######## block 1 ########
`src/rtl/maze_pkg.sv`:
```
// ---------------------------------------------------------------------------
// maze_pkg : grid geometry, direction codes and replay FSM state encoding
// Revision : 1.0
// ---------------------------------------------------------------------------
`default_nettype none

package maze_pkg;

  localparam int GRID_DIM = 16;
  localparam int COORD_W  = 4;

  localparam logic [1:0] DIR_UP    = 2'b00;
  localparam logic [1:0] DIR_RIGHT = 2'b01;
  localparam logic [1:0] DIR_LEFT  = 2'b10;
  localparam logic [1:0] DIR_DOWN  = 2'b11;

  typedef enum logic [2:0] {
    ST_IDLE    = 3'd0,
    ST_FETCH   = 3'd1,
    ST_WAIT_RD = 3'd2,
    ST_PRESENT = 3'd3,
    ST_DONE    = 3'd4,
    ST_ERR     = 3'd5
`ifdef PATH_REPLAY_PACE_EN
    , ST_PACE  = 3'd6
`endif
  } replay_state_t;

endpackage

`default_nettype wire

```
`src/rtl/maze_step_calc.sv`:
```
// ---------------------------------------------------------------------------
// maze_step_calc : one grid step from {row,col} in direction dir; flags off-grid
// Revision       : 1.0
// ---------------------------------------------------------------------------
`default_nettype none

module maze_step_calc
  import maze_pkg::*;
(
  input  logic [COORD_W-1:0] row,
  input  logic [COORD_W-1:0] col,
  input  logic [1:0]         dir,
  output logic [COORD_W-1:0] next_row,
  output logic [COORD_W-1:0] next_col,
  output logic               off_grid
);

  localparam logic [COORD_W-1:0] c_edge_max = COORD_W'(GRID_DIM - 1);
  localparam logic [COORD_W-1:0] c_one      = COORD_W'(1);

  // An off-grid step leaves the coordinates untouched.
  always_comb begin
    next_row = row;
    next_col = col;
    off_grid = 1'b0;
    case (dir)
      DIR_UP: begin
        if (row == '0) off_grid = 1'b1;
        else           next_row = row - c_one;
      end
      DIR_RIGHT: begin
        if (col == c_edge_max) off_grid = 1'b1;
        else                   next_col = col + c_one;
      end
      DIR_LEFT: begin
        if (col == '0) off_grid = 1'b1;
        else           next_col = col - c_one;
      end
      default: begin
        if (row == c_edge_max) off_grid = 1'b1;
        else                   next_row = row + c_one;
      end
    endcase
  end

endmodule

`default_nettype wire

```
`src/rtl/path_replay_ctrl.sv`:
```
// ---------------------------------------------------------------------------
// path_replay_ctrl : replays a solved maze path as absolute {row,col} moves.
// Optional inter-move pacing when PATH_REPLAY_PACE_EN is defined.
// Revision         : 1.0
// ---------------------------------------------------------------------------
`default_nettype none

module path_replay_ctrl
  import maze_pkg::*;
#(
  parameter int START_ROW   = 0,
  parameter int START_COL   = 0,
  parameter int PACE_CYCLES = 4
) (
  input  logic       clk,
  input  logic       rst,
  input  logic       Start_Play,
  input  logic       Solve_Done,
  input  logic [8:0] Path_Len,
  output logic       Rd_En,
  output logic [7:0] Rd_Addr,
  input  logic [1:0] Rd_Data,
  input  logic       Move_Ready,
  output logic       Move_Valid,
  output logic [7:0] Move,
  output logic       Busy,
  output logic       The_End,
  output logic       Fail
);

  localparam logic [7:0] c_start_pos = {COORD_W'(START_ROW), COORD_W'(START_COL)};

  replay_state_t state_q, state_d;
  logic [7:0]    pos_q, pos_d;
  logic [7:0]    idx_q, idx_d;
  logic [8:0]    len_q, len_d;
  logic          the_end_q, the_end_d;
  logic          fail_q, fail_d;

  logic [COORD_W-1:0] next_row;
  logic [COORD_W-1:0] next_col;
  logic               off_grid;
  logic               last_move;

`ifdef PATH_REPLAY_PACE_EN
  localparam logic [7:0] c_pace = 8'(PACE_CYCLES);
  logic [7:0] pace_cnt_q, pace_cnt_d;
`endif

  maze_step_calc u_step (
    .row      (pos_q[7:4]),
    .col      (pos_q[3:0]),
    .dir      (Rd_Data),
    .next_row (next_row),
    .next_col (next_col),
    .off_grid (off_grid)
  );

  // 9-bit compare so a 256-entry path ends after index 255.
  assign last_move = ({1'b0, idx_q} + 9'd1) == len_q;

  always_comb begin
    state_d   = state_q;
    pos_d     = pos_q;
    idx_d     = idx_q;
    len_d     = len_q;
    the_end_d = the_end_q;
    fail_d    = fail_q;
`ifdef PATH_REPLAY_PACE_EN
    pace_cnt_d = pace_cnt_q;
`endif
    case (state_q)
      ST_IDLE: begin
        if (Start_Play && Solve_Done) begin
          the_end_d = 1'b0;
          fail_d    = 1'b0;
          pos_d     = c_start_pos;
          idx_d     = '0;
          len_d     = Path_Len;
          if (Path_Len == 9'd0) begin
            state_d   = ST_DONE;
            the_end_d = 1'b1;
          end else begin
            state_d = ST_FETCH;
          end
        end
      end
      ST_FETCH:   state_d = ST_WAIT_RD;
      ST_WAIT_RD: begin
        if (off_grid) begin
          state_d = ST_ERR;
          fail_d  = 1'b1;
        end else begin
          pos_d   = {next_row, next_col};
          state_d = ST_PRESENT;
        end
      end
      ST_PRESENT: begin
        if (Move_Ready) begin
          idx_d = idx_q + 8'd1;
          if (last_move) begin
            state_d   = ST_DONE;
            the_end_d = 1'b1;
          end else begin
`ifdef PATH_REPLAY_PACE_EN
            if (c_pace == 8'd0) begin
              state_d = ST_FETCH;
            end else begin
              state_d    = ST_PACE;
              pace_cnt_d = c_pace;
            end
`else
            state_d = ST_FETCH;
`endif
          end
        end
      end
`ifdef PATH_REPLAY_PACE_EN
      ST_PACE: begin
        if (pace_cnt_q <= 8'd1) state_d = ST_FETCH;
        else                    pace_cnt_d = pace_cnt_q - 8'd1;
      end
`endif
      ST_DONE: state_d = ST_IDLE;
      ST_ERR:  state_d = ST_IDLE;
      default: state_d = ST_IDLE;
    endcase
  end

  always_ff @(posedge clk) begin
    if (!rst) begin
      state_q   <= ST_IDLE;
      pos_q     <= c_start_pos;
      idx_q     <= '0;
      len_q     <= '0;
      the_end_q <= 1'b0;
      fail_q    <= 1'b0;
`ifdef PATH_REPLAY_PACE_EN
      pace_cnt_q <= '0;
`endif
    end else begin
      state_q   <= state_d;
      pos_q     <= pos_d;
      idx_q     <= idx_d;
      len_q     <= len_d;
      the_end_q <= the_end_d;
      fail_q    <= fail_d;
`ifdef PATH_REPLAY_PACE_EN
      pace_cnt_q <= pace_cnt_d;
`endif
    end
  end

  assign Rd_En      = (state_q == ST_FETCH);
  assign Rd_Addr    = idx_q;
  assign Move_Valid = (state_q == ST_PRESENT);
  assign Move       = pos_q;
  assign The_End    = the_end_q;
  assign Fail       = fail_q;
`ifdef PATH_REPLAY_PACE_EN
  assign Busy = (state_q == ST_FETCH) || (state_q == ST_WAIT_RD) ||
                (state_q == ST_PRESENT) || (state_q == ST_PACE);
`else
  assign Busy = (state_q == ST_FETCH) || (state_q == ST_WAIT_RD) ||
                (state_q == ST_PRESENT);
`endif

endmodule

`default_nettype wire

```
`config.mk`:
```
export PLATFORM = sky130hd
export DESIGN_NAME = path_replay_ctrl
export DESIGN_NICKNAME = d
export VERILOG_FILES = /design/src/rtl/maze_pkg.sv /design/src/rtl/maze_step_calc.sv /design/src/rtl/path_replay_ctrl.sv
export SDC_FILE = /design/constraint.sdc
export NUM_CORES = 1
export LEC_CHECK = 0
export CAP_MARGIN = 40
export CORE_UTILIZATION = 48
export DETAILED_ROUTE_END_ITERATION = 10
export HOLD_SLACK_MARGIN = 0.06
export PLACE_DENSITY = 0.73
export REMOVE_ABC_BUFFERS = 1
export SETUP_SLACK_MARGIN = 0.1
export SYNTH_ARGS = -nofsm -noshare
export SYNTH_HDL_FRONTEND = slang
export SYNTH_SLANG_ARGS = --single-unit
```
`constraint.sdc`:
```
create_clock -name clk -period 2.8 [get_ports clk]
set_input_delay 0.42 -clock clk [delete_from_list [all_inputs] [get_ports clk]]
set_output_delay 0.42 -clock clk [all_outputs]
set_load 0.05 [all_outputs]
```
######## block 2 ########
--- config.mk ---
export PLATFORM = sky130hd
export DESIGN_NAME = bkm_shift_add_iter
export DESIGN_NICKNAME = d
export VERILOG_FILES = /design/src/rtl/bkm_shift_add_iter.sv
export SDC_FILE = /design/constraint.sdc
export NUM_CORES = 1
export LEC_CHECK = 0
export ABC_AREA = 1
export CAP_MARGIN = 25
export CORE_MARGIN = 1.5
export CORE_UTILIZATION = 35
export CTS_CLUSTER_DIAMETER = 50
export DETAILED_ROUTE_END_ITERATION = 12
export SLEW_MARGIN = 25
export SYNTH_ARGS = -nofsm -noshare
export SYNTH_HDL_FRONTEND = slang
export SYNTH_SLANG_ARGS = --single-unit
--- constraint.sdc ---
create_clock -name clk -period 3.1 [get_ports clk]
set_clock_uncertainty 0.1 [all_clocks]
set_input_delay 0.62 -clock clk [delete_from_list [all_inputs] [get_ports clk]]
set_output_delay 0.62 -clock clk [all_outputs]
set_load 0.005 [all_outputs]
--- src/rtl/bkm_shift_add_iter.sv ---
// BKM shift-and-add iteration engine: x <= x + d_n * (x >>> n) for n = 0..N_ITER-1.
// Optional macro BKM_SHIFT_ADD_SAT_EN saturates x on signed overflow instead of wrapping.

module add_subb #(
  parameter int unsigned W = 8
) (
  input  logic [W-1:0] a,
  input  logic [W-1:0] b,
  input  logic         subb_a,
  input  logic         subb_b,
  output logic [W-1:0] sum
);

  logic [W-1:0] op_a;
  logic [W-1:0] op_b;

  assign op_a = subb_a ? (~a + W'(1)) : a;
  assign op_b = subb_b ? (~b + W'(1)) : b;
  assign sum  = op_a + op_b;

endmodule

module bkm_shift_add_iter #(
  parameter int unsigned W      = 8,
  parameter int unsigned N_ITER = 8,
  parameter int unsigned CNT_W  = 4
) (
  input  logic                clk,
  input  logic                rst,
  input  logic                ena,
  input  logic                start,
  input  logic signed [W-1:0] x0,
  input  logic [1:0]          d_in,
  output logic [CNT_W-1:0]    iter,
  output logic                busy,
  output logic                done,
  output logic signed [W-1:0] x_out,
  output logic                ovf,
  output logic                derr
);

  typedef enum logic [1:0] {IDLE, RUN, DONE} state_t;

  localparam logic [CNT_W-1:0] LAST_ITER = CNT_W'(N_ITER - 1);

  state_t              state_q, state_d;
  logic signed [W-1:0] x_q, x_d;
  logic [CNT_W-1:0]    iter_q, iter_d;
  logic                busy_q, busy_d;
  logic                done_q, done_d;
  logic                ovf_q, ovf_d;
  logic                derr_q, derr_d;

  logic signed [W-1:0] sh;
  logic [W-1:0]        sum;
  logic signed [W-1:0] x_step;
  logic                d_add, d_sub, d_ill;
  logic                same_sign;
  logic                ovf_c;

  assign d_add = (d_in == 2'b01);
  assign d_sub = (d_in == 2'b11);
  assign d_ill = (d_in == 2'b10);

  // Arithmetic shift keeps the sign, so large shifts of a negative x yield -1.
  assign sh = x_q >>> iter_q;

  add_subb #(.W(W)) u_add_subb (
    .a      (x_q),
    .b      (sh),
    .subb_a (1'b0),
    .subb_b (d_sub),
    .sum    (sum)
  );

  // Effective operand signs match for add when signs agree, for subtract when they differ.
  assign same_sign = (x_q[W-1] == sh[W-1]);
  assign ovf_c     = (d_add | d_sub) & (d_sub ? ~same_sign : same_sign) & (sum[W-1] != x_q[W-1]);

`ifdef BKM_SHIFT_ADD_SAT_EN
  localparam logic signed [W-1:0] X_MAX = {1'b0, {(W-1){1'b1}}};
  localparam logic signed [W-1:0] X_MIN = {1'b1, {(W-1){1'b0}}};

  always_comb begin
    x_step = x_q;
    if (ovf_c)              x_step = x_q[W-1] ? X_MIN : X_MAX;
    else if (d_add | d_sub) x_step = $signed(sum);
  end
`else
  assign x_step = (d_add | d_sub) ? $signed(sum) : x_q;
`endif

  // Next-state and datapath update.
  always_comb begin
    state_d = state_q;
    x_d     = x_q;
    iter_d  = iter_q;
    ovf_d   = ovf_q;
    derr_d  = derr_q;
    case (state_q)
      IDLE: begin
        if (start) begin
          state_d = RUN;
          x_d     = x0;
          iter_d  = '0;
          ovf_d   = 1'b0;
          derr_d  = 1'b0;
        end
      end
      RUN: begin
        x_d    = x_step;
        ovf_d  = ovf_q | ovf_c;
        derr_d = derr_q | d_ill;
        if (iter_q == LAST_ITER) state_d = DONE;
        else                     iter_d  = iter_q + CNT_W'(1);
      end
      DONE: begin
        state_d = IDLE;
        iter_d  = '0;
      end
      default: state_d = IDLE;
    endcase
    busy_d = (state_d == RUN);
    done_d = (state_d == DONE);
  end

  always_ff @(posedge clk or posedge rst) begin
    if (rst) begin
      state_q <= IDLE;
      x_q     <= '0;
      iter_q  <= '0;
      busy_q  <= 1'b0;
      done_q  <= 1'b0;
      ovf_q   <= 1'b0;
      derr_q  <= 1'b0;
    end else if (ena) begin
      state_q <= state_d;
      x_q     <= x_d;
      iter_q  <= iter_d;
      busy_q  <= busy_d;
      done_q  <= done_d;
      ovf_q   <= ovf_d;
      derr_q  <= derr_d;
    end
  end

  assign iter  = iter_q;
  assign busy  = busy_q;
  assign done  = done_q;
  assign x_out = x_q;
  assign ovf   = ovf_q;
  assign derr  = derr_q;

endmodule
Figure 1. Pin placement (block 2).
Pins as bars across the die edge, other pins in gray.
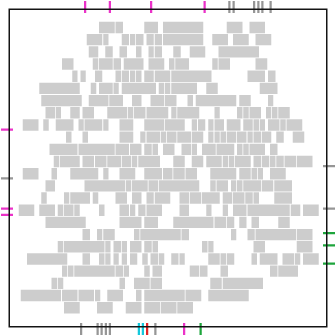
- cyan: d_in (pins 2; direction input; edge south)
- green: iter (pins 4; direction output; edge 3 east, 1 south)
- red: derr (pins 1; direction output; edge south)
- magenta: x0 (pins 8; direction input; edge 4 north, 3 west, 1 south)
- all pins by edge: 11 south, 10 north, 5 east, 4 west

==> results.json, block 2 <==
{
  "num-fill-cells": 396,
  "synth_seq_share_pct": 28.21,
  "status": "complete, but fails checks",
  "grt_util_met1_pct": 27.22,
  "reg2reg_depth": 18,
  "via_count": 1796,
  "cts_buffers": 3,
  "synthTopCellsByArea": "dfrtp_1, nand2_1, inv_1",
  "num_io_pins": 30,
  "slew_headroom_pct": 48.77,
  "syn_area_sq_um": 1597,
  "rows": 24,
  "chip_area_sq_um": 4976,
  "hold_start": "busy$_DFFE_PP0P_",
  "violations": "setup timing",
  "tap_cells": 52,
  "grt_max_degree": 19,
  "route.detailed.drc": 0,
  "postCtsSetupBuffers": 1,
  "min_path_cells": 2,
  "final_layout_top_logic_cells": "nand2_1, buf_4, inv_1, clkdlybuf4s50_1, nor2_1",
  "met2_length_microns": 2223,
  "dp_hpwl_microns": 3539,
  "synth.top_cells.by_count": "nand2_1, inv_1, nand3_1, nor2_1, dfrtp_1",
  "critical_path_class": "register to register",
  "setup_slack_ps": -35.95,
  "buffers": 67,
  "worst_pin_slew_ps": 767.6,
  "diodes": 0,
  "finalSetupViolations": 2,
  "regArea_sq_um": 451.7,
  "overflow": 0,
  "endpoint": "x_out[7]$_DFFE_PP0P_",
  "htree_levels": 1,
  "post_dp_cell_area_sq_um": 2180,
  "drive_above_1_share_pct": 34.75,
  "met3WireLength_microns": 238,
  "drt_iter0_drc": 68,
  "die_w_microns": 70.54,
  "routed_wl_microns": 4743,
  "synth.most_common_cell": "nand2_1",
  "synth.avg_cell_area_sq_um": 6.736
}
-- block 2: logic make-up (layout without fill, tap and decap cells) --
kind of cell | Yosys count | in the layout | share of synthesized area [%]
adders and majority gates | 10 | 10 | 8.307
xor gates and xnor gates | 5 | 5 | 2.743
DFF | 18 | 18 | 28.21
and+or+nand+nor | 120 | 120 | 34.56
buffers and inverters | 39 | 107 | 10.03
AOI/OAI and AO/OA | 45 | 45 | 16.14
-- block 2: worst max-delay path: stages, from the launching register on --
cell and delay [ps]:
dfrtp_2 480, clkinv_4 120, nand2_1 100, nand3_1 100
nand2_2 110, o21ai_2 70, nor2_4 140, ha_4 160
nand2_2 60, nand2_1 90, xor2_1 200, inv_1 70
ha_1 300, a21oi_1 250, o31ai_4 100, a21oi_2 190
nand3_2 110, a21oi_1 180, o22ai_1 90
-- block 2: state kept, by name, indices dropped and copies added (netlist names) --
signal   flops
busy         1
derr         1
done         1
iter         4
ovf          1
state_q      2
x_out        8
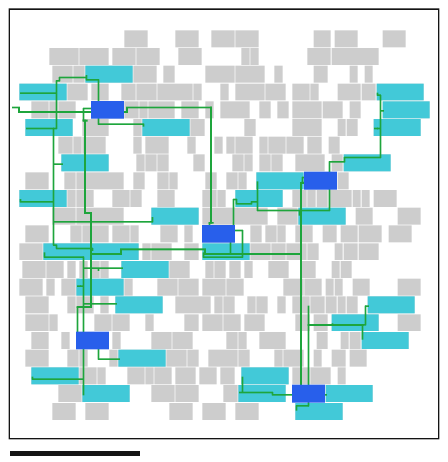
Figure 2: block 1, clock distribution.
The bar under the picture is 20 microns long.
- green: clock wires (length 424 microns)
- blue: cells driving clock nets (count 5)
- cyan: flip-flops (count 30)
- routed clock nets: 6
Layout Skew: 9.492 ps
clk latency of the worst-skew pair: 290 ps

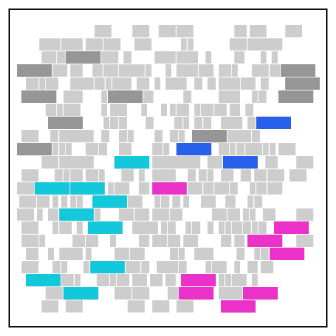
Figure 3: block 1, where the registers sit.
Other sequential cells in the stronger gray, the rest of the logic in the fainter gray.
- blue: state_q (sequential cells 3)
- cyan: len_q (sequential cells 9)
- magenta: Rd_Addr (sequential cells 8; where south-east)
- not colored: 10

==> results.json, block 1 <==
{
  "final-nonclk-buf-share_pct": 16.06,
  "rsz0062_at_grt": "false",
  "cts_sinks": 30,
  "reg2reg_depth": 6,
  "ctsResizeCount": 0,
  "via_count": 1801,
  "chipHeight_microns": 65.61,
  "synthTopCellsByArea": "dfxtp_1, nand2_1, ha_1",
  "critical_path.top_delay_family": "buffers and inverters",
  "critical_path_class": "primary input to register",
  "num_io_pins": 37,
  "use_met2_pct": 33.63,
  "seq_share_pct": 24.70,
  "logic_gate_count": 193,
  "hold_buffers": 0,
  "grt_max_degree": 17,
  "status": "finished, final reports clean",
  "hold_class": "register to register",
  "slew_headroom_pct": 63.24,
  "holdWs_ps": 476.5,
  "cts.clk_slew.worst_paths_ps": 60,
  "syn_to_final_growth_pct": 25.19,
  "edf_count": 0,
  "antenna_found_initial": 0,
  "drive_above_1_share_pct": 6.810,
  "slowest_delay_ps": 510
}
[block 1: sequential cells by signal (all words and copies together), names as in the netlist]
name / cells
Move: 8
The_End: 1
len_q: 9
state_q: 3
Rd_Addr: 8
Fail: 1
[block 1: logic make-up after synthesis]
logic type / synth area share, %
fa+ha+maj: 7.861
flops: 30.93
simple gates: 27.96
compound gates: 20.43
mux: 1.031
xor+xnor: 8.118
buf+inv: 3.672
[block 1: per-stage QoR]
| step | cells | util [%] | cell area [sq um] | setup slack [ps] |
|---|---|---|---|---|
| finish | 327 | 64.47 | 2431 | 322.2 |
| floorplan | 232 | - | 1904 | 445.4 |
| global route | 327 | 64.47 | 2431 | 259.8 |
| global placement | 320 | 62.44 | 2355 | 146.4 |
| CTS | 327 | 64.47 | 2431 | 348.5 |
| detailed placement | 320 | 62.44 | 2355 | 68.01 |
[block 1: placed cells by master, fill, tap and decap left out, types with 6 or more instances in the layout]
master            n
a21oi_1           7
xnor2_1          12
clkdlybuf4s50_1  36
nand3_1          11
nor2_1           21
inv_1             9
o21ai_0          16
nand2_1          38
a21boi_0         13
xor2_1            6
dfxtp_1          30
ha_1              9

######## block 3 ########
## src/rtl/ram_ctrl_pkg.sv

```systemverilog
// Shared types and defaults for the block-RAM port arbiter.
// No logic; constants and encodings only.
// Imported by ram_rr_arbiter and rr_arb2.
package ram_ctrl_pkg;

  localparam int ADDR_W_DEF = 4;
  localparam int DATA_W_DEF = 2;

  // Controller phase: clear pass after reset, then normal arbitration.
  typedef enum logic {
    ST_CLEAR = 1'b0,
    ST_RUN   = 1'b1
  } state_t;

  // Which requester wins the next tie.
  typedef enum logic {
    REQ_A = 1'b0,
    REQ_B = 1'b1
  } prio_t;

endpackage

```

## src/rtl/rr_arb2.sv

```systemverilog
// Two-way round-robin picker: req[0]=A, req[1]=B.
// Latency: grant is combinational from req/en; prio updates on the next edge.
// Backpressure: en=0 blocks all grants and freezes prio; losers simply keep requesting.
module rr_arb2
  import ram_ctrl_pkg::*;
(
  input  logic       clk,
  input  logic       rst,
  input  logic [1:0] req,
  input  logic       en,
  output logic [1:0] gnt,
  output prio_t      prio
);

  // Pick a winner: a lone requester always wins, a tie goes to the prio holder.
  always_comb begin
    gnt = 2'b00;
    if (en) begin
      case (req)
        2'b01:   gnt = 2'b01;
        2'b10:   gnt = 2'b10;
        2'b11:   gnt = (prio == REQ_A) ? 2'b01 : 2'b10;
        default: gnt = 2'b00;
      endcase
    end
  end

  // Hand priority to the side that did not win; idle cycles leave it alone.
  always_ff @(posedge clk) begin
    if (rst) begin
      prio <= REQ_A;
    end else if (gnt[0]) begin
      prio <= REQ_B;
    end else if (gnt[1]) begin
      prio <= REQ_A;
    end
  end

endmodule

```

## src/rtl/ram_rr_arbiter.sv

```systemverilog
// Shares one block-RAM write/read port pair between requesters A and B, after a post-reset clear pass.
// Latency: grant and RAM strobes are same-cycle; read data returns with rvalid one cycle after the grant.
// Backpressure: requests are held until gnt; no grants during the clear pass; one access per cycle total.
module ram_rr_arbiter
  import ram_ctrl_pkg::*;
#(
  parameter int                ADDR_W    = ADDR_W_DEF,
  parameter int                DATA_W    = DATA_W_DEF,
  parameter bit                CLEAR_EN  = 1'b1,
  parameter logic [DATA_W-1:0] CLEAR_VAL = '0
) (
  input  logic              clk,
  input  logic              rst,
  output logic              ready,

  input  logic              a_req,
  input  logic              a_we,
  input  logic [ADDR_W-1:0] a_addr,
  input  logic [DATA_W-1:0] a_wdata,
  output logic              a_gnt,
  output logic              a_rvalid,
  output logic [DATA_W-1:0] a_rdata,

  input  logic              b_req,
  input  logic              b_we,
  input  logic [ADDR_W-1:0] b_addr,
  input  logic [DATA_W-1:0] b_wdata,
  output logic              b_gnt,
  output logic              b_rvalid,
  output logic [DATA_W-1:0] b_rdata,

  output logic              ram_w_en,
  output logic [ADDR_W-1:0] ram_w_addr,
  output logic [DATA_W-1:0] ram_w_data,
  output logic              ram_r_en,
  output logic [ADDR_W-1:0] ram_r_addr,
  input  logic [DATA_W-1:0] ram_r_data
);

  localparam logic [ADDR_W-1:0] LAST_ADDR = '1;
  localparam state_t            RST_STATE = CLEAR_EN ? ST_CLEAR : ST_RUN;

  state_t            state, state_nxt;
  logic [ADDR_W-1:0] clr_addr, clr_addr_nxt;
  logic              arb_en;
  logic [1:0]        arb_gnt;
  prio_t             arb_prio;

  // Arbitration is only live once the clear pass is done.
  assign arb_en = (state == ST_RUN);
  assign ready  = (state == ST_RUN);
  assign a_gnt  = arb_gnt[0];
  assign b_gnt  = arb_gnt[1];

  // Both requesters see the RAM read bus directly; rvalid says whose data it is.
  assign a_rdata = ram_r_data;
  assign b_rdata = ram_r_data;

  rr_arb2 u_arb (
    .clk  (clk),
    .rst  (rst),
    .req  ({b_req, a_req}),
    .en   (arb_en),
    .gnt  (arb_gnt),
    .prio (arb_prio)
  );

  // State and clear-address registers; reset always restarts the clear at address 0.
  always_ff @(posedge clk) begin
    if (rst) begin
      state    <= RST_STATE;
      clr_addr <= '0;
    end else begin
      state    <= state_nxt;
      clr_addr <= clr_addr_nxt;
    end
  end

  // Next state plus RAM port muxing; idle address/data lines are held at 0.
  always_comb begin
    state_nxt    = state;
    clr_addr_nxt = clr_addr;
    ram_w_en     = 1'b0;
    ram_w_addr   = '0;
    ram_w_data   = '0;
    ram_r_en     = 1'b0;
    ram_r_addr   = '0;
    case (state)
      ST_CLEAR: begin
        ram_w_en     = 1'b1;
        ram_w_addr   = clr_addr;
        ram_w_data   = CLEAR_VAL;
        clr_addr_nxt = clr_addr + 1'b1;
        if (clr_addr == LAST_ADDR) begin
          state_nxt = ST_RUN;
        end
      end
      ST_RUN: begin
        if (arb_gnt[0]) begin
          if (a_we) begin
            ram_w_en   = 1'b1;
            ram_w_addr = a_addr;
            ram_w_data = a_wdata;
          end else begin
            ram_r_en   = 1'b1;
            ram_r_addr = a_addr;
          end
        end else if (arb_gnt[1]) begin
          if (b_we) begin
            ram_w_en   = 1'b1;
            ram_w_addr = b_addr;
            ram_w_data = b_wdata;
          end else begin
            ram_r_en   = 1'b1;
            ram_r_addr = b_addr;
          end
        end
      end
      default: state_nxt = RST_STATE;
    endcase
  end

  // Tag the RAM's registered read data for the side that issued the read.
  always_ff @(posedge clk) begin
    if (rst) begin
      a_rvalid <= 1'b0;
      b_rvalid <= 1'b0;
    end else begin
      a_rvalid <= a_gnt & ~a_we;
      b_rvalid <= b_gnt & ~b_we;
    end
  end

  // A tie must always resolve toward the current priority holder.
  tie_follows_prio: assert property (@(posedge clk) disable iff (rst)
    (arb_en && a_req && b_req) |-> (a_gnt == (arb_prio == REQ_A)));

endmodule

```

## config.mk

```make
export PLATFORM = sky130hd
export DESIGN_NAME = ram_rr_arbiter
export DESIGN_NICKNAME = d
export VERILOG_FILES = /design/src/rtl/ram_ctrl_pkg.sv /design/src/rtl/rr_arb2.sv /design/src/rtl/ram_rr_arbiter.sv
export SDC_FILE = /design/constraint.sdc
export NUM_CORES = 1
export LEC_CHECK = 0
export CORE_UTILIZATION = 35
export DETAILED_ROUTE_END_ITERATION = 16
export HOLD_SLACK_MARGIN = 0.15
export PLACE_DENSITY = 0.91
export SYNTH_ARGS = -nofsm -noshare
export SYNTH_HDL_FRONTEND = slang
export SYNTH_SLANG_ARGS = --single-unit
export TNS_END_PERCENT = 20
```

## constraint.sdc

```tcl
create_clock -name clk -period 4.2 [get_ports clk]
set_clock_uncertainty 0.15 [all_clocks]
set_input_delay 0.84 -clock clk [delete_from_list [all_inputs] [get_ports clk]]
set_output_delay 0.84 -clock clk [all_outputs]
set_load 0.01 [all_outputs]
```

######## block 4 ########
$ cat src/rtl/countdown_sequencer.sv
// Run/pause/reload controller for the down-counter datapath.
// A single-clock prescaler produces the tick events that decrement the owned counter.
module countdown_sequencer #(
    parameter int unsigned DIV_WIDTH   = 24,
    parameter int unsigned COUNT_WIDTH = 4
) (
    input  logic                   mainClock,
    input  logic                   reset,
    input  logic                   start,
    input  logic                   pause,
    input  logic                   load,
    input  logic [COUNT_WIDTH-1:0] loadValue,
    input  logic                   autoReload,
    output logic [COUNT_WIDTH-1:0] count,
    output logic                   tick,
    output logic                   done,
    output logic                   running,
    output logic                   expired
);

    typedef enum logic [1:0] {
        IDLE   = 2'd0,
        RUN    = 2'd1,
        PAUSED = 2'd2,
        DONE   = 2'd3
    } stateType;

    stateType               state;
    stateType               stateNext;
    logic [DIV_WIDTH-1:0]   prescaler;
    logic [DIV_WIDTH-1:0]   prescalerNext;
    logic [COUNT_WIDTH-1:0] reloadReg;
    logic [COUNT_WIDTH-1:0] reloadNext;
    logic [COUNT_WIDTH-1:0] countNext;
    logic                   tickNext;
    logic                   doneNext;
    logic                   prescalerWrap;

    assign prescalerWrap = &prescaler;

    // State register
    always_ff @(posedge mainClock or negedge reset) begin
        if (!reset) begin
            state <= IDLE;
        end else begin
            state <= stateNext;
        end
    end

    // Datapath registers; count and reload value power up at all ones
    always_ff @(posedge mainClock or negedge reset) begin
        if (!reset) begin
            count     <= '1;
            reloadReg <= '1;
            prescaler <= '0;
            tick      <= 1'b0;
            done      <= 1'b0;
        end else begin
            count     <= countNext;
            reloadReg <= reloadNext;
            prescaler <= prescalerNext;
            tick      <= tickNext;
            done      <= doneNext;
        end
    end

    // Next-state and datapath update; command priority is load, start, pause, tick
    always_comb begin
        stateNext     = state;
        countNext     = count;
        reloadNext    = reloadReg;
        prescalerNext = prescaler;
        tickNext      = 1'b0;
        doneNext      = 1'b0;

        if (load) begin
            countNext     = loadValue;
            reloadNext    = loadValue;
            prescalerNext = '0;
            stateNext     = IDLE;
        end else if (start && (state != RUN)) begin
            stateNext = RUN;
            // Resuming from PAUSED keeps the partial period already counted
            if (state != PAUSED) begin
                prescalerNext = '0;
            end
            if (state == DONE) begin
                countNext = reloadReg;
            end
        end else if (pause && (state == RUN)) begin
            stateNext = PAUSED;
        end else if (state == RUN) begin
            prescalerNext = prescaler + DIV_WIDTH'(1);
            if (prescalerWrap) begin
                tickNext = 1'b1;
                if (count != '0) begin
                    countNext = count - COUNT_WIDTH'(1);
                end else begin
                    doneNext = 1'b1;
                    if (autoReload) begin
                        countNext = reloadReg;
                    end else begin
                        stateNext = DONE;
                    end
                end
            end
        end
    end

    // Status decoded from the state register
    always_comb begin
        running = 1'b0;
        expired = 1'b0;
        if (state == RUN) begin
            running = 1'b1;
        end
        if (state == DONE) begin
            expired = 1'b1;
        end
    end

endmodule

$ cat config.mk
export PLATFORM = sky130hd
export DESIGN_NAME = countdown_sequencer
export DESIGN_NICKNAME = d
export VERILOG_FILES = /design/src/rtl/countdown_sequencer.sv
export SDC_FILE = /design/constraint.sdc
export NUM_CORES = 1
export LEC_CHECK = 0
export CELL_PAD_IN_SITES_DETAIL_PLACEMENT = 1
export CELL_PAD_IN_SITES_GLOBAL_PLACEMENT = 1
export CORE_MARGIN = 3
export CORE_UTILIZATION = 50
export CTS_BUF_LIST = sky130_fd_sc_hd__clkbuf_8
export DETAILED_ROUTE_END_ITERATION = 8
export PLACE_DENSITY = 0.87
export SYNTH_ARGS = -nofsm -noshare
export SYNTH_HDL_FRONTEND = slang
export SYNTH_SLANG_ARGS = --single-unit
$ cat constraint.sdc
create_clock -name mainClock -period 3.6 [get_ports mainClock]
set_input_delay 0.54 -clock mainClock [delete_from_list [all_inputs] [get_ports mainClock]]
set_output_delay 0.54 -clock mainClock [all_outputs]
set_load 0.02 [all_outputs]
Figure 4. Metal layers overlaid (block 4).
The bar under the picture is 20 microns long.
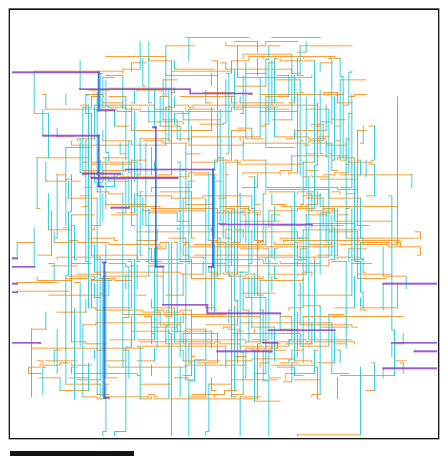
- blue: met4 (wire length 74.1 microns)
- orange: met1 (wire length 2160 microns)
- purple: met3 (wire length 188 microns)
- cyan: met2 (wire length 2470 microns)
detail-routed net length per standard cell: 18.10 microns
Tot GR Track Use: 23.28%
final wirelength: 4888 microns
Via Count: 1617

==> results.json, block 4 <==
{
  "status": "finished, final reports clean",
  "antenna_found_initial": 0,
  "powerClk_w": 0.000397,
  "reg2reg_depth": 7,
  "slew_headroom_pct": 50.92,
  "syn-instance-count": 204,
  "use_met2_pct": 40.71,
  "comb_share_pct": 42.82,
  "hold_class": "register to register",
  "ctsResizeCount": 0,
  "worst_ep_required_time_ps": 3770,
  "buffers": 19,
  "overflow": 0,
  "ys_sh_adder_pct": 1.267,
  "cp_num_cells": 6,
  "htree_levels": 2,
  "cts_tree": "yes",
  "final-nonclk-buf-share_pct": 8.022,
  "top_cell_area_share_pct": 35.49,
  "rsz0062_at_grt": "false",
  "cp_max_fo": 11,
  "logic_area_sq_um": 988.4,
  "die_w_microns": 68.84,
  "power_frac_clock_pct": 37.6
}
[block 4: worst min-delay path, delay by kind of cell (launching register included)]
| kind | cells | cell delay (ps) |
|---|---|---|
| flip-flops | 1 | 370 |
| buffers and inverters | 1 | 40 |
| AND-OR/OR-AND | 1 | 60 |
[block 4: state kept, by name, summed over array words and instances (netlist names)]
register,flops
reloadReg,4
count,4
tick,1
prescaler,24
state,2
done,1
[block 4: through the flow]
stage	instances	setup slack, ps	utilization [%]	hold slack (ps)	total power [W]
floorplan	204	1612	-	244.4	0.0005834
global placement	262	1140	58.29	454.4	0.0006535
detailed placement	262	1084	58.29	470.3	0.0006652
CTS	270	1287	61.66	480.7	0.001065
global route	270	1160	61.66	506.3	0.001103
finish	270	1290	61.66	478.2	0.001056
[block 4: placed cells by master, fill, tap and decap left out, drive strengths merged, types with 2 or more instances in the layout]
master and instances:
dfrtp 28, dfstp 8, xnor2 7, o21ai 15, nand4 11, inv 10
buf 2, clkbuf 7, nor3 8, or3 4, nor2 23, and3 5
nand3 7, mux2 5, o31ai 3, a21oi 7, a31oi 3, clkdlybuf4s50 17
and4 3, mux2i 3, ha 2, nand2b 4, nand2 13, xor2 11
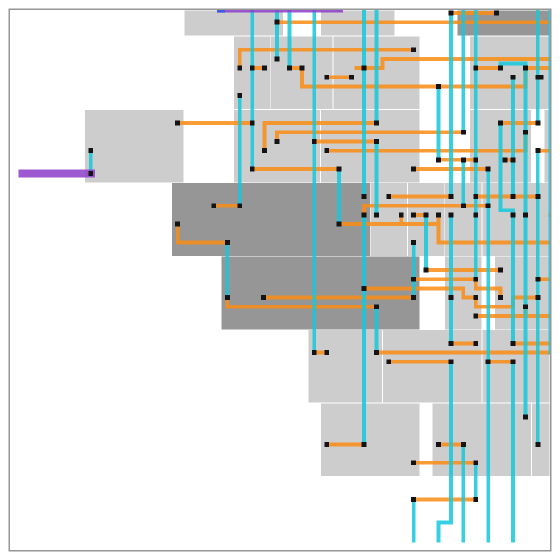
Figure 5: block 3, a small window of the routed layout.
Region (0, 0) to (20, 20) microns. Cells in gray, sequential cells in the stronger gray; small squares are vias.
- purple: met3
- cyan: met2
- orange: met1
- blue: met4
- cells with their middle in the window: 21
- netlist names of flops here include: clr_addr (1), u_arb.prio (1)
- sequential cells in the window: 2
- most frequent: clkdlybuf4s50_1 (6), nor2_1 (3)

==> results.json, block 3 <==
{
  "p_switching_w": 0.00004070,
  "synth_seq_share_pct": 30.05,
  "overflow": 0,
  "rows": 13,
  "placed_cells": 100,
  "critical_path.endpoint_type": "output pin",
  "peakVddDrop_mv": 0.1388,
  "final_layout_top_logic_cells": "clkdlybuf4s50_1, dfxtp_1, nor2b_1, nor2_1",
  "hold_class": "register to register",
  "yosysCellCount": 58,
  "pg_seq_w": 0.0000811,
  "status": "finished, final reports clean",
  "route.detailed.drc": 0,
  "ctsResizeCount": 0,
  "warning_count": 26,
  "cp.arrival_ps": 2640,
  "cp_common_cell": "clkdlybuf4s50_1",
  "maxCapViolations": 0,
  "syn_area_sq_um": 533.0,
  "grt_pass1_vias": 536,
  "initCoreUtil_pct": 39.01,
  "fmax_ghz": 0.2756,
  "synth.avg_cell_area_sq_um": 9.190,
  "xor_share_pct": 3.286,
  "setup_slack_ps": 571.6,
  "worst_ep_required_time_ps": 3210,
  "ys_warn_count": 0
}
## block 3: final timing paths
path | endpoint | startpoint | slack [ps]
hold reg to reg | clr_addr[0]$_SDFFE_PP0N_ | clr_addr[0]$_SDFFE_PP0N_ | 360
hold / removal | clr_addr[0]$_SDFFE_PP0N_ | clr_addr[0]$_SDFFE_PP0N_ | 360
setup / recovery | ram_w_addr[0] | a_req | 570
setup reg to reg | u_arb.prio$_SDFFE_PP0P_ | ready$_SDFF_PP0_ | 2800
## block 3: Yosys cell counts, drive strengths merged
cell / count / area (sq um)
ha: 1 / 12.51
clkbuf: 1 / 3.750
xor2: 1 / 8.760
nand3: 1 / 5.000
dfxtp: 8 / 160.2
nor4: 1 / 6.260
a21oi: 1 / 5.000
mux2i: 1 / 10.01
a221o: 4 / 45.04
inv: 1 / 3.750
nand4b: 1 / 8.760
and4b: 1 / 10.01
nand2: 2 / 7.510
and3: 1 / 6.260
or2: 1 / 6.260
a22oi: 1 / 7.510
and4: 1 / 8.760
buf: 6 / 38.78
nor3: 2 / 21.27
nor3b: 1 / 18.77
a22o: 6 / 55.05
or3: 1 / 6.260
nor2: 6 / 22.52
xnor2: 1 / 8.760
and2b: 1 / 8.760
nor2b: 6 / 37.54

######## block 5 ########
Figure 6. Clock distribution (block 5).
The bar under the picture is 20 microns long.
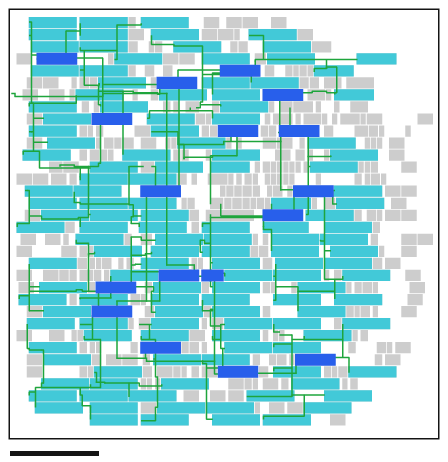

### src/rtl/axis_tx_fifo_pkg.sv
// Shared definitions for the axis_tx_fifo slice.
//   ptr_t    : wide pointer carrier; each user truncates to ADDR_W+1 bits
//   addr_w   : storage address width for a given DEPTH
//   ptr_inc  : pointer increment wrapping modulo 2*DEPTH (extra wrap bit kept)
package axis_tx_fifo_pkg;

  localparam int unsigned PTR_MAX_W = 32;

  typedef logic [PTR_MAX_W-1:0] ptr_t;

  function automatic int unsigned addr_w(input int unsigned depth);
    return $clog2(depth);
  endfunction

  // DEPTH is a power of two, so modulo 2*DEPTH is a mask.
  function automatic ptr_t ptr_inc(input ptr_t ptr, input int unsigned depth);
    return (ptr + ptr_t'(1)) & (ptr_t'(2 * depth) - ptr_t'(1));
  endfunction

endpackage

### src/rtl/axis_tx_fifo_if.sv
// AXI-Stream handshake bundle used on both sides of axis_tx_fifo.
//   tvalid : beat valid (master -> slave)
//   tdata  : beat payload, TDATA_WIDTH bits (master -> slave)
//   tready : slave accepts beat (slave -> master)
// Modports: master drives tvalid/tdata, slave drives tready.
interface axis_tx_fifo_if #(
  parameter int unsigned TDATA_WIDTH = 32
);
  logic                   tvalid;
  logic                   tready;
  logic [TDATA_WIDTH-1:0] tdata;

  modport master (output tvalid, output tdata, input tready);
  modport slave  (input tvalid, input tdata, output tready);
endinterface

### src/rtl/axis_tx_fifo_mem.sv
// Storage array for axis_tx_fifo: DEPTH x TDATA_WIDTH, one synchronous
// write port and one asynchronous read port. Contents are not reset.
//   clk   : write clock
//   we    : write enable
//   waddr : write address
//   wdata : write data
//   raddr : read address
//   rdata : read data (combinational)
module axis_tx_fifo_mem
  import axis_tx_fifo_pkg::*;
#(
  parameter int unsigned TDATA_WIDTH = 32,
  parameter int unsigned DEPTH       = 4,
  parameter int unsigned ADDR_W      = addr_w(DEPTH)
) (
  input  logic                   clk,
  input  logic                   we,
  input  logic [ADDR_W-1:0]      waddr,
  input  logic [TDATA_WIDTH-1:0] wdata,
  input  logic [ADDR_W-1:0]      raddr,
  output logic [TDATA_WIDTH-1:0] rdata
);

  logic [TDATA_WIDTH-1:0] mem [DEPTH];

  always_ff @(posedge clk) begin
    if (we) mem[waddr] <= wdata;
  end

  assign rdata = mem[raddr];

endmodule

### src/rtl/axis_tx_fifo.sv
// Producer-side elastic buffer: accepts beats on axis_sif and replays them in
// order on axis_mif from a DEPTH-entry circular queue. invalidate flushes
// every queued beat on the next edge.
//   clk        : clock
//   rst        : asynchronous active-high reset
//   axis_sif   : producer side (slave modport)
//   axis_mif   : consumer side (master modport)
//   invalidate : synchronous flush; blocks push and pop in the same cycle
//   level      : occupancy 0..DEPTH, present only when AXIS_TX_FIFO_LEVEL_EN
//                is defined
module axis_tx_fifo
  import axis_tx_fifo_pkg::*;
#(
  parameter int unsigned TDATA_WIDTH = 32,
  parameter int unsigned DEPTH       = 4
) (
  input  logic                      clk,
  input  logic                      rst,
  axis_tx_fifo_if.slave             axis_sif,
  axis_tx_fifo_if.master            axis_mif,
  input  logic                      invalidate
`ifdef AXIS_TX_FIFO_LEVEL_EN
  ,
  output logic [$clog2(DEPTH):0]    level
`endif
);

  localparam int unsigned ADDR_W = addr_w(DEPTH);

  typedef logic [ADDR_W:0] fptr_t;

  fptr_t                  wr_ptr;
  fptr_t                  rd_ptr;
  logic                   empty;
  logic                   full;
  logic                   push;
  logic                   pop;
  logic [TDATA_WIDTH-1:0] rdata;

  // Flags come only from registered pointers, so a pop never opens tready
  // in the same cycle (no mif.tready -> sif.tready path).
  assign empty = (wr_ptr == rd_ptr);
  assign full  = (wr_ptr[ADDR_W] != rd_ptr[ADDR_W]) &&
                 (wr_ptr[ADDR_W-1:0] == rd_ptr[ADDR_W-1:0]);

  assign axis_sif.tready = !full && !invalidate && !rst;
  assign push            = axis_sif.tvalid && axis_sif.tready;

  assign axis_mif.tvalid = !empty && !invalidate;
  assign axis_mif.tdata  = rdata;
  assign pop             = axis_mif.tvalid && axis_mif.tready;

  always_ff @(posedge clk or posedge rst) begin
    if (rst) begin
      wr_ptr <= '0;
      rd_ptr <= '0;
    end else if (invalidate) begin
      rd_ptr <= wr_ptr;
    end else begin
      if (push) wr_ptr <= fptr_t'(ptr_inc(ptr_t'(wr_ptr), DEPTH));
      if (pop)  rd_ptr <= fptr_t'(ptr_inc(ptr_t'(rd_ptr), DEPTH));
    end
  end

  axis_tx_fifo_mem #(
    .TDATA_WIDTH (TDATA_WIDTH),
    .DEPTH       (DEPTH),
    .ADDR_W      (ADDR_W)
  ) u_mem (
    .clk   (clk),
    .we    (push),
    .waddr (wr_ptr[ADDR_W-1:0]),
    .wdata (axis_sif.tdata),
    .raddr (rd_ptr[ADDR_W-1:0]),
    .rdata (rdata)
  );

`ifdef AXIS_TX_FIFO_LEVEL_EN
  assign level = wr_ptr - rd_ptr;
`endif

endmodule

### src/flat_wrapper.sv
// flat-port wrapper written by rule: the top's interface ports become plain ports
module axis_tx_fifo_flat import axis_tx_fifo_pkg::*;
#(
  parameter int unsigned TDATA_WIDTH = 32,
  parameter int unsigned DEPTH       = 4
)
  (clk, rst, invalidate, axis_sif_tvalid, axis_sif_tdata, axis_sif_tready, axis_mif_tvalid, axis_mif_tdata, axis_mif_tready);
  axis_tx_fifo_if #(.TDATA_WIDTH(TDATA_WIDTH)) axis_sif_i ();
  axis_tx_fifo_if #(.TDATA_WIDTH(TDATA_WIDTH)) axis_mif_i ();
  input  logic clk;
  input  logic rst;
  input  logic invalidate;
  input wire logic [$bits(axis_sif_i.tvalid)-1:0] axis_sif_tvalid;
  input wire logic [$bits(axis_sif_i.tdata)-1:0] axis_sif_tdata;
  output wire logic [$bits(axis_sif_i.tready)-1:0] axis_sif_tready;
  output wire logic [$bits(axis_mif_i.tvalid)-1:0] axis_mif_tvalid;
  output wire logic [$bits(axis_mif_i.tdata)-1:0] axis_mif_tdata;
  input wire logic [$bits(axis_mif_i.tready)-1:0] axis_mif_tready;
  assign axis_sif_i.tvalid = axis_sif_tvalid;
  assign axis_sif_i.tdata = axis_sif_tdata;
  assign axis_sif_tready = axis_sif_i.tready;
  assign axis_mif_tvalid = axis_mif_i.tvalid;
  assign axis_mif_tdata = axis_mif_i.tdata;
  assign axis_mif_i.tready = axis_mif_tready;
  axis_tx_fifo #(.TDATA_WIDTH(TDATA_WIDTH), .DEPTH(DEPTH)) u_core (.clk(clk), .rst(rst), .axis_sif(axis_sif_i), .axis_mif(axis_mif_i), .invalidate(invalidate));
endmodule
### config.mk
export PLATFORM = sky130hd
export DESIGN_NAME = axis_tx_fifo_flat
export DESIGN_NICKNAME = d
export VERILOG_FILES = /design/src/rtl/axis_tx_fifo_pkg.sv /design/src/rtl/axis_tx_fifo_if.sv /design/src/rtl/axis_tx_fifo_mem.sv /design/src/rtl/axis_tx_fifo.sv /design/src/flat_wrapper.sv
export SDC_FILE = /design/constraint.sdc
export NUM_CORES = 1
export LEC_CHECK = 0
export ABC_AREA = 1
export CORE_UTILIZATION = 58
export DETAILED_ROUTE_END_ITERATION = 8
export PLACE_DENSITY = 0.84
export SETUP_SLACK_MARGIN = 0.02
export SLEW_MARGIN = 20
export SYNTH_ARGS = -nofsm -noshare
export SYNTH_HDL_FRONTEND = slang
export SYNTH_SLANG_ARGS = --single-unit
### constraint.sdc
create_clock -name clk -period 5.5 [get_ports clk]
set_input_delay 0.825 -clock clk [delete_from_list [all_inputs] [get_ports clk]]
set_output_delay 0.825 -clock clk [all_outputs]
set_load 0.01 [all_outputs]
######## block 6 ########
## config.mk

```make
export PLATFORM = sky130hd
export DESIGN_NAME = text_term_ctrl_flat
export DESIGN_NICKNAME = d
export VERILOG_FILES = /design/src/rtl/text_term_ctrl_pkg.sv /design/src/rtl/text_term_ctrl_if.sv /design/src/rtl/text_term_ctrl_addr_gen.sv /design/src/rtl/text_term_ctrl.sv /design/src/flat_wrapper.sv
export SDC_FILE = /design/constraint.sdc
export NUM_CORES = 1
export LEC_CHECK = 0
export ABC_CLOCK_PERIOD_IN_PS = 7500
export CORE_ASPECT_RATIO = 0.8
export CORE_MARGIN = 5
export CORE_UTILIZATION = 57
export CTS_CLUSTER_DIAMETER = 100
export CTS_CLUSTER_SIZE = 20
export DETAILED_ROUTE_END_ITERATION = 7
export PLACE_DENSITY = 0.87
export SETUP_SLACK_MARGIN = 0.3
export SKIP_LAST_GASP = 1
export SLEW_MARGIN = 25
export SYNTH_ARGS = -nofsm -noshare
export SYNTH_HDL_FRONTEND = slang
export SYNTH_SLANG_ARGS = --single-unit
```

## constraint.sdc

```tcl
create_clock -name CLK_CPU -period 7.5 [get_ports CLK_CPU]
set_input_delay 0.75 -clock CLK_CPU [delete_from_list [all_inputs] [get_ports CLK_CPU]]
set_output_delay 0.75 -clock CLK_CPU [all_outputs]
set_load 0.02 [all_outputs]
```

## src/rtl/text_term_ctrl_pkg.sv

```systemverilog
// Shared constants and types for the text terminal write path.
// The GPU display stage imports the same DEF_COLS / DEF_ROWS so its
// ROW_BASE and address math agrees with the controller.
package text_term_pkg;

  localparam int          DEF_COLS      = 50;     // characters per row (row stride)
  localparam int          DEF_ROWS      = 37;     // visible rows
  localparam logic [6:0]  DEF_FILL_CHAR = 7'h20;  // code written by clears

  localparam int AW = 11;  // framebuffer address width
  localparam int CW = 6;   // cursor / row-base width

  localparam logic [6:0] CHR_BS = 7'h08;
  localparam logic [6:0] CHR_LF = 7'h0A;
  localparam logic [6:0] CHR_FF = 7'h0C;
  localparam logic [6:0] CHR_CR = 7'h0D;

  typedef enum logic [1:0] {
    ST_IDLE,
    ST_PUT,
    ST_CLR_ROW,
    ST_CLR_ALL
  } term_state_e;

  function automatic logic is_printable(input logic [6:0] c);
    return (c >= 7'h20) && (c <= 7'h7E);
  endfunction

endpackage

```

## src/rtl/text_term_ctrl_if.sv

```systemverilog
// CPU-bus and framebuffer/status signal bundle for text_term_ctrl.
//   master : CPU side (drives CE, RW, DATA; observes everything else)
//   slave  : controller side (samples CE, RW, DATA; drives FB_* and status)
interface text_term_ctrl_if;
  import text_term_pkg::*;

  logic          CE;        // chip enable, active-low
  logic          RW;        // 1 = read, 0 = write
  logic [7:0]    DATA;      // write data, bit 7 ignored
  logic          FB_WE;     // framebuffer write strobe
  logic [AW-1:0] FB_ADDR;   // physical framebuffer address
  logic [6:0]    FB_DATA;   // character code
  logic [CW-1:0] ROW_BASE;  // physical row shown at screen top
  logic [CW-1:0] CURSOR_X;  // logical cursor column
  logic [CW-1:0] CURSOR_Y;  // logical cursor row
  logic          BUSY;      // sweep in progress
  logic          OVERRUN;   // sticky: write dropped while BUSY

  modport master (
    output CE, RW, DATA,
    input  FB_WE, FB_ADDR, FB_DATA, ROW_BASE, CURSOR_X, CURSOR_Y, BUSY, OVERRUN
  );

  modport slave (
    input  CE, RW, DATA,
    output FB_WE, FB_ADDR, FB_DATA, ROW_BASE, CURSOR_X, CURSOR_Y, BUSY, OVERRUN
  );

endinterface

```

## src/rtl/text_term_ctrl_addr_gen.sv

```systemverilog
// term_addr_gen: combinational logical-to-physical address mapping.
//   row, base : logical row and row-base offset (both < ROWS)
//   col       : column (< COLS)
//   addr      : ((row + base) mod ROWS) * COLS + col
// Both operands are below ROWS, so the mod is a single compare-and-subtract.
module term_addr_gen
  import text_term_pkg::*;
#(
  parameter int COLS = DEF_COLS,
  parameter int ROWS = DEF_ROWS
) (
  input  logic [CW-1:0] row,
  input  logic [CW-1:0] base,
  input  logic [CW-1:0] col,
  output logic [AW-1:0] addr
);

  logic [CW:0]   sum;
  logic [CW-1:0] prow;

  always_comb begin
    sum  = {1'b0, row} + {1'b0, base};
    prow = (sum >= (CW+1)'(ROWS)) ? CW'(sum - (CW+1)'(ROWS)) : sum[CW-1:0];
    addr = AW'(int'(prow) * COLS + int'(col));
  end

endmodule

```

## src/rtl/text_term_ctrl.sv

```systemverilog
// text_term_ctrl: terminal-style write controller for the character
// framebuffer. Decodes CPU byte writes into character stores and cursor
// moves, and runs clear-screen / scroll sweeps that write FILL_CHAR.
//   CLK_CPU, RST : clock, async active-low reset
//   bus (slave)  : CE/RW/DATA from the CPU; FB_WE/FB_ADDR/FB_DATA write
//                  request (registered), ROW_BASE, cursor, BUSY, OVERRUN
module text_term_ctrl
  import text_term_pkg::*;
#(
  parameter int         COLS      = DEF_COLS,
  parameter int         ROWS      = DEF_ROWS,
  parameter logic [6:0] FILL_CHAR = DEF_FILL_CHAR
) (
  input  logic             CLK_CPU,
  input  logic             RST,
  text_term_ctrl_if.slave  bus
);

  term_state_e   state_q, state_d;
  logic [CW-1:0] cur_x_q, cur_x_d, cur_y_q, cur_y_d;
  logic [CW-1:0] row_base_q, row_base_d;
  logic [CW-1:0] sweep_row_q, sweep_row_d, sweep_col_q, sweep_col_d;
  logic          pend_scroll_q, pend_scroll_d;  // PUT must chain into a row sweep
  logic          fb_we_q, fb_we_d;
  logic [AW-1:0] fb_addr_q, fb_addr_d;
  logic [6:0]    fb_data_q, fb_data_d;
  logic          overrun_q, overrun_d;

  logic          sweeping, wr_req, accept, last_row;
  logic [6:0]    chr;
  logic [CW-1:0] ag_row, ag_base, ag_col, row_base_inc;
  logic [AW-1:0] ag_addr;

  // A PUT that wrapped into a scroll already counts as busy so the sweep
  // follows the character write with no gap.
  assign sweeping = (state_q == ST_CLR_ROW) || (state_q == ST_CLR_ALL) ||
                    ((state_q == ST_PUT) && pend_scroll_q);
  assign wr_req   = !bus.CE && !bus.RW;
  assign accept   = wr_req && !sweeping;
  assign chr      = bus.DATA[6:0];
  assign last_row = (cur_y_q == CW'(ROWS-1));
  assign row_base_inc = (row_base_q == CW'(ROWS-1)) ? '0 : row_base_q + 1'b1;

  // Sweeps address physical rows directly, so the base offset is zero.
  assign ag_row  = sweeping ? sweep_row_q : cur_y_q;
  assign ag_base = sweeping ? '0          : row_base_q;
  assign ag_col  = sweeping ? sweep_col_q : cur_x_q;

  term_addr_gen #(.COLS(COLS), .ROWS(ROWS)) u_addr_gen (
    .row  (ag_row),
    .base (ag_base),
    .col  (ag_col),
    .addr (ag_addr)
  );

  always_comb begin
    state_d       = state_q;
    cur_x_d       = cur_x_q;
    cur_y_d       = cur_y_q;
    row_base_d    = row_base_q;
    sweep_row_d   = sweep_row_q;
    sweep_col_d   = sweep_col_q;
    pend_scroll_d = pend_scroll_q;
    fb_we_d       = 1'b0;
    fb_addr_d     = fb_addr_q;
    fb_data_d     = fb_data_q;
    overrun_d     = overrun_q | (wr_req && sweeping);

    if (sweeping) begin
      fb_we_d       = 1'b1;
      fb_addr_d     = ag_addr;
      fb_data_d     = FILL_CHAR;
      pend_scroll_d = 1'b0;
      if ((sweep_col_q == CW'(COLS-1)) &&
          ((state_q != ST_CLR_ALL) || (sweep_row_q == CW'(ROWS-1)))) begin
        state_d = ST_IDLE;
      end else begin
        state_d = (state_q == ST_PUT) ? ST_CLR_ROW : state_q;
        if (sweep_col_q == CW'(COLS-1)) begin
          sweep_col_d = '0;
          sweep_row_d = sweep_row_q + 1'b1;
        end else begin
          sweep_col_d = sweep_col_q + 1'b1;
        end
      end
    end else begin
      // IDLE, or a PUT with no pending scroll: ready for the next byte.
      state_d = ST_IDLE;
      if (accept) begin
        if (is_printable(chr)) begin
          fb_we_d   = 1'b1;
          fb_addr_d = ag_addr;
          fb_data_d = chr;
          state_d   = ST_PUT;
          if (cur_x_q == CW'(COLS-1)) begin
            cur_x_d = '0;
            if (last_row) begin
              row_base_d    = row_base_inc;
              sweep_row_d   = row_base_q;
              sweep_col_d   = '0;
              pend_scroll_d = 1'b1;
            end else begin
              cur_y_d = cur_y_q + 1'b1;
            end
          end else begin
            cur_x_d = cur_x_q + 1'b1;
          end
        end else begin
          case (chr)
            CHR_CR: cur_x_d = '0;
            CHR_LF: begin
              cur_x_d = '0;
              if (last_row) begin
                row_base_d  = row_base_inc;
                sweep_row_d = row_base_q;  // old top row becomes new bottom
                sweep_col_d = '0;
                state_d     = ST_CLR_ROW;
              end else begin
                cur_y_d = cur_y_q + 1'b1;
              end
            end
            CHR_BS: begin
              if (cur_x_q != '0) begin
                cur_x_d = cur_x_q - 1'b1;
              end else if (cur_y_q != '0) begin
                cur_x_d = CW'(COLS-1);
                cur_y_d = cur_y_q - 1'b1;
              end
            end
            CHR_FF: begin
              cur_x_d     = '0;
              cur_y_d     = '0;
              row_base_d  = '0;
              sweep_row_d = '0;
              sweep_col_d = '0;
              state_d     = ST_CLR_ALL;
            end
            default: ;
          endcase
        end
      end
    end
  end

  always_ff @(posedge CLK_CPU or negedge RST) begin
    if (!RST) begin
      state_q       <= ST_IDLE;
      cur_x_q       <= '0;
      cur_y_q       <= '0;
      row_base_q    <= '0;
      sweep_row_q   <= '0;
      sweep_col_q   <= '0;
      pend_scroll_q <= 1'b0;
      fb_we_q       <= 1'b0;
      fb_addr_q     <= '0;
      fb_data_q     <= '0;
      overrun_q     <= 1'b0;
    end else begin
      state_q       <= state_d;
      cur_x_q       <= cur_x_d;
      cur_y_q       <= cur_y_d;
      row_base_q    <= row_base_d;
      sweep_row_q   <= sweep_row_d;
      sweep_col_q   <= sweep_col_d;
      pend_scroll_q <= pend_scroll_d;
      fb_we_q       <= fb_we_d;
      fb_addr_q     <= fb_addr_d;
      fb_data_q     <= fb_data_d;
      overrun_q     <= overrun_d;
    end
  end

  assign bus.FB_WE    = fb_we_q;
  assign bus.FB_ADDR  = fb_addr_q;
  assign bus.FB_DATA  = fb_data_q;
  assign bus.ROW_BASE = row_base_q;
  assign bus.CURSOR_X = cur_x_q;
  assign bus.CURSOR_Y = cur_y_q;
  assign bus.BUSY     = sweeping;
  assign bus.OVERRUN  = overrun_q;

endmodule

```

## src/flat_wrapper.sv

```systemverilog
// flat-port wrapper written by rule: the top's interface ports become plain ports
module text_term_ctrl_flat import text_term_pkg::*;
#(
  parameter int         COLS      = DEF_COLS,
  parameter int         ROWS      = DEF_ROWS,
  parameter logic [6:0] FILL_CHAR = DEF_FILL_CHAR
)
  (CLK_CPU, RST, bus_CE, bus_RW, bus_DATA, bus_FB_WE, bus_FB_ADDR, bus_FB_DATA, bus_ROW_BASE, bus_CURSOR_X, bus_CURSOR_Y, bus_BUSY, bus_OVERRUN);
  text_term_ctrl_if bus_i ();
  input  logic CLK_CPU;
  input  logic RST;
  input wire logic [$bits(bus_i.CE)-1:0] bus_CE;
  input wire logic [$bits(bus_i.RW)-1:0] bus_RW;
  input wire logic [$bits(bus_i.DATA)-1:0] bus_DATA;
  output wire logic [$bits(bus_i.FB_WE)-1:0] bus_FB_WE;
  output wire logic [$bits(bus_i.FB_ADDR)-1:0] bus_FB_ADDR;
  output wire logic [$bits(bus_i.FB_DATA)-1:0] bus_FB_DATA;
  output wire logic [$bits(bus_i.ROW_BASE)-1:0] bus_ROW_BASE;
  output wire logic [$bits(bus_i.CURSOR_X)-1:0] bus_CURSOR_X;
  output wire logic [$bits(bus_i.CURSOR_Y)-1:0] bus_CURSOR_Y;
  output wire logic [$bits(bus_i.BUSY)-1:0] bus_BUSY;
  output wire logic [$bits(bus_i.OVERRUN)-1:0] bus_OVERRUN;
  assign bus_i.CE = bus_CE;
  assign bus_i.RW = bus_RW;
  assign bus_i.DATA = bus_DATA;
  assign bus_FB_WE = bus_i.FB_WE;
  assign bus_FB_ADDR = bus_i.FB_ADDR;
  assign bus_FB_DATA = bus_i.FB_DATA;
  assign bus_ROW_BASE = bus_i.ROW_BASE;
  assign bus_CURSOR_X = bus_i.CURSOR_X;
  assign bus_CURSOR_Y = bus_i.CURSOR_Y;
  assign bus_BUSY = bus_i.BUSY;
  assign bus_OVERRUN = bus_i.OVERRUN;
  text_term_ctrl #(.COLS(COLS), .ROWS(ROWS), .FILL_CHAR(FILL_CHAR)) u_core (.CLK_CPU(CLK_CPU), .RST(RST), .bus(bus_i));
endmodule
```

######## block 7 ########
--- src/rtl/sprite_pkg.sv ---
// rtl/sprite_pkg.sv - shared types, scale codes and helpers for the sprite blitter
package sprite_pkg;

  typedef struct packed {
    logic [3:0] red;
    logic [3:0] green;
    logic [3:0] blue;
  } rgb444_t;

  localparam logic [1:0] SCALE_X1 = 2'd0;
  localparam logic [1:0] SCALE_X2 = 2'd1;
  localparam logic [1:0] SCALE_X4 = 2'd2;
  localparam logic [1:0] SCALE_X8 = 2'd3;

  function automatic int frame_w(input int n);
    return (n > 2) ? $clog2(n) : 1;
  endfunction

  // Texel image of the current sprite asset, indexed by linear ROM address.
  function automatic logic [7:0] sprite_image(input int addr);
    return 8'((addr & 15) + ((addr >> 4) & 15) + 3 * ((addr >> 8) & 15) +
              ((addr >> 12) & 7) + 5);
  endfunction

endpackage

--- src/rtl/sprite_rom.sv ---
// rtl/sprite_rom.sv - synchronous-read texel ROM holding all animation frames
module sprite_rom
  import sprite_pkg::*;
#(
  parameter int DEPTH  = 17408,
  parameter int WIDTH  = 4,
  parameter int ADDR_W = $clog2(DEPTH)
) (
  input  logic              clk,
  input  logic [ADDR_W-1:0] addr,
  output logic [WIDTH-1:0]  q
);

  always_ff @(posedge clk) begin
    q <= (int'(addr) < DEPTH) ? WIDTH'(sprite_image(int'(addr))) : '0;
  end

endmodule

--- src/rtl/sprite_blitter.sv ---
// rtl/sprite_blitter.sv - positioned, scaled, animated sprite renderer, 3-cycle pixel pipeline
// Define SPRITE_FLIP_EN to latch flip_x and mirror the sprite horizontally.
module sprite_blitter
  import sprite_pkg::*;
#(
  parameter int SPR_W      = 68,
  parameter int SPR_H      = 64,
  parameter int NUM_FRAMES = 4,
  parameter int ANIM_DIV   = 8,
  parameter int PAL_BITS   = 4,
  parameter int TRANSP_IDX = 0,
  localparam int FRAME_W   = frame_w(NUM_FRAMES)
) (
  input  logic               vga_clk,
  input  logic               reset_n,
  input  logic [9:0]         DrawX,
  input  logic [9:0]         DrawY,
  input  logic               blank,
  input  logic               frame_start,
  input  logic [9:0]         pos_x,
  input  logic [9:0]         pos_y,
  input  logic [1:0]         scale_log2,
  input  logic               visible,
  input  logic               anim_en,
  input  logic [FRAME_W-1:0] frame_sel,
  input  logic               flip_x,
  output logic [3:0]         red,
  output logic [3:0]         green,
  output logic [3:0]         blue,
  output logic               hit,
  output logic [FRAME_W-1:0] cur_frame
);

  localparam int FRAME_SIZE = SPR_W * SPR_H;
  localparam int DEPTH      = NUM_FRAMES * FRAME_SIZE;
  localparam int ADDR_W     = $clog2(DEPTH);
  localparam int U_W        = frame_w(SPR_W);
  localparam int V_W        = frame_w(SPR_H);
  localparam int DIV_W      = frame_w(ANIM_DIV);

  logic [9:0]          sh_px, sh_py;
  logic [1:0]          sh_scale;
  logic                sh_vis;
  logic [DIV_W-1:0]    div_cnt;
  logic [10:0]         px, py, span_x, span_y, dx, dy;
  logic                in_box;
  logic [U_W-1:0]      u_raw, u;
  logic [V_W-1:0]      v;
  logic [ADDR_W-1:0]   addr_d, addr_q;
  logic                vld1, vld2, opaque;
  logic [PAL_BITS-1:0] rom_q;
  rgb444_t             pal_rgb, colour_q;

  // Shadow registers and animation state all move together on frame_start.
  always_ff @(posedge vga_clk) begin
    if (!reset_n) begin
      sh_px     <= '0;
      sh_py     <= '0;
      sh_scale  <= '0;
      sh_vis    <= 1'b0;
      div_cnt   <= '0;
      cur_frame <= '0;
    end else if (frame_start) begin
      sh_px    <= pos_x;
      sh_py    <= pos_y;
      sh_scale <= scale_log2;
      sh_vis   <= visible;
      if (anim_en) begin
        if (div_cnt == DIV_W'(ANIM_DIV - 1)) begin
          div_cnt   <= '0;
          cur_frame <= (cur_frame == FRAME_W'(NUM_FRAMES - 1)) ? '0 : cur_frame + 1'b1;
        end else begin
          div_cnt <= div_cnt + 1'b1;
        end
      end else begin
        div_cnt   <= '0;
        cur_frame <= ({1'b0, frame_sel} < (FRAME_W + 1)'(NUM_FRAMES)) ? frame_sel : '0;
      end
    end
  end

  always_comb begin
    span_x = 11'(SPR_W);
    span_y = 11'(SPR_H);
    case (sh_scale)
      SCALE_X1: ;
      SCALE_X2: begin span_x = 11'(SPR_W) << 1; span_y = 11'(SPR_H) << 1; end
      SCALE_X4: begin span_x = 11'(SPR_W) << 2; span_y = 11'(SPR_H) << 2; end
      SCALE_X8: begin span_x = 11'(SPR_W) << 3; span_y = 11'(SPR_H) << 3; end
    endcase
  end

  // 11-bit compare so a box hanging past the right/bottom edge clips instead of wrapping.
  assign px     = {1'b0, sh_px};
  assign py     = {1'b0, sh_py};
  assign dx     = {1'b0, DrawX} - px;
  assign dy     = {1'b0, DrawY} - py;
  assign in_box = ({1'b0, DrawX} >= px) && ({1'b0, DrawX} < px + span_x) &&
                  ({1'b0, DrawY} >= py) && ({1'b0, DrawY} < py + span_y);
  assign u_raw  = U_W'(dx >> sh_scale);
  assign v      = V_W'(dy >> sh_scale);

`ifdef SPRITE_FLIP_EN
  logic sh_flip;

  always_ff @(posedge vga_clk) begin
    if (!reset_n)         sh_flip <= 1'b0;
    else if (frame_start) sh_flip <= flip_x;
  end

  assign u = sh_flip ? U_W'(SPR_W - 1) - u_raw : u_raw;
`else
  logic unused_flip;
  assign unused_flip = flip_x;
  assign u           = u_raw;
`endif

  assign addr_d = ADDR_W'(cur_frame) * ADDR_W'(FRAME_SIZE) +
                  ADDR_W'(v) * ADDR_W'(SPR_W) + ADDR_W'(u);

  sprite_rom #(
    .DEPTH (DEPTH),
    .WIDTH (PAL_BITS),
    .ADDR_W(ADDR_W)
  ) u_rom (
    .clk (vga_clk),
    .addr(addr_q),
    .q   (rom_q)
  );

  always_comb begin
    pal_rgb = '0;
    case (int'(rom_q))
      1:  pal_rgb = 12'hF00;
      2:  pal_rgb = 12'h0F0;
      3:  pal_rgb = 12'h00F;
      4:  pal_rgb = 12'hFF0;
      5:  pal_rgb = 12'h0FF;
      6:  pal_rgb = 12'hF0F;
      7:  pal_rgb = 12'hFFF;
      8:  pal_rgb = 12'h800;
      9:  pal_rgb = 12'h080;
      10: pal_rgb = 12'h008;
      11: pal_rgb = 12'h880;
      12: pal_rgb = 12'h088;
      13: pal_rgb = 12'h808;
      14: pal_rgb = 12'h888;
      15: pal_rgb = 12'h421;
      default: pal_rgb = '0;
    endcase
  end

  assign opaque = vld2 && (rom_q != PAL_BITS'(TRANSP_IDX));

  always_ff @(posedge vga_clk) begin
    if (!reset_n) begin
      addr_q   <= '0;
      vld1     <= 1'b0;
      vld2     <= 1'b0;
      hit      <= 1'b0;
      colour_q <= '0;
    end else begin
      addr_q   <= addr_d;
      vld1     <= blank & in_box & sh_vis;
      vld2     <= vld1;
      hit      <= opaque;
      colour_q <= opaque ? pal_rgb : '0;
    end
  end

  assign red   = colour_q.red;
  assign green = colour_q.green;
  assign blue  = colour_q.blue;

endmodule
--- config.mk ---
export PLATFORM = sky130hd
export DESIGN_NAME = sprite_blitter
export DESIGN_NICKNAME = d
export VERILOG_FILES = /design/src/rtl/sprite_pkg.sv /design/src/rtl/sprite_rom.sv /design/src/rtl/sprite_blitter.sv
export SDC_FILE = /design/constraint.sdc
export NUM_CORES = 1
export LEC_CHECK = 0
export CORE_MARGIN = 2
export CORE_UTILIZATION = 56
export CTS_BUF_LIST = sky130_fd_sc_hd__clkbuf_16
export DETAILED_ROUTE_END_ITERATION = 10
export HOLD_SLACK_MARGIN = 0.15
export PLACE_DENSITY = 0.81
export SYNTH_ARGS = -nofsm -noshare
export SYNTH_HDL_FRONTEND = slang
export SYNTH_HIERARCHICAL = 1
export SYNTH_SLANG_ARGS = --single-unit
--- constraint.sdc ---
create_clock -name vga_clk -period 6.7 [get_ports vga_clk]
set_input_delay 2.01 -clock vga_clk [delete_from_list [all_inputs] [get_ports vga_clk]]
set_output_delay 2.01 -clock vga_clk [all_outputs]
set_load 0.03 [all_outputs]

==> screenshots <==
The clock network.
panel A
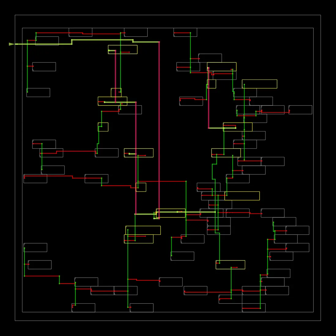
panel B
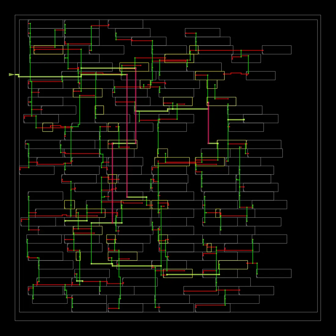
panel C
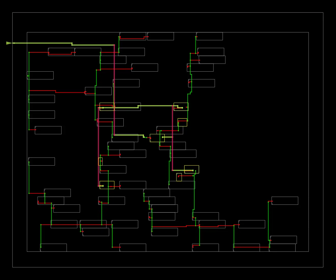
block 7: panel A
block 6: panel C
block 5: panel B
The one with the fewest clock buffers is panel C.
The one with the most sequential cells is panel B.

Figure 7. Metal layers overlaid (block 6).
The bar under the picture is 20 microns long.
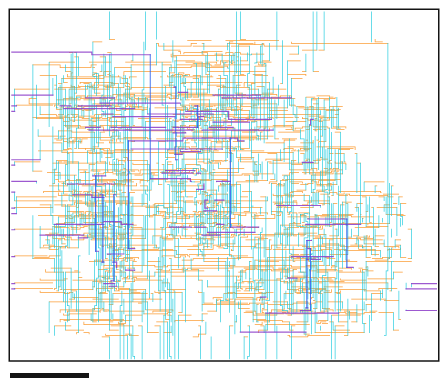
- blue: met4 (wire length 207 microns)
- purple: met3 (wire length 638 microns)
- orange: met1 (wire length 4710 microns)
- cyan: met2 (wire length 5260 microns)
Tot GR Track Use: 23.97%
detail-routed net length per standard cell: 15.63 microns
Via Count: 4231
final wirelength: 10820 microns

==> results.json, block 6 <==
{
  "cp_common_cell": "ha_1",
  "slowest_stage": "fa_1",
  "syn_area_sq_um": 4389,
  "cp.buffers_inverters": 5,
  "fin_util_pct": 67.61,
  "p_int_w": 0.0003601,
  "p_seq_share_pct": 60.4,
  "ys_sh_adder_pct": 13.65,
  "largest_area_cell": "dfrtp_1",
  "core_area_sq_um": 7462,
  "p_comb_w": 0.0000224,
  "p_comb_share_pct": 4.7,
  "cts_tree": "yes",
  "status": "finished, final reports clean",
  "largest_reg_flops": 11,
  "aoi_share_pct": 23.00,
  "cts.clk_slew.worst_paths_ps": 100,
  "chip_area_sq_um": 9566,
  "startpoint_type": "register",
  "drive_above_1_share_pct": 3.918
}
## block 6: metal layers
layer / share of wire (%) / up-vias / routed length [microns] / GRT usage, %
met3: 5.9 / 24 / 638 / 4.012
met1: 44 / 1990 / 4712 / 31.18
met2: 49 / 172 / 5257 / 41.59
li1: - / 2045 / - / -
met4: 1.9 / 0 / 207 / 6.881
met5: 0 / - / 0 / 0
## block 6: area by class of cell
class	count	area, sq um	area share [%]
Sequential cell	53	1326	26.29
Timing Repair Buffer	52	508.0	10.07
Inverter	27	101.3	2.009
Multi-Input combinational cell	447	2892	57.32
Tap cell	105	131.4	2.604
Clock buffer	6	72.57	1.438
Clock inverter	2	13.76	0.2728
## block 6: per-stage QoR
stage	total power (W)	instance area (sq um)
floorplan	0.0002990	4389
global placement	0.0003135	4959
detailed placement	0.0003139	4959
CTS	0.0004777	5045
global route	0.0004956	5045
finish	0.0004729	5045
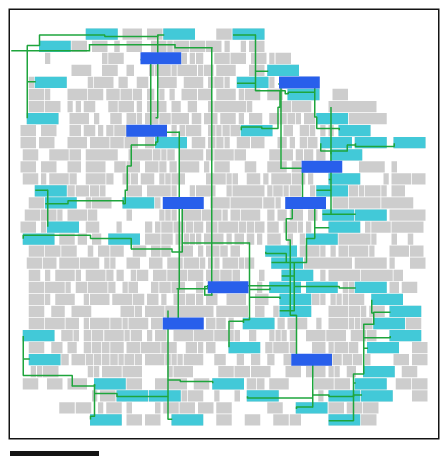
Figure 8: block 7, clock distribution.
The bar under the picture is 20 microns long.
- green: clock wires (length 917 microns)
- blue: cells driving clock nets (count 9)
- cyan: flip-flops (count 59)
- routed clock nets: 10

==> results.json, block 7 <==
{
  "status": "finished, final reports clean",
  "regArea_sq_um": 1181,
  "core_area_sq_um": 8258,
  "synth_seq_share_pct": 24.60,
  "slowest_delay_ps": 470,
  "worst_pin_slew_ps": 727.5,
  "met3WireLength_microns": 377,
  "vias_per_cell": 5.381,
  "cts_max_path_buffers": 2,
  "reg2reg_depth": 19,
  "ys_sh_adder_pct": 23.66,
  "drive_above_1_share_pct": 5.170,
  "drt_iter0_drc": 122,
  "fin_util_pct": 71.05,
  "cts_tree": "yes",
  "power-top-group": "combinational logic",
  "pg_seq_w": 0.000458,
  "synthesis.nets": 687,
  "chipHeight_microns": 96.59,
  "leakagePower_nw": 2.709,
  "skew_ps": 7.607,
  "cts_sinks": 59,
  "hold_viol_final": 0,
  "ant_nets": 0,
  "synth.cellmix.simpleShare_pct": 14.65,
  "cts.clk_slew.worst_paths_ps": 60,
  "num-fill-cells": 646,
  "reg2reg_slack_ps": 2300,
  "comb_share_pct": 56.09,
  "rr_startpoint": "sh_py[0]$_SDFFE_PN0P_",
  "critical_path.endpoint_type": "register",
  "syn-instance-count": 553,
  "top_cell_area_share_pct": 24.60,
  "edf_count": 0,
  "num-nonclk-inverters": 67,
  "grt_util_met1_pct": 25.99,
  "warning_count": 33,
  "final_max_slew_viol_count": 0,
  "tap_cells": 105,
  "p_int_w": 0.001165
}
block 7: how the worst min path moves through the flow:
stage	start	endpoint	slack [ps]	cells past startpoint
final	div_cnt[2]$_SDFFE_PN0P_	div_cnt[2]$_SDFFE_PN0P_	470	2
after global routing	div_cnt[1]$_SDFFE_PN0P_	div_cnt[1]$_SDFFE_PN0P_	500	2
after CTS	div_cnt[1]$_SDFFE_PN0P_	div_cnt[1]$_SDFFE_PN0P_	480	2
after detailed placement	div_cnt[1]$_SDFFE_PN0P_	div_cnt[1]$_SDFFE_PN0P_	460	2
after global placement	div_cnt[1]$_SDFFE_PN0P_	div_cnt[1]$_SDFFE_PN0P_	460	2
after floorplan	vld1$_SDFF_PN0_	vld2$_SDFF_PN0_	410	1
block 7: through the flow:
step	worst slack (ps)	hold slack (ps)	instance area, sq um	instances	power [W]
detailed placement	205.4	464.9	5518	708	0.001237
finish	436.4	473.6	5867	724	0.001773
global placement	286.2	459.3	5518	708	0.001203
floorplan	956.5	411.8	4801	553	0.001070
CTS	444.7	475.2	5867	724	0.001789
global route	9.199	496.5	5867	724	0.001914
block 7: worst min-delay path: stages (launching register included):
cell	delay [ps]
dfxtp_1	310
nand2b_1	60
a21oi_1	50
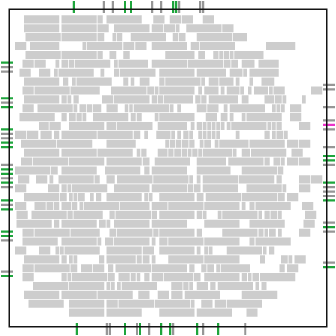
Figure 9: block 5, pin placement.
Pins as bars across the die edge, other pins in gray.
- magenta: axis_mif_tvalid (pins 1; direction output; edge east)
- green: axis_sif_tdata (pins 32; direction input; edge 14 west, 7 south, 6 east, 5 north)
- all pins by edge: 25 west, 20 east, 14 south, 12 north
Die X: 96.71 microns
IO Port Bufs: 70

Notes on Figure 6 above:
- cyan: flip-flops (count 134)
- green: clock wires (length 1430 microns)
- blue: cells driving clock nets (count 17)
- routed clock nets: 18
- flops lie: all over the die

==> results.json, block 5 <==
{
  "grt.met3_usage_pct": 7.659,
  "logic_gate_count": 214,
  "fmax_ghz": 0.2495,
  "cts_max_path_buffers": 2,
  "core_area_sq_um": 8721,
  "busiest_layer": "met2",
  "cts.clk_slew.worst_paths_ps": 60,
  "routabilityCongestion": 0.7778,
  "cp_cell_sequence": "inv_2 > o21ai_0 > o22ai_1 > clkdlybuf4s50_1",
  "startpoint_type": "register",
  "num_io_pins": 71,
  "worst_ep_required_time_ps": 4680,
  "status": "finished, final reports clean",
  "cp.arrival_ps": 3180,
  "syn_to_final_growth_pct": 25.69,
  "synth_flop_count": 134,
  "synth.avg_cell_area_sq_um": 13.65,
  "fin_crit_ps": 4008,
  "regMostFlops": "u_core.u_mem.mem",
  "syn_area_sq_um": 5202,
  "num-fill-cells": 493,
  "slowest_stage": "inv_2",
  "edf_count": 128,
  "largest_area_cell": "edfxtp_1",
  "critical_path.top_delay_family": "buffers and inverters",
  "dp_slack_ps": 1865,
  "final_max_slew_viol_count": 0,
  "cts_sinks": 134,
  "cp_num_cells": 4,
  "comb_share_pct": 16.82,
  "synth_seq_share_pct": 76.77,
  "nets": 494,
  "p_comb_share_pct": 30.8,
  "p_sw_share_pct": 32.64,
  "leakagePower_nw": 2.215,
  "maxCapViolations": 0,
  "pg_seq_w": 0.00130,
  "fin_area_sq_um": 6539,
  "post_dp_cell_area_sq_um": 5991,
  "synthTopCellsByArea": "edfxtp_1, o21ai_0, nor2_1",
  "p_switching_w": 0.001098,
  "hold_buffers": 0,
  "skew_ps": 8.421,
  "ys_area_sq_um": 5202,
  "power-top-group": "registers",
  "buffers": 71,
  "num-nonclk-inverters": 14,
  "p_int_w": 0.002266,
  "ys_warn_count": 0
}
[block 5: per-stage QoR]
stage,utilization [%],std cells
CTS,74.95,573
global placement,68.69,541
global route,74.98,573
floorplan,-,381
finish,74.98,573
detailed placement,68.69,541
[block 5: logic make-up after synthesis]
kind of cell	count (synthesis)	share of synthesized area [%]
DFF	134	76.77
and+or+nand+nor	108	8.730
AOI/OAI and AO/OA	99	10.29
buffers and inverters	33	2.669
adders and majority gates	5	1.203
xor gates and xnor gates	2	0.3368
[block 5: final timing paths]
check / startpoint / endpoint / slack [ps]
setup reg to reg: u_core.rd_ptr[0]$_DFFE_PP0P_ / u_core.u_mem.mem[3][0]$_DFFE_PP_ / 2810
hold reg to reg: u_core.rd_ptr[2]$_DFFE_PP0P_ / u_core.rd_ptr[2]$_DFFE_PP0P_ / 610
setup / recovery: u_core.rd_ptr[0]$_DFFE_PP0P_ / axis_mif_tdata[3] / 1490
max in group asynchronous: rst / u_core.rd_ptr[0]$_DFFE_PP0P_ / 4690
min in group clk: u_core.rd_ptr[2]$_DFFE_PP0P_ / u_core.rd_ptr[2]$_DFFE_PP0P_ / 610
hold / removal: rst / u_core.wr_ptr[2]$_DFFE_PP0P_ / 570

######## block 8 ########
`config.mk`:
```
export PLATFORM = sky130hd
export DESIGN_NAME = frame_tx_arbiter
export DESIGN_NICKNAME = d
export VERILOG_FILES = /design/src/rtl/frame_tx_arbiter.sv
export SDC_FILE = /design/constraint.sdc
export NUM_CORES = 1
export LEC_CHECK = 0
export CORE_ASPECT_RATIO = 0.6
export CORE_MARGIN = 2
export CORE_UTILIZATION = 49
export DETAILED_ROUTE_END_ITERATION = 10
export PLACE_DENSITY = 0.86
export SLEW_MARGIN = 30
export SYNTH_ARGS = -nofsm -noshare
export SYNTH_HDL_FRONTEND = slang
export SYNTH_SLANG_ARGS = --single-unit
export TNS_END_PERCENT = 30
```
`constraint.sdc`:
```
create_clock -name clk -period 6.8 [get_ports clk]
set_input_delay 1.02 -clock clk [delete_from_list [all_inputs] [get_ports clk]]
set_output_delay 1.02 -clock clk [all_outputs]
set_load 0.005 [all_outputs]
```
`src/rtl/frame_tx_arbiter.sv`:
```
// Round-robin arbiter that serializes one requester's 40-bit frame onto a shared line:
// start bit, data LSB first, then a low guard gap.
module frame_tx_arbiter #(
  parameter int unsigned N          = 3,
  parameter int unsigned FRAME_BITS = 40,
  parameter int unsigned GAP        = 4
) (
  input  logic                    clk,
  input  logic                    rst,
  input  logic [N-1:0]            req,
  input  logic [N*FRAME_BITS-1:0] data_in,
  output logic [N-1:0]            grant,
  output logic                    so,
  output logic                    busy,
  output logic                    frame_done
);

  localparam int unsigned PW      = (N > 1) ? $clog2(N) : 1;
  localparam int unsigned CNT_MAX = (FRAME_BITS > GAP) ? FRAME_BITS : GAP;
  localparam int unsigned CW      = $clog2(CNT_MAX);

  localparam logic [1:0] StIdle  = 2'd0;
  localparam logic [1:0] StStart = 2'd1;
  localparam logic [1:0] StShift = 2'd2;
  localparam logic [1:0] StGap   = 2'd3;

  logic [1:0]            state_q, state_d;
  logic [FRAME_BITS-1:0] shreg_q, shreg_d;
  logic [CW-1:0]         cnt_q, cnt_d;
  logic [PW-1:0]         last_q, last_d;
  logic [N-1:0]          grant_q, grant_d;
  logic                  so_q, so_d;
  logic                  busy_q, busy_d;
  logic                  done_q, done_d;

  logic                  win_valid;
  logic [PW-1:0]         win_idx;
  logic [PW-1:0]         cand;
  logic [FRAME_BITS-1:0] win_frame;

  // Search starts one past the last winner, so the most recently served requester is last.
  always_comb begin
    win_valid = 1'b0;
    win_idx   = '0;
    cand      = '0;
    for (int o = 1; o <= int'(N); o++) begin
      cand = PW'((int'(last_q) + o) % int'(N));
      if (!win_valid && req[cand]) begin
        win_valid = 1'b1;
        win_idx   = cand;
      end
    end
  end

  always_comb begin
    win_frame = '0;
    for (int i = 0; i < int'(N); i++) begin
      if (win_idx == PW'(i)) win_frame = data_in[i*FRAME_BITS +: FRAME_BITS];
    end
  end

  always_comb begin
    state_d = state_q;
    shreg_d = shreg_q;
    cnt_d   = cnt_q;
    last_d  = last_q;
    grant_d = '0;
    so_d    = so_q;
    done_d  = 1'b0;
    case (state_q)
      StIdle: begin
        so_d = 1'b0;
        if (win_valid) begin
          shreg_d          = win_frame;
          last_d           = win_idx;
          grant_d[win_idx] = 1'b1;
          so_d             = 1'b1;
          state_d          = StStart;
        end
      end
      StStart: begin
        so_d    = shreg_q[0];
        shreg_d = shreg_q >> 1;
        cnt_d   = '0;
        state_d = StShift;
      end
      StShift: begin
        if (cnt_q == CW'(FRAME_BITS - 1)) begin
          so_d    = 1'b0;
          done_d  = 1'b1;
          cnt_d   = '0;
          state_d = StGap;
        end else begin
          so_d    = shreg_q[0];
          shreg_d = shreg_q >> 1;
          cnt_d   = cnt_q + CW'(1);
        end
      end
      StGap: begin
        so_d = 1'b0;
        if (cnt_q == CW'(GAP - 1)) begin
          cnt_d   = '0;
          state_d = StIdle;
        end else begin
          cnt_d = cnt_q + CW'(1);
        end
      end
      default: state_d = StIdle;
    endcase
    busy_d = (state_d != StIdle);
  end

  always_ff @(posedge clk) begin
    if (rst) begin
      state_q <= StIdle;
      shreg_q <= '0;
      cnt_q   <= '0;
      last_q  <= PW'(N - 1);
      grant_q <= '0;
      so_q    <= 1'b0;
      busy_q  <= 1'b0;
      done_q  <= 1'b0;
    end else begin
      state_q <= state_d;
      shreg_q <= shreg_d;
      cnt_q   <= cnt_d;
      last_q  <= last_d;
      grant_q <= grant_d;
      so_q    <= so_d;
      busy_q  <= busy_d;
      done_q  <= done_d;
    end
  end

  assign grant      = grant_q;
  assign so         = so_q;
  assign busy       = busy_q;
  assign frame_done = done_q;

endmodule
```
######## block 9 ########
File: config.mk
export PLATFORM = sky130hd
export DESIGN_NAME = fetch_stage
export DESIGN_NICKNAME = d
export VERILOG_FILES = /design/src/rtl/mips_pkg.sv /design/src/rtl/fetch_npc_sel.sv /design/src/rtl/fetch_stage.sv
export SDC_FILE = /design/constraint.sdc
export NUM_CORES = 1
export LEC_CHECK = 0
export ABC_AREA = 0
export CAP_MARGIN = 40
export CORE_MARGIN = 2
export CORE_UTILIZATION = 50
export DETAILED_ROUTE_END_ITERATION = 12
export PLACE_DENSITY = 0.84
export SLEW_MARGIN = 20
export SYNTH_ARGS = -nofsm -noshare
export SYNTH_HDL_FRONTEND = slang
export SYNTH_SLANG_ARGS = --single-unit
File: constraint.sdc
create_clock -name CLK -period 2.4 [get_ports CLK]
set_input_delay 0.72 -clock CLK [delete_from_list [all_inputs] [get_ports CLK]]
set_output_delay 0.72 -clock CLK [all_outputs]
set_load 0.02 [all_outputs]
File: src/rtl/mips_pkg.sv
// Shared definitions for the MIPS pipeline: NOP encoding, jump opcodes,
// the fetch FSM state type and a word-alignment helper.
package mips_pkg;

  localparam logic [31:0] NOP_INSTR = 32'h0000_0000;
  localparam logic [5:0]  OP_J      = 6'h02;
  localparam logic [5:0]  OP_JAL    = 6'h03;

  typedef enum logic {
    RUN   = 1'b0,
    REDIR = 1'b1
  } fetch_state_t;

  // Force an address onto a word boundary
  function automatic logic [31:0] align_word(input logic [31:0] addr);
    return addr & 32'hFFFF_FFFC;
  endfunction

endpackage

File: src/rtl/fetch_npc_sel.sv
// Redirect target selection for the fetch stage.
// JR has priority over JUMP, which has priority over the branch adder target.
// The result is always word aligned.
module fetch_npc_sel
  import mips_pkg::*;
(
  input  logic        i_jr,
  input  logic        i_jump,
  input  logic [31:0] i_btgt,
  input  logic [31:0] i_jrtgt,
  input  logic [3:0]  i_idpc4_hi,
  input  logic [25:0] i_instr_index,
  output logic [31:0] o_target
);

  logic [31:0] w_raw;

  // Pick the raw target by priority, then drop the byte-offset bits
  always_comb begin
    w_raw = i_btgt;
    if (i_jr) begin
      w_raw = i_jrtgt;
    end else if (i_jump) begin
      w_raw = {i_idpc4_hi, i_instr_index, 2'b00};
    end
    o_target = align_word(w_raw);
  end

endmodule

File: src/rtl/fetch_stage.sv
// Instruction-fetch stage plus IF/ID pipeline register.
// Drives a variable-latency instruction memory handshake, holds one word in a
// skid buffer when ID stalls, and parks in REDIR while a redirect waits for
// the outstanding fetch to complete.
// Optional build macro FETCH_PERF_EN adds stall/redirect performance counters.
module fetch_stage
  import mips_pkg::*;
#(
  parameter logic [31:0] RESET_PC = 32'h0000_0000
`ifdef FETCH_PERF_EN
  ,
  parameter int PERF_W = 32
`endif
) (
  input  logic        CLK,
  input  logic        RST,
  input  logic        WPCIR,
  input  logic        BRANCH,
  input  logic        JUMP,
  input  logic        JR,
  input  logic [31:0] BTGT,
  input  logic [31:0] JRTGT,
  output logic [31:0] IMEM_ADDR,
  output logic        IMEM_REQ,
  input  logic [31:0] IMEM_RDATA,
  input  logic        IMEM_RDY,
  output logic [31:0] IDIR,
  output logic [31:0] IDPC4,
  output logic        IDVALID
`ifdef FETCH_PERF_EN
  ,
  output logic [PERF_W-1:0] PERF_STALL,
  output logic [PERF_W-1:0] PERF_REDIR
`endif
);

  fetch_state_t r_state, w_state_nxt;
  logic [31:0]  r_pc, w_pc_nxt;
  logic [31:0]  r_idir, w_idir_nxt;
  logic [31:0]  r_idpc4, w_idpc4_nxt;
  logic         r_idvalid, w_idvalid_nxt;
  logic         r_skid_v, w_skid_v_nxt;
  logic [31:0]  r_skid, w_skid_nxt;
  logic [31:0]  r_skid_pc4, w_skid_pc4_nxt;
  logic [31:0]  r_rtgt, w_rtgt_nxt;

  logic         w_req;
  logic         w_ack;
  logic         w_redirect;
  logic         w_stall_evt;
  logic         w_redir_evt;
  logic [31:0]  w_pc4;
  logic [31:0]  w_target;

  assign w_req      = (r_state == REDIR) | ((r_state == RUN) & ~r_skid_v);
  assign w_ack      = IMEM_RDY & w_req;
  assign w_redirect = BRANCH & ~WPCIR;
  assign w_pc4      = r_pc + 32'd4;

  assign IMEM_REQ   = w_req;
  assign IMEM_ADDR  = r_pc;
  assign IDIR       = r_idir;
  assign IDPC4      = r_idpc4;
  assign IDVALID    = r_idvalid;

  fetch_npc_sel u_npc_sel (
    .i_jr          (JR),
    .i_jump        (JUMP),
    .i_btgt        (BTGT),
    .i_jrtgt       (JRTGT),
    .i_idpc4_hi    (r_idpc4[31:28]),
    .i_instr_index (r_idir[25:0]),
    .o_target      (w_target)
  );

  // Next-state logic: redirect beats stall, a held skid word beats a fresh fetch
  always_comb begin
    w_state_nxt    = r_state;
    w_pc_nxt       = r_pc;
    w_idir_nxt     = r_idir;
    w_idpc4_nxt    = r_idpc4;
    w_idvalid_nxt  = r_idvalid;
    w_skid_v_nxt   = r_skid_v;
    w_skid_nxt     = r_skid;
    w_skid_pc4_nxt = r_skid_pc4;
    w_rtgt_nxt     = r_rtgt;
    w_stall_evt    = 1'b0;
    w_redir_evt    = 1'b0;
    case (r_state)
      REDIR: begin
        w_idir_nxt    = NOP_INSTR;
        w_idvalid_nxt = 1'b0;
        if (w_ack) begin
          w_pc_nxt    = r_rtgt;
          w_state_nxt = RUN;
        end
      end
      RUN: begin
        if (w_redirect) begin
          w_redir_evt   = 1'b1;
          w_idir_nxt    = NOP_INSTR;
          w_idvalid_nxt = 1'b0;
          w_skid_v_nxt  = 1'b0;
          if (w_ack || !w_req) begin
            w_pc_nxt = w_target;
          end else begin
            w_rtgt_nxt  = w_target;
            w_state_nxt = REDIR;
          end
        end else if (WPCIR) begin
          w_stall_evt = 1'b1;
          if (w_ack) begin
            w_skid_v_nxt   = 1'b1;
            w_skid_nxt     = IMEM_RDATA;
            w_skid_pc4_nxt = w_pc4;
            w_pc_nxt       = w_pc4;
          end
        end else if (r_skid_v) begin
          w_idir_nxt    = r_skid;
          w_idpc4_nxt   = r_skid_pc4;
          w_idvalid_nxt = 1'b1;
          w_skid_v_nxt  = 1'b0;
        end else if (w_ack) begin
          w_idir_nxt    = IMEM_RDATA;
          w_idpc4_nxt   = w_pc4;
          w_idvalid_nxt = 1'b1;
          w_pc_nxt      = w_pc4;
        end else begin
          w_idir_nxt    = NOP_INSTR;
          w_idvalid_nxt = 1'b0;
        end
      end
      default: begin
        w_state_nxt = RUN;
      end
    endcase
  end

  // State register for the FSM, PC, IF/ID and skid buffer
  always_ff @(posedge CLK) begin
    if (RST) begin
      r_state    <= RUN;
      r_pc       <= RESET_PC;
      r_idir     <= NOP_INSTR;
      r_idpc4    <= 32'h0;
      r_idvalid  <= 1'b0;
      r_skid_v   <= 1'b0;
      r_skid     <= 32'h0;
      r_skid_pc4 <= 32'h0;
      r_rtgt     <= 32'h0;
    end else begin
      r_state    <= w_state_nxt;
      r_pc       <= w_pc_nxt;
      r_idir     <= w_idir_nxt;
      r_idpc4    <= w_idpc4_nxt;
      r_idvalid  <= w_idvalid_nxt;
      r_skid_v   <= w_skid_v_nxt;
      r_skid     <= w_skid_nxt;
      r_skid_pc4 <= w_skid_pc4_nxt;
      r_rtgt     <= w_rtgt_nxt;
    end
  end

`ifdef FETCH_PERF_EN
  logic [PERF_W-1:0] r_perf_stall;
  logic [PERF_W-1:0] r_perf_redir;

  // Free-running wrap-around counters of RUN stall cycles and taken redirects
  always_ff @(posedge CLK) begin
    if (RST) begin
      r_perf_stall <= '0;
      r_perf_redir <= '0;
    end else begin
      if (w_stall_evt) r_perf_stall <= r_perf_stall + 1'b1;
      if (w_redir_evt) r_perf_redir <= r_perf_redir + 1'b1;
    end
  end

  assign PERF_STALL = r_perf_stall;
  assign PERF_REDIR = r_perf_redir;
`else
  logic w_perf_unused;
  assign w_perf_unused = w_stall_evt ^ w_redir_evt;
`endif

endmodule

######## block 10 ########
--- src/rtl/sat_pkg.sv ---
// Shared definitions for the SAT solver datapath: clause occurrence database
// opcodes, controller states and default sizing.
package sat_pkg;

  localparam int DEF_CLAUSE_NUM = 7;
  localparam int DEF_VAR_NUM    = 7;

  typedef enum logic [1:0] {
    DB_READ  = 2'b00,
    DB_WRITE = 2'b01,
    DB_SET   = 2'b10,
    DB_CLR   = 2'b11
  } db_op_t;

  typedef enum logic {
    DB_INIT = 1'b0,
    DB_IDLE = 1'b1
  } db_state_t;

  // Index width for n items, never narrower than one bit.
  function automatic int clog2_min1(input int n);
    return (n > 1) ? $clog2(n) : 1;
  endfunction

endpackage

--- src/rtl/clause_occ_bank.sv ---
// Single-polarity occurrence bank: one CLAUSE_NUM-bit mask per variable, with
// whole-word write, single-bit set/clear and an index-driven clear port used by
// the controller's zeroing sweep. Reads are combinational.
module clause_occ_bank
  import sat_pkg::*;
#(
  parameter int CLAUSE_NUM = DEF_CLAUSE_NUM,
  parameter int VAR_NUM    = DEF_VAR_NUM,
  parameter int VAR_W      = clog2_min1(VAR_NUM),
  parameter int CL_W       = clog2_min1(CLAUSE_NUM)
) (
  input  logic                  clk,
  input  logic                  wr_en_i,
  input  db_op_t                wr_op_i,
  input  logic [VAR_W-1:0]      wr_addr_i,
  input  logic [CLAUSE_NUM-1:0] wr_data_i,
  input  logic [CL_W-1:0]       wr_clause_i,
  input  logic                  clr_en_i,
  input  logic [VAR_W-1:0]      clr_idx_i,
  input  logic [VAR_W-1:0]      rd_addr_i,
  output logic [CLAUSE_NUM-1:0] rd_data_o
);

  logic [CLAUSE_NUM-1:0] mem_q [VAR_NUM];

  // Storage update: sweep clear wins, otherwise apply the validated edit.
  // NOTE: the array has no reset term; the controller's INIT sweep zeroes every
  // entry before requests are accepted, so a reset here would only add fan-out.
  always_ff @(posedge clk) begin
    if (clr_en_i) begin
      mem_q[clr_idx_i] <= '0;
    end else if (wr_en_i) begin
      unique case (wr_op_i)
        DB_WRITE: mem_q[wr_addr_i]              <= wr_data_i;
        DB_SET:   mem_q[wr_addr_i][wr_clause_i] <= 1'b1;
        DB_CLR:   mem_q[wr_addr_i][wr_clause_i] <= 1'b0;
        default:  ;
      endcase
    end
  end

  assign rd_data_o = mem_q[rd_addr_i];

endmodule

--- src/rtl/clause_occ_db.sv ---
// Dual-polarity clause occurrence memory for the BCP unit. A small controller
// zeroes both banks after reset or db_clear, then executes one request per
// cycle; READ data is registered onto the response port one cycle later.
module clause_occ_db
  import sat_pkg::*;
#(
  parameter int CLAUSE_NUM = DEF_CLAUSE_NUM,
  parameter int VAR_NUM    = DEF_VAR_NUM,
  parameter int VAR_W      = clog2_min1(VAR_NUM),
  parameter int CL_W       = clog2_min1(CLAUSE_NUM)
) (
  input  logic                  clk,
  input  logic                  rst,
  input  logic                  db_clear,
  input  logic                  req_valid,
  output logic                  req_ready,
  input  logic [1:0]            req_op,
  input  logic                  req_pol,
  input  logic [VAR_W-1:0]      req_addr,
  input  logic [CLAUSE_NUM-1:0] req_wdata,
  input  logic [CL_W-1:0]       req_clause,
  output logic                  rsp_valid,
  output logic [CLAUSE_NUM-1:0] rsp_pos,
  output logic [CLAUSE_NUM-1:0] rsp_neg,
  output logic                  rsp_err,
  output logic                  init_done
);

  localparam logic [VAR_W:0]   VAR_LIM  = (VAR_W+1)'(VAR_NUM);
  localparam logic [CL_W:0]    CL_LIM   = (CL_W+1)'(CLAUSE_NUM);
  localparam logic [VAR_W-1:0] LAST_IDX = VAR_W'(VAR_NUM - 1);

  db_state_t             state_q, state_d;
  logic [VAR_W-1:0]      cnt_q, cnt_d;
  logic                  rsp_valid_q, rsp_valid_d;
  logic [CLAUSE_NUM-1:0] rsp_pos_q, rsp_pos_d;
  logic [CLAUSE_NUM-1:0] rsp_neg_q, rsp_neg_d;
  logic                  rsp_err_q, rsp_err_d;

  db_op_t                op;
  logic                  accept;
  logic                  addr_ok;
  logic                  clause_ok;
  logic                  edit_en;
  logic                  sweep_en;
  logic [CLAUSE_NUM-1:0] pos_rd;
  logic [CLAUSE_NUM-1:0] neg_rd;

  assign op        = db_op_t'(req_op);
  assign init_done = (state_q == DB_IDLE);
  assign req_ready = init_done && !db_clear;
  assign accept    = req_valid && req_ready;
  assign addr_ok   = ({1'b0, req_addr} < VAR_LIM);
  assign clause_ok = ({1'b0, req_clause} < CL_LIM);
  assign sweep_en  = (state_q == DB_INIT);

  // An edit touches memory only if its address (and clause, for bit edits) is in range.
  assign edit_en = accept && (op != DB_READ) && addr_ok &&
                   ((op == DB_WRITE) || clause_ok);

  clause_occ_bank #(
    .CLAUSE_NUM (CLAUSE_NUM),
    .VAR_NUM    (VAR_NUM),
    .VAR_W      (VAR_W),
    .CL_W       (CL_W)
  ) u_pos_bank (
    .clk         (clk),
    .wr_en_i     (edit_en && !req_pol),
    .wr_op_i     (op),
    .wr_addr_i   (req_addr),
    .wr_data_i   (req_wdata),
    .wr_clause_i (req_clause),
    .clr_en_i    (sweep_en),
    .clr_idx_i   (cnt_q),
    .rd_addr_i   (req_addr),
    .rd_data_o   (pos_rd)
  );

  clause_occ_bank #(
    .CLAUSE_NUM (CLAUSE_NUM),
    .VAR_NUM    (VAR_NUM),
    .VAR_W      (VAR_W),
    .CL_W       (CL_W)
  ) u_neg_bank (
    .clk         (clk),
    .wr_en_i     (edit_en && req_pol),
    .wr_op_i     (op),
    .wr_addr_i   (req_addr),
    .wr_data_i   (req_wdata),
    .wr_clause_i (req_clause),
    .clr_en_i    (sweep_en),
    .clr_idx_i   (cnt_q),
    .rd_addr_i   (req_addr),
    .rd_data_o   (neg_rd)
  );

  // Controller: sweep indices 0..VAR_NUM-1 in INIT, db_clear restarts the sweep.
  // NOTE: every variable gets a default at the top of the block so no path
  // leaves it unassigned, which would otherwise infer a latch.
  always_comb begin
    state_d = state_q;
    cnt_d   = cnt_q;
    unique case (state_q)
      DB_INIT: begin
        if (db_clear) begin
          cnt_d = '0;
        end else if (cnt_q == LAST_IDX) begin
          state_d = DB_IDLE;
          cnt_d   = '0;
        end else begin
          cnt_d = cnt_q + 1'b1;
        end
      end
      DB_IDLE: begin
        if (db_clear) begin
          state_d = DB_INIT;
          cnt_d   = '0;
        end
      end
      default: begin
        state_d = DB_INIT;
        cnt_d   = '0;
      end
    endcase
  end

  // Controller state registers.
  // NOTE: clocked state uses non-blocking assignments so every register samples
  // pre-edge values regardless of block evaluation order.
  always_ff @(posedge clk or posedge rst) begin
    if (rst) begin
      state_q <= DB_INIT;
      cnt_q   <= '0;
    end else begin
      state_q <= state_d;
      cnt_q   <= cnt_d;
    end
  end

  // Response next-state: READ loads masks (or zero + err); otherwise hold the masks.
  always_comb begin
    rsp_valid_d = accept && (op == DB_READ);
    rsp_pos_d   = rsp_pos_q;
    rsp_neg_d   = rsp_neg_q;
    rsp_err_d   = rsp_err_q;
    if (rsp_valid_d) begin
      if (addr_ok) begin
        rsp_pos_d = pos_rd;
        rsp_neg_d = neg_rd;
        rsp_err_d = 1'b0;
      end else begin
        rsp_pos_d = '0;
        rsp_neg_d = '0;
        rsp_err_d = 1'b1;
      end
    end
  end

  // Response registers.
  always_ff @(posedge clk or posedge rst) begin
    if (rst) begin
      rsp_valid_q <= 1'b0;
      rsp_pos_q   <= '0;
      rsp_neg_q   <= '0;
      rsp_err_q   <= 1'b0;
    end else begin
      rsp_valid_q <= rsp_valid_d;
      rsp_pos_q   <= rsp_pos_d;
      rsp_neg_q   <= rsp_neg_d;
      rsp_err_q   <= rsp_err_d;
    end
  end

  assign rsp_valid = rsp_valid_q;
  assign rsp_pos   = rsp_pos_q;
  assign rsp_neg   = rsp_neg_q;
  assign rsp_err   = rsp_err_q;

endmodule
--- config.mk ---
export PLATFORM = sky130hd
export DESIGN_NAME = clause_occ_db
export DESIGN_NICKNAME = d
export VERILOG_FILES = /design/src/rtl/sat_pkg.sv /design/src/rtl/clause_occ_bank.sv /design/src/rtl/clause_occ_db.sv
export SDC_FILE = /design/constraint.sdc
export NUM_CORES = 1
export LEC_CHECK = 0
export ABC_AREA = 1
export ABC_CLOCK_PERIOD_IN_PS = 2100
export CORE_UTILIZATION = 45
export DETAILED_ROUTE_END_ITERATION = 12
export GPL_ROUTABILITY_DRIVEN = 0
export PLACE_DENSITY = 0.74
export SYNTH_ARGS = -nofsm -noshare
export SYNTH_HDL_FRONTEND = slang
export SYNTH_SLANG_ARGS = --single-unit
--- constraint.sdc ---
create_clock -name clk -period 2.1 [get_ports clk]
set_input_delay 0.315 -clock clk [delete_from_list [all_inputs] [get_ports clk]]
set_output_delay 0.315 -clock clk [all_outputs]
set_load 0.03 [all_outputs]

==> gallery <==
Pin placement.
Pins as bars across the die edge, other pins in gray.
Plate I
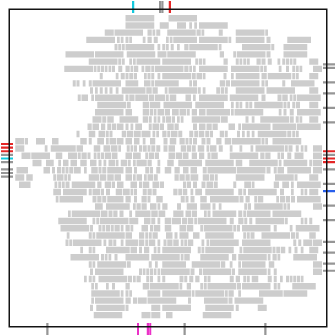
Plate II
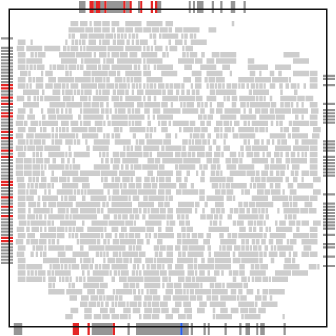
Plate III
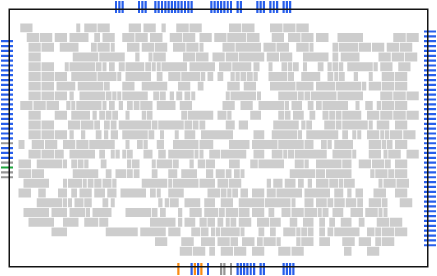
block 8: Plate III
block 9: Plate II
block 10: Plate I
- fewest pins: Plate I
- most pins: Plate II

Figure 10. Where the registers sit (block 9).
Other sequential cells in the stronger gray, the rest of the logic in the fainter gray.
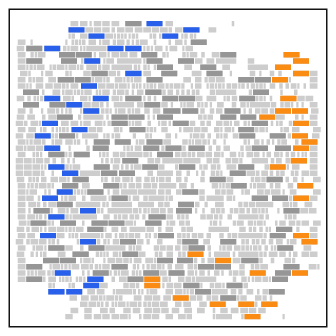
- orange: IDPC4 (sequential cells 30)
- blue: IDIR (sequential cells 32)
- not colored: 125

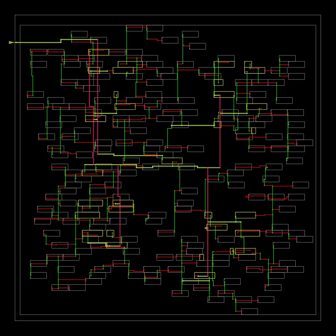
Figure 11: block 9, the clock network.
Clk. pwr: 0.00317 W
clkbuf count: 19
registers: 187
clk latency of the worst-skew pair: 440 ps
CTS sink cnt: 187

==> results.json, block 9 <==
{
  "p_seq_share_pct": 42.8,
  "synth.most_common_cell": "nand2_1",
  "power-top-group": "registers",
  "route.detailed.drc": 0,
  "cts.clk_slew.worst_paths_ps": 70,
  "met3WireLength_microns": 2476,
  "worst_ep_required_time_ps": 2700,
  "ctsResizeCount": 1,
  "busiest_layer": "met2",
  "use_met2_pct": 47.36,
  "cts_tree": "yes",
  "buffers": 273,
  "status": "finished, final reports clean",
  "p_sw_share_pct": 26.97,
  "tap_cells": 225,
  "p_switching_w": 0.002127,
  "vias_per_cell": 5.832,
  "cp_max_fo": 17,
  "seq_share_pct": 30.68,
  "drt_iter0_drc": 1028,
  "p_comb_w": 0.00135,
  "flop_cell": "dfxtp_1",
  "comb_share_pct": 39.38,
  "routed_wl_microns": 27610,
  "overflow": 0,
  "placed_cells": 1539
}
==> block 9: stage by stage <==
step | setup slack (ps) | hold slack (ps) | instance area (sq um)
2_1_floorplan | 135.4 | 436.0 | 8971
3_3_place_gp | -369.1 | 438.9 | 11540
3_5_place_dp | -411.3 | 446.3 | 11540
4_1_cts | 16.25 | 455.7 | 12200
5_1_grt | -47.46 | 474.6 | 12220
6_report | 32.93 | 452.5 | 12220
==> block 9: flip-flops by register name (all words and copies together) (netlist names) <==
| register | count |
|---|---|
| IDVALID | 1 |
| IDPC4 | 30 |
| IMEM_ADDR | 30 |
| r_rtgt | 30 |
| IDIR | 32 |
| r_skid_pc4 | 30 |
| r_skid_v | 1 |
| r_skid | 32 |
| r_state | 1 |
==> block 9: worst max-delay path, cell delays in order <==
cell and delay, ps:
clkdlybuf4s50_1 470, or4_2 820, buf_4 260, nor2_1 150, buf_4 150, a311oi_1 90
==> block 9: cell families after synthesis <==
logic type      after synthesis  share of synthesized area (%)
xor+xnor                     24                          2.346
simple gates                449                          22.51
compound gates              299                          20.63
fa+ha+maj                     1                         0.1396
flops                       187                          41.78
mux                          67                          7.527
other cells                   1                        0.04185
buf+inv                     111                          5.027
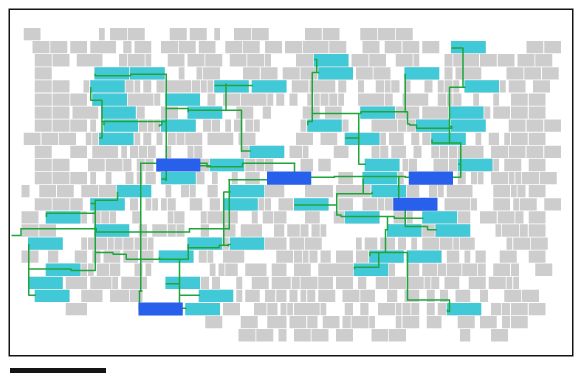
Figure 12: block 8, clock distribution.
The bar under the picture is 20 microns long.
- cyan: flip-flops (count 56)
- green: clock wires (length 621 microns)
- blue: cells driving clock nets (count 5)
- routed clock nets: 6

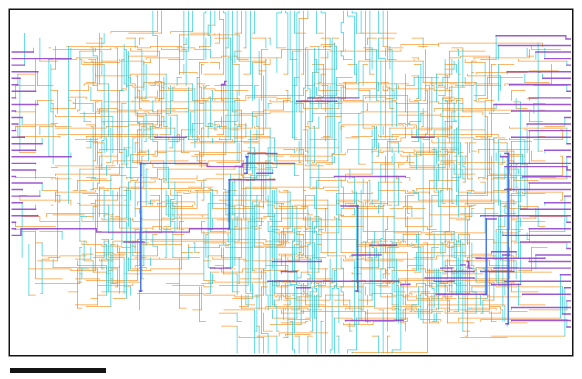
Figure 13: block 8, metal layers overlaid.
The bar under the picture is 20 microns long.
- purple: met3 (wire length 772 microns)
- blue: met4 (wire length 109 microns)
- orange: met1 (wire length 4810 microns)
- cyan: met2 (wire length 5110 microns)

==> results.json, block 8 <==
{
  "status": "finished, final reports clean",
  "slowest_delay_ps": 750,
  "wl_per_cell_microns": 16.32,
  "finalNonFillerCells": 662,
  "seq_share_pct": 21.78,
  "synth.avg_cell_area_sq_um": 8.266,
  "cts_tree": "yes",
  "power_frac_clock_pct": 12.1,
  "hold_buffers": 0,
  "antenna_found_initial": 0,
  "num_io_pins": 131,
  "drt_first_pass_iters": 4,
  "rsz0062_at_grt": "false",
  "critical_path.endpoint_type": "register",
  "root_buffer": "clkbuf_16",
  "cp.buffers_inverters": 2,
  "finalSetupViolations": 0,
  "p_seq_share_pct": 23.4,
  "post_dp_cell_area_sq_um": 4997,
  "p_sw_share_pct": 45.81,
  "final-nonclk-buf-share_pct": 25.86,
  "chipHeight_microns": 71.64,
  "ctsResizeCount": 0,
  "slowest_stage": "or3_1",
  "rr_startpoint": "last_q[0]$_SDFFE_PP0N_",
  "slew_headroom_pct": 34.44,
  "hold_class": "register to register",
  "endpoint": "shreg_q[15]$_SDFFE_PP0P_",
  "synth_flop_count": 56,
  "syn-instance-count": 452,
  "synthesis.nets": 586,
  "edf_count": 0,
  "worst_ep_required_time_ps": 6980,
  "fin_total_pwr_w": 0.002155,
  "synth.top_cells.by_count": "a21oi_1, dfxtp_1, nor2_1, inv_1, mux2i_1",
  "cts_max_path_buffers": 2,
  "skew_ps": 3.817,
  "hold_viol_final": 0,
  "drive_above_1_share_pct": 8.781,
  "port_buffers": 130,
  "top_cell_area_share_pct": 30.01,
  "warning_count": 32,
  "hold_start": "shreg_q[26]$_SDFFE_PP0P_",
  "final_layout_top_logic_cells": "clkdlybuf4s50_1, a21oi_1, dfxtp_1",
  "startpoint_type": "primary input",
  "htree_levels": 2,
  "cts_buffers": 5,
  "lay_top_count": "clkdlybuf4s50_1"
}
[block 8: power groups by stage]
| stage | Combinational (W) | Clock, W | Sequential (W) |
|---|---|---|---|
| floorplan | 0.00116 | 0 | 0.000497 |
| global placement | 0.00131 | 0 | 0.000503 |
| detailed placement | 0.00137 | 0 | 0.000507 |
| CTS | 0.00139 | 0.000264 | 0.000502 |
| global route | 0.00154 | 0.000278 | 0.000515 |
| finish | 0.00139 | 0.000260 | 0.000504 |
[block 8: routing by layer]
metal	vias to the layer above	global-route usage, %	share of wire [%]	wire length, microns
met3	12	5.415	7.1	772
met5	-	0	0	0
met1	1757	33.54	45	4807
met4	0	4.314	1.0	108
li1	1858	-	-	-
met2	149	43.87	47	5114
[block 8: logic make-up after synthesis]
family	share of synthesized area (%)
AND-OR/OR-AND	33.09
adder cells (fa/ha/maj)	3.014
buffers and inverters	9.143
flip-flops	30.01
multiplexers	9.076
AND/OR/NAND/NOR	15.67
[block 8: registers in the layout, summed over array words and instances (netlist names)]
| register | count |
|---|---|
| busy | 1 |
| cnt_q | 6 |
| frame_done | 1 |
| grant | 3 |
| last_q | 2 |
| shreg_q | 40 |
| so | 1 |
| state_q | 2 |
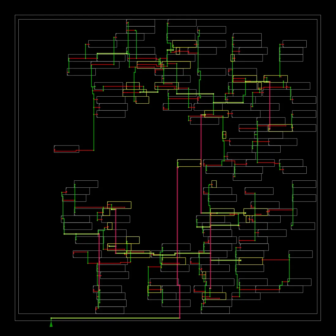
Figure 14: block 10, the clock network.
registers: 118
TritonCTS Buffers: 17

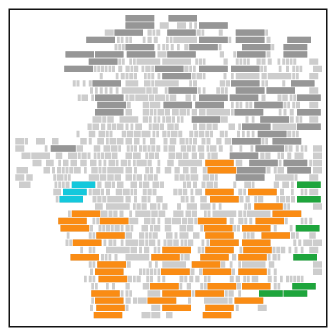
Figure 15: block 10, where the registers sit.
Other sequential cells in the stronger gray, the rest of the logic in the fainter gray.
- green: rsp_pos (sequential cells 7; where south-east)
- orange: u_pos_bank.mem_q (sequential cells 49)
- cyan: cnt_q (sequential cells 3)
- not colored: 59
flop share of the area: 43.34%
Seq. pwr: 0.00273 W

==> results.json, block 10 <==
{
  "final_max_slew_viol_count": 0,
  "postCtsSetupBuffers": 0,
  "clock_latency_ps": 410,
  "r2r-end": "u_pos_bank.mem_q[3][2]$_DFFE_PP_",
  "dp_slack_ps": -403.8,
  "synth_seq_share_pct": 56.22,
  "met2_length_microns": 8013,
  "warning_count": 27,
  "cp_common_cell": "nand2_1",
  "status": "finished, final reports clean",
  "rows": 42,
  "htree_levels": 4,
  "synth.logic.top_family": "simple AND/OR/NAND/NOR gates",
  "drive_above_1_share_pct": 21.51,
  "ys_sh_mux_pct": 0,
  "ys_warn_count": 0,
  "worst_pin_slew_ps": 423.1,
  "via_count": 5442,
  "cp.buffers_inverters": 2,
  "skew_ps": 9.738,
  "ys_area_sq_um": 6125,
  "slew_headroom_pct": 71.79,
  "synth_cell_types": 30,
  "slowest_delay_ps": 530,
  "top_cell_area_share_pct": 48.05,
  "routed_wl_microns": 16000,
  "antenna_found_initial": 0
}
## block 10: power groups by stage
stage / clock, W / combinational, W / sequential [W]
CTS: 0.00271 / 0.000768 / 0.00273
global route: 0.00282 / 0.000864 / 0.00274
detailed placement: 0 / 0.000761 / 0.00277
floorplan: 0 / 0.000426 / 0.00279
global placement: 0 / 0.000744 / 0.00277
finish: 0.00269 / 0.000799 / 0.00273
## block 10: layout make-up
cell class / instances / share of cell area [%]
flip-flops and latches: 118 / 43.34
multi-input cells: 494 / 29.55
well taps: 176 / 2.771
repair buffers: 130 / 13.84
clock inverters: 5 / 0.6455
clock buffers: 26 / 6.281
inverters: 73 / 3.574
## block 10: cells in the final DEF, fill, tap and decap left out, drive strengths merged, types with 2 or more instances in the layout
master	netlist	final
nor3	4	4
dlymetal6s2s	0	2
o21ai	46	46
a21oi	42	42
o22ai	15	15
clkinv	2	5
clkdlybuf4s50	0	34
nand3	50	50
o211ai	6	6
buf	11	94
nand4	8	8
nor2	126	126
edfxtp	98	98
dfrtp	20	20
inv	71	71
clkbuf	19	26
nand2	195	195

######## block 11 ########
--- src/rtl/bf_pipe_if.sv ---
// rtl/bf_pipe_if.sv - sample/result bundle for one NTT butterfly lane
interface bf_pipe_if #(
  parameter int W = 12
);
  logic         in_valid;
  logic [1:0]   mode;
  logic [W-1:0] i1;
  logic [W-1:0] i2;
  logic [W-1:0] w;
  logic         out_valid;
  logic [W-1:0] o1;
  logic [W-1:0] o2;

  modport master (
    output in_valid, mode, i1, i2, w,
    input  out_valid, o1, o2
  );

  modport slave (
    input  in_valid, mode, i1, i2, w,
    output out_valid, o1, o2
  );
endinterface

--- src/rtl/bf_pipe.sv ---
// rtl/bf_pipe.sv - pipelined modular butterfly (CT / GS / GS_HALF / MUL per sample)
module bf_pipe #(
  parameter int W       = 12,
  parameter int Q       = 3329,
  parameter int MUL_LAT = 4
) (
  input  logic       clk,
  input  logic       rst,
  input  logic       en,
  bf_pipe_if.slave   bus
);
  localparam int LAT = MUL_LAT + 3;

  localparam logic [1:0] MD_CT  = 2'd0;
  localparam logic [1:0] MD_GS  = 2'd1;
  localparam logic [1:0] MD_GSH = 2'd2;

  localparam logic [W:0]   QW = (W+1)'(Q);
  // Barrett constant floor(2^(2W)/Q); estimate is at most 2 below the true quotient
  localparam logic [2*W:0] BM = {1'b1, {(2*W){1'b0}}} / (2*W+1)'(Q);

  function automatic logic [W-1:0] add_mod(input logic [W-1:0] a, input logic [W-1:0] b);
    logic [W:0] s;
    s = {1'b0, a} + {1'b0, b};
    if (s >= QW) s = s - QW;
    return s[W-1:0];
  endfunction

  function automatic logic [W-1:0] sub_mod(input logic [W-1:0] a, input logic [W-1:0] b);
    logic [W:0] d;
    if (a >= b) d = {1'b0, a} - {1'b0, b};
    else        d = {1'b0, a} + QW - {1'b0, b};
    return d[W-1:0];
  endfunction

  function automatic logic [W-1:0] half_mod(input logic [W-1:0] x);
    logic [W:0] t;
    t = x[0] ? ({1'b0, x} + QW) : {1'b0, x};
    return t[W:1];
  endfunction

  function automatic logic [W-1:0] mod_red(input logic [2*W-1:0] p);
    logic [4*W:0] t;
    logic [W+1:0] r;
    t = ((4*W+1)'(p) * (4*W+1)'(BM)) >> (2*W);
    r = (W+2)'((4*W+1)'(p) - t * (4*W+1)'(Q));
    if (r >= (W+2)'(Q)) r = r - (W+2)'(Q);
    if (r >= (W+2)'(Q)) r = r - (W+2)'(Q);
    return r[W-1:0];
  endfunction

  logic [LAT-1:0]   vpipe;
  logic [1:0]       s0_mode, s1_mode;
  logic [W-1:0]     s0_a, s0_b, s0_w;
  logic [W-1:0]     s1_x, s1_y, s1_w;
  logic [W-1:0]     pre_x, pre_y, pre_sum, pre_dif;
  logic [2*W-1:0]   prod;
  logic [W-1:0]     xd [MUL_LAT];
  logic [1:0]       md [MUL_LAT];
  logic [W-1:0]     mout;
  logic [W-1:0]     post_1, post_2;
  logic [W-1:0]     o1_q, o2_q;

  always_comb begin
    pre_sum = add_mod(s0_a, s0_b);
    pre_dif = sub_mod(s0_b, s0_a);
    pre_x   = s0_a;
    pre_y   = s0_b;
    case (s0_mode)
      MD_GS: begin
        pre_x = pre_sum;
        pre_y = pre_dif;
      end
      MD_GSH: begin
        pre_x = half_mod(pre_sum);
        pre_y = half_mod(pre_dif);
      end
      default: ;
    endcase
  end

  always_ff @(posedge clk or negedge rst) begin
    if (!rst) begin
      vpipe   <= '0;
      s0_mode <= '0;
      s0_a    <= '0;
      s0_b    <= '0;
      s0_w    <= '0;
      s1_mode <= '0;
      s1_x    <= '0;
      s1_y    <= '0;
      s1_w    <= '0;
      prod    <= '0;
      for (int i = 0; i < MUL_LAT; i++) begin
        xd[i] <= '0;
        md[i] <= '0;
      end
      o1_q    <= '0;
      o2_q    <= '0;
    end else if (en) begin
      vpipe   <= {vpipe[LAT-2:0], bus.in_valid};
      s0_mode <= bus.mode;
      s0_a    <= bus.i1;
      s0_b    <= bus.i2;
      s0_w    <= bus.w;
      s1_mode <= s0_mode;
      s1_x    <= pre_x;
      s1_y    <= pre_y;
      s1_w    <= s0_w;
      prod    <= {{W{1'b0}}, s1_y} * {{W{1'b0}}, s1_w};
      xd[0]   <= s1_x;
      md[0]   <= s1_mode;
      for (int i = 1; i < MUL_LAT; i++) begin
        xd[i] <= xd[i-1];
        md[i] <= md[i-1];
      end
      // bubbles leave the last valid result on o1/o2
      if (vpipe[LAT-2]) begin
        o1_q <= post_1;
        o2_q <= post_2;
      end
    end
  end

  // Multiplier: stage 0 holds the raw product, later stages hold the reduced value
  if (MUL_LAT == 1) begin : g_mul1
    assign mout = mod_red(prod);
  end else begin : g_muln
    logic [W-1:0] rd [MUL_LAT-1];
    always_ff @(posedge clk or negedge rst) begin
      if (!rst) begin
        for (int i = 0; i < MUL_LAT-1; i++) rd[i] <= '0;
      end else if (en) begin
        rd[0] <= mod_red(prod);
        for (int i = 1; i < MUL_LAT-1; i++) rd[i] <= rd[i-1];
      end
    end
    assign mout = rd[MUL_LAT-2];
  end

  always_comb begin
    post_1 = xd[MUL_LAT-1];
    post_2 = mout;
    if (md[MUL_LAT-1] == MD_CT) begin
      post_1 = add_mod(xd[MUL_LAT-1], mout);
      post_2 = sub_mod(xd[MUL_LAT-1], mout);
    end
  end

  assign bus.out_valid = vpipe[LAT-1];
  assign bus.o1        = o1_q;
  assign bus.o2        = o2_q;
endmodule
--- src/flat_wrapper.sv ---
// flat-port wrapper written by rule: the top's interface ports become plain ports
module bf_pipe_flat 
#(
  parameter int W       = 12,
  parameter int Q       = 3329,
  parameter int MUL_LAT = 4
)
  (clk, rst, en, bus_in_valid, bus_mode, bus_i1, bus_i2, bus_w, bus_out_valid, bus_o1, bus_o2);
  bf_pipe_if #(.W(W)) bus_i ();
  input  logic clk;
  input  logic rst;
  input  logic en;
  input wire logic [$bits(bus_i.in_valid)-1:0] bus_in_valid;
  input wire logic [$bits(bus_i.mode)-1:0] bus_mode;
  input wire logic [$bits(bus_i.i1)-1:0] bus_i1;
  input wire logic [$bits(bus_i.i2)-1:0] bus_i2;
  input wire logic [$bits(bus_i.w)-1:0] bus_w;
  output wire logic [$bits(bus_i.out_valid)-1:0] bus_out_valid;
  output wire logic [$bits(bus_i.o1)-1:0] bus_o1;
  output wire logic [$bits(bus_i.o2)-1:0] bus_o2;
  assign bus_i.in_valid = bus_in_valid;
  assign bus_i.mode = bus_mode;
  assign bus_i.i1 = bus_i1;
  assign bus_i.i2 = bus_i2;
  assign bus_i.w = bus_w;
  assign bus_out_valid = bus_i.out_valid;
  assign bus_o1 = bus_i.o1;
  assign bus_o2 = bus_i.o2;
  bf_pipe #(.W(W), .Q(Q), .MUL_LAT(MUL_LAT)) u_core (.clk(clk), .rst(rst), .en(en), .bus(bus_i));
endmodule
--- config.mk ---
export PLATFORM = sky130hd
export DESIGN_NAME = bf_pipe_flat
export DESIGN_NICKNAME = d
export VERILOG_FILES = /design/src/rtl/bf_pipe_if.sv /design/src/rtl/bf_pipe.sv /design/src/flat_wrapper.sv
export SDC_FILE = /design/constraint.sdc
export NUM_CORES = 1
export LEC_CHECK = 0
export ABC_CLOCK_PERIOD_IN_PS = 12950
export CAP_MARGIN = 15
export CORE_UTILIZATION = 57
export DETAILED_ROUTE_END_ITERATION = 10
export GPL_TIMING_DRIVEN = 0
export HOLD_SLACK_MARGIN = 0.06
export PLACE_DENSITY = 0.8
export SLEW_MARGIN = 20
export SYNTH_ARGS = -nofsm -noshare
export SYNTH_HDL_FRONTEND = slang
export SYNTH_SLANG_ARGS = --single-unit
--- constraint.sdc ---
create_clock -name clk -period 12.95 [get_ports clk]
set_clock_uncertainty 0.2 [all_clocks]
set_input_delay 3.885 -clock clk [delete_from_list [all_inputs] [get_ports clk]]
set_output_delay 3.885 -clock clk [all_outputs]
set_load 0.02 [all_outputs]
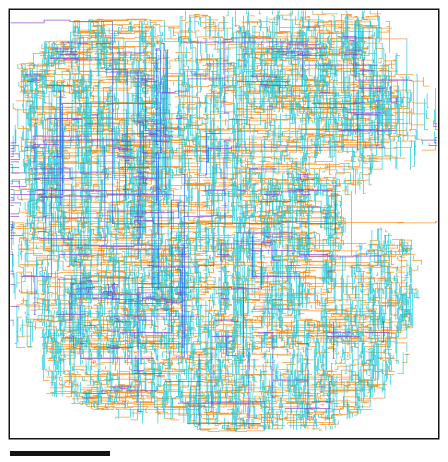
Figure 16: block 11, metal layers overlaid.
The bar under the picture is 50 microns long.
- cyan: met2 (wire length 31.4 mm)
- blue: met4 (wire length 2060 microns)
- orange: met1 (wire length 27.7 mm)
- purple: met3 (wire length 3410 microns)

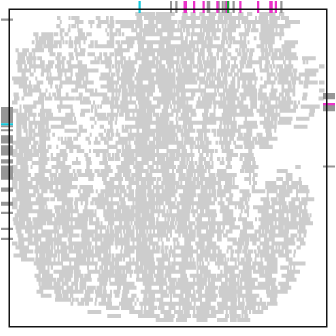
Figure 17: block 11, pin placement.
Pins as bars across the die edge, other pins in gray.
- green: bus_out_valid (pins 1; direction output; edge north)
- magenta: bus_o1 (pins 12; direction output; edge 11 north, 1 east)
- cyan: bus_mode (pins 2; direction input; edge 1 west, 1 north)
- all pins by edge: 37 west, 22 north, 8 east

==> results.json <==
{
  "cts_buffers": 27,
  "logic_gate_count": 1957,
  "cp.arrival_ps": 12630,
  "slowest_stage": "fa_1",
  "chip_area_sq_um": 45600,
  "met3WireLength_microns": 3414,
  "drt_first_pass_iters": 7,
  "hold_viol_final": 0,
  "lay_top_count": "inv_1",
  "cp.buffers_inverters": 6,
  "status": "finished, final reports clean",
  "slew_headroom_pct": 28.05,
  "final_layout_top_logic_cells": "inv_1, ha_1, fa_1",
  "met2_length_microns": 31450,
  "postCtsSetupBuffers": 0,
  "hold_buffers": 0,
  "syn_to_final_growth_pct": 9.856,
  "top_cell_area_share_pct": 21.88,
  "grt_max_degree": 102,
  "num_io_pins": 67,
  "async_flop_share_pct": 100.0,
  "synth.avg_cell_area_sq_um": 9.359,
  "rr_startpoint": "u_core.prod[22]$_DFFE_PN0P_",
  "hold_class": "register to register",
  "ctsResizeCount": 0,
  "largestClassByArea": "combinational gates",
  "finalClockPeriodUsage_pct": 95.67,
  "num-fill-cells": 3580,
  "grt_pass1_wl_microns": 106200,
  "buffers": 168,
  "route.detailed.drc": 0,
  "reg2reg_depth": 42,
  "tap_cells": 592,
  "placed_cells": 3384,
  "final-clk-cell-share_pct": 3.657,
  "grt_pass1_vias": 20760,
  "reg_top3": "u_core.xd (48), u_core.g_muln.rd (24), u_core.prod (24)",
  "wl_met1_microns": 27690,
  "fin_util_pct": 63.36,
  "r2r-end": "u_core.g_muln.rd[33]$_DFFE_PN0P_",
  "post_dp_cell_area_sq_um": 26960,
  "rows": 77,
  "final_max_slew_viol_count": 0
}
## synth_stat cells (6+ instances only)
cell	count
ha_1	312
inv_1	446
xnor2_1	98
o22ai_1	17
dfrtp_1	223
and2_1	53
nor2b_1	16
o31ai_1	6
nand3_1	40
a22oi_1	14
nor3_1	37
a21o_1	13
a31oi_1	25
a211oi_1	18
o21ai_0	151
a21oi_1	110
a221oi_1	16
nand2_1	242
nand3b_1	6
xor2_1	42
o221ai_1	7
mux2i_1	20
clkbuf_1	91
mux2_2	112
o21a_1	23
nand2b_1	12
o211ai_1	16
or3_1	15
nor4_1	10
fa_1	255
buf_1	6
or2_2	9
nor2_1	127
nor3b_1	8
o21bai_1	18
and3_1	12
## cell families after synthesis
logic type | synth area share [%]
simple gates | 11.13
buf+inv | 8.050
fa+ha+maj | 35.32
compound gates | 12.80
mux | 5.730
flops | 21.88
xor+xnor | 5.087


==> layout pictures side by side <==
Metal layers overlaid.
image #1
The bar under the picture is 20 microns long.
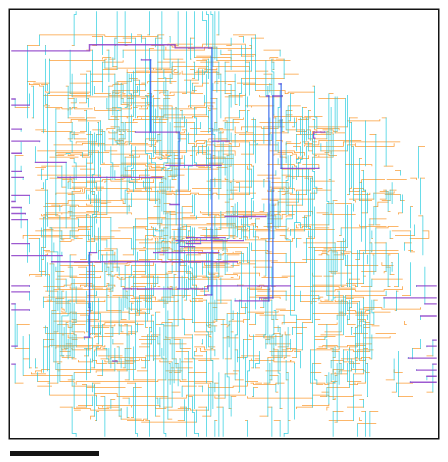
image #2
The bar under the picture is 20 microns long.
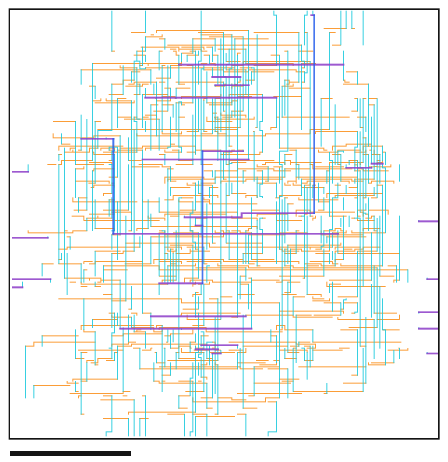
image #3
The bar under the picture is 20 microns long.
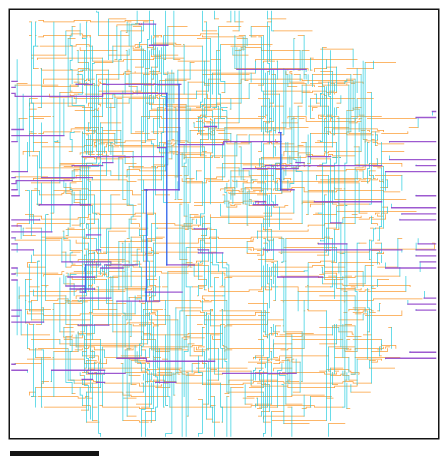
image #4
The bar under the picture is 20 microns long.
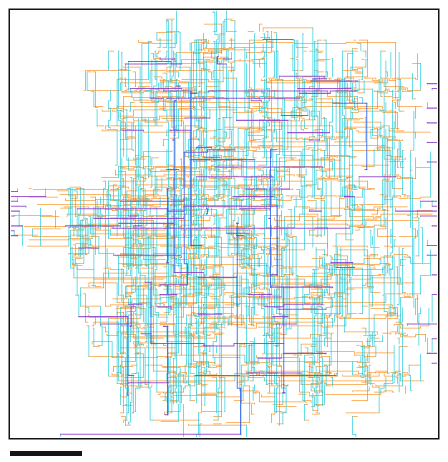
image #5
The bar under the picture is 50 microns long.
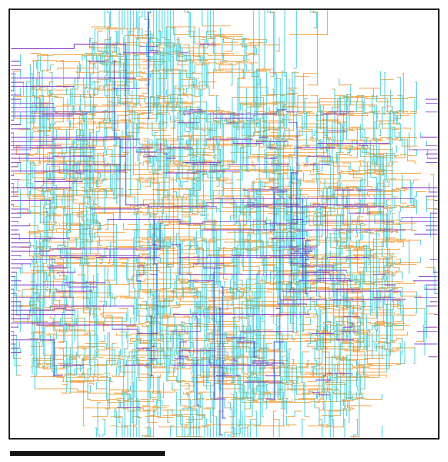
image #6
The bar under the picture is 20 microns long.
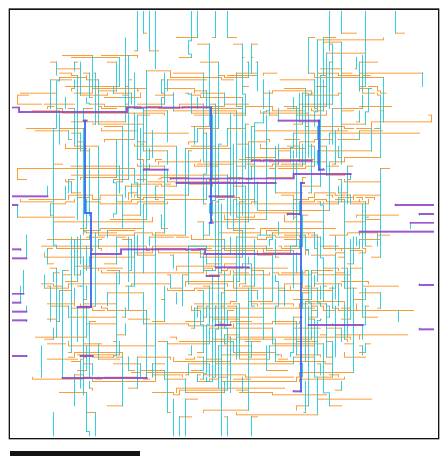
- smallest die: image #6
- image #5 = block 9
- image #6 = block 1
- image #4 = block 10
- image #3 = block 5
- image #2 = block 2
- image #1 = block 7

Key to image #1:
- orange: met1 (wire length 4270 microns)
- purple: met3 (wire length 378 microns)
- blue: met4 (wire length 237 microns)
- cyan: met2 (wire length 5100 microns)


## Gallery

The clock network.
(a)
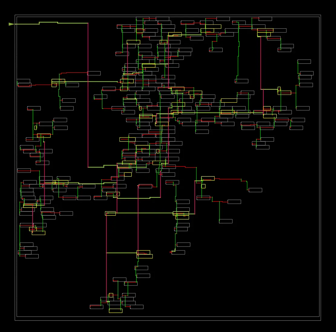
(b)
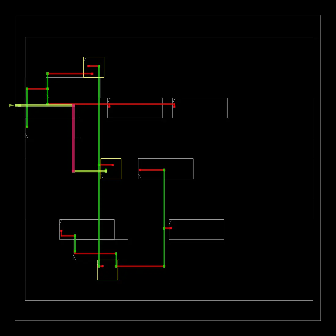
(c)
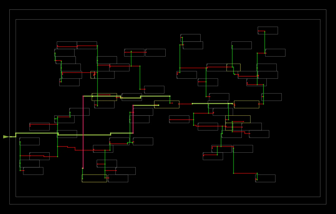
(d)
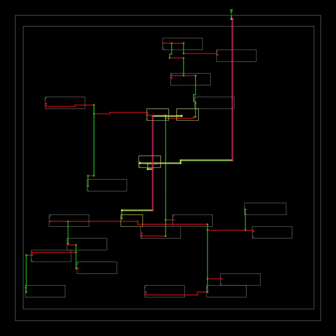
(e)
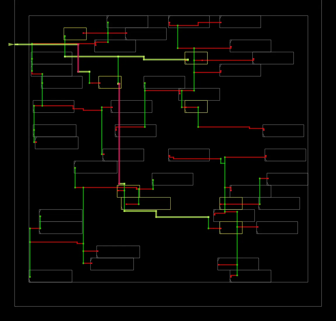
(f)
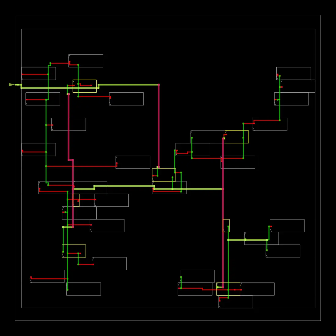
| from | picture |
|---|---|
| block 11 | (a) |
| block 8 | (c) |
| block 1 | (f) |
| block 3 | (b) |
| block 4 | (e) |
| block 2 | (d) |
- most clock buffers: (a)
- fewest sequential cells: (b)

Power figures rest on the tool's default switching activity, not on a simulated workload.
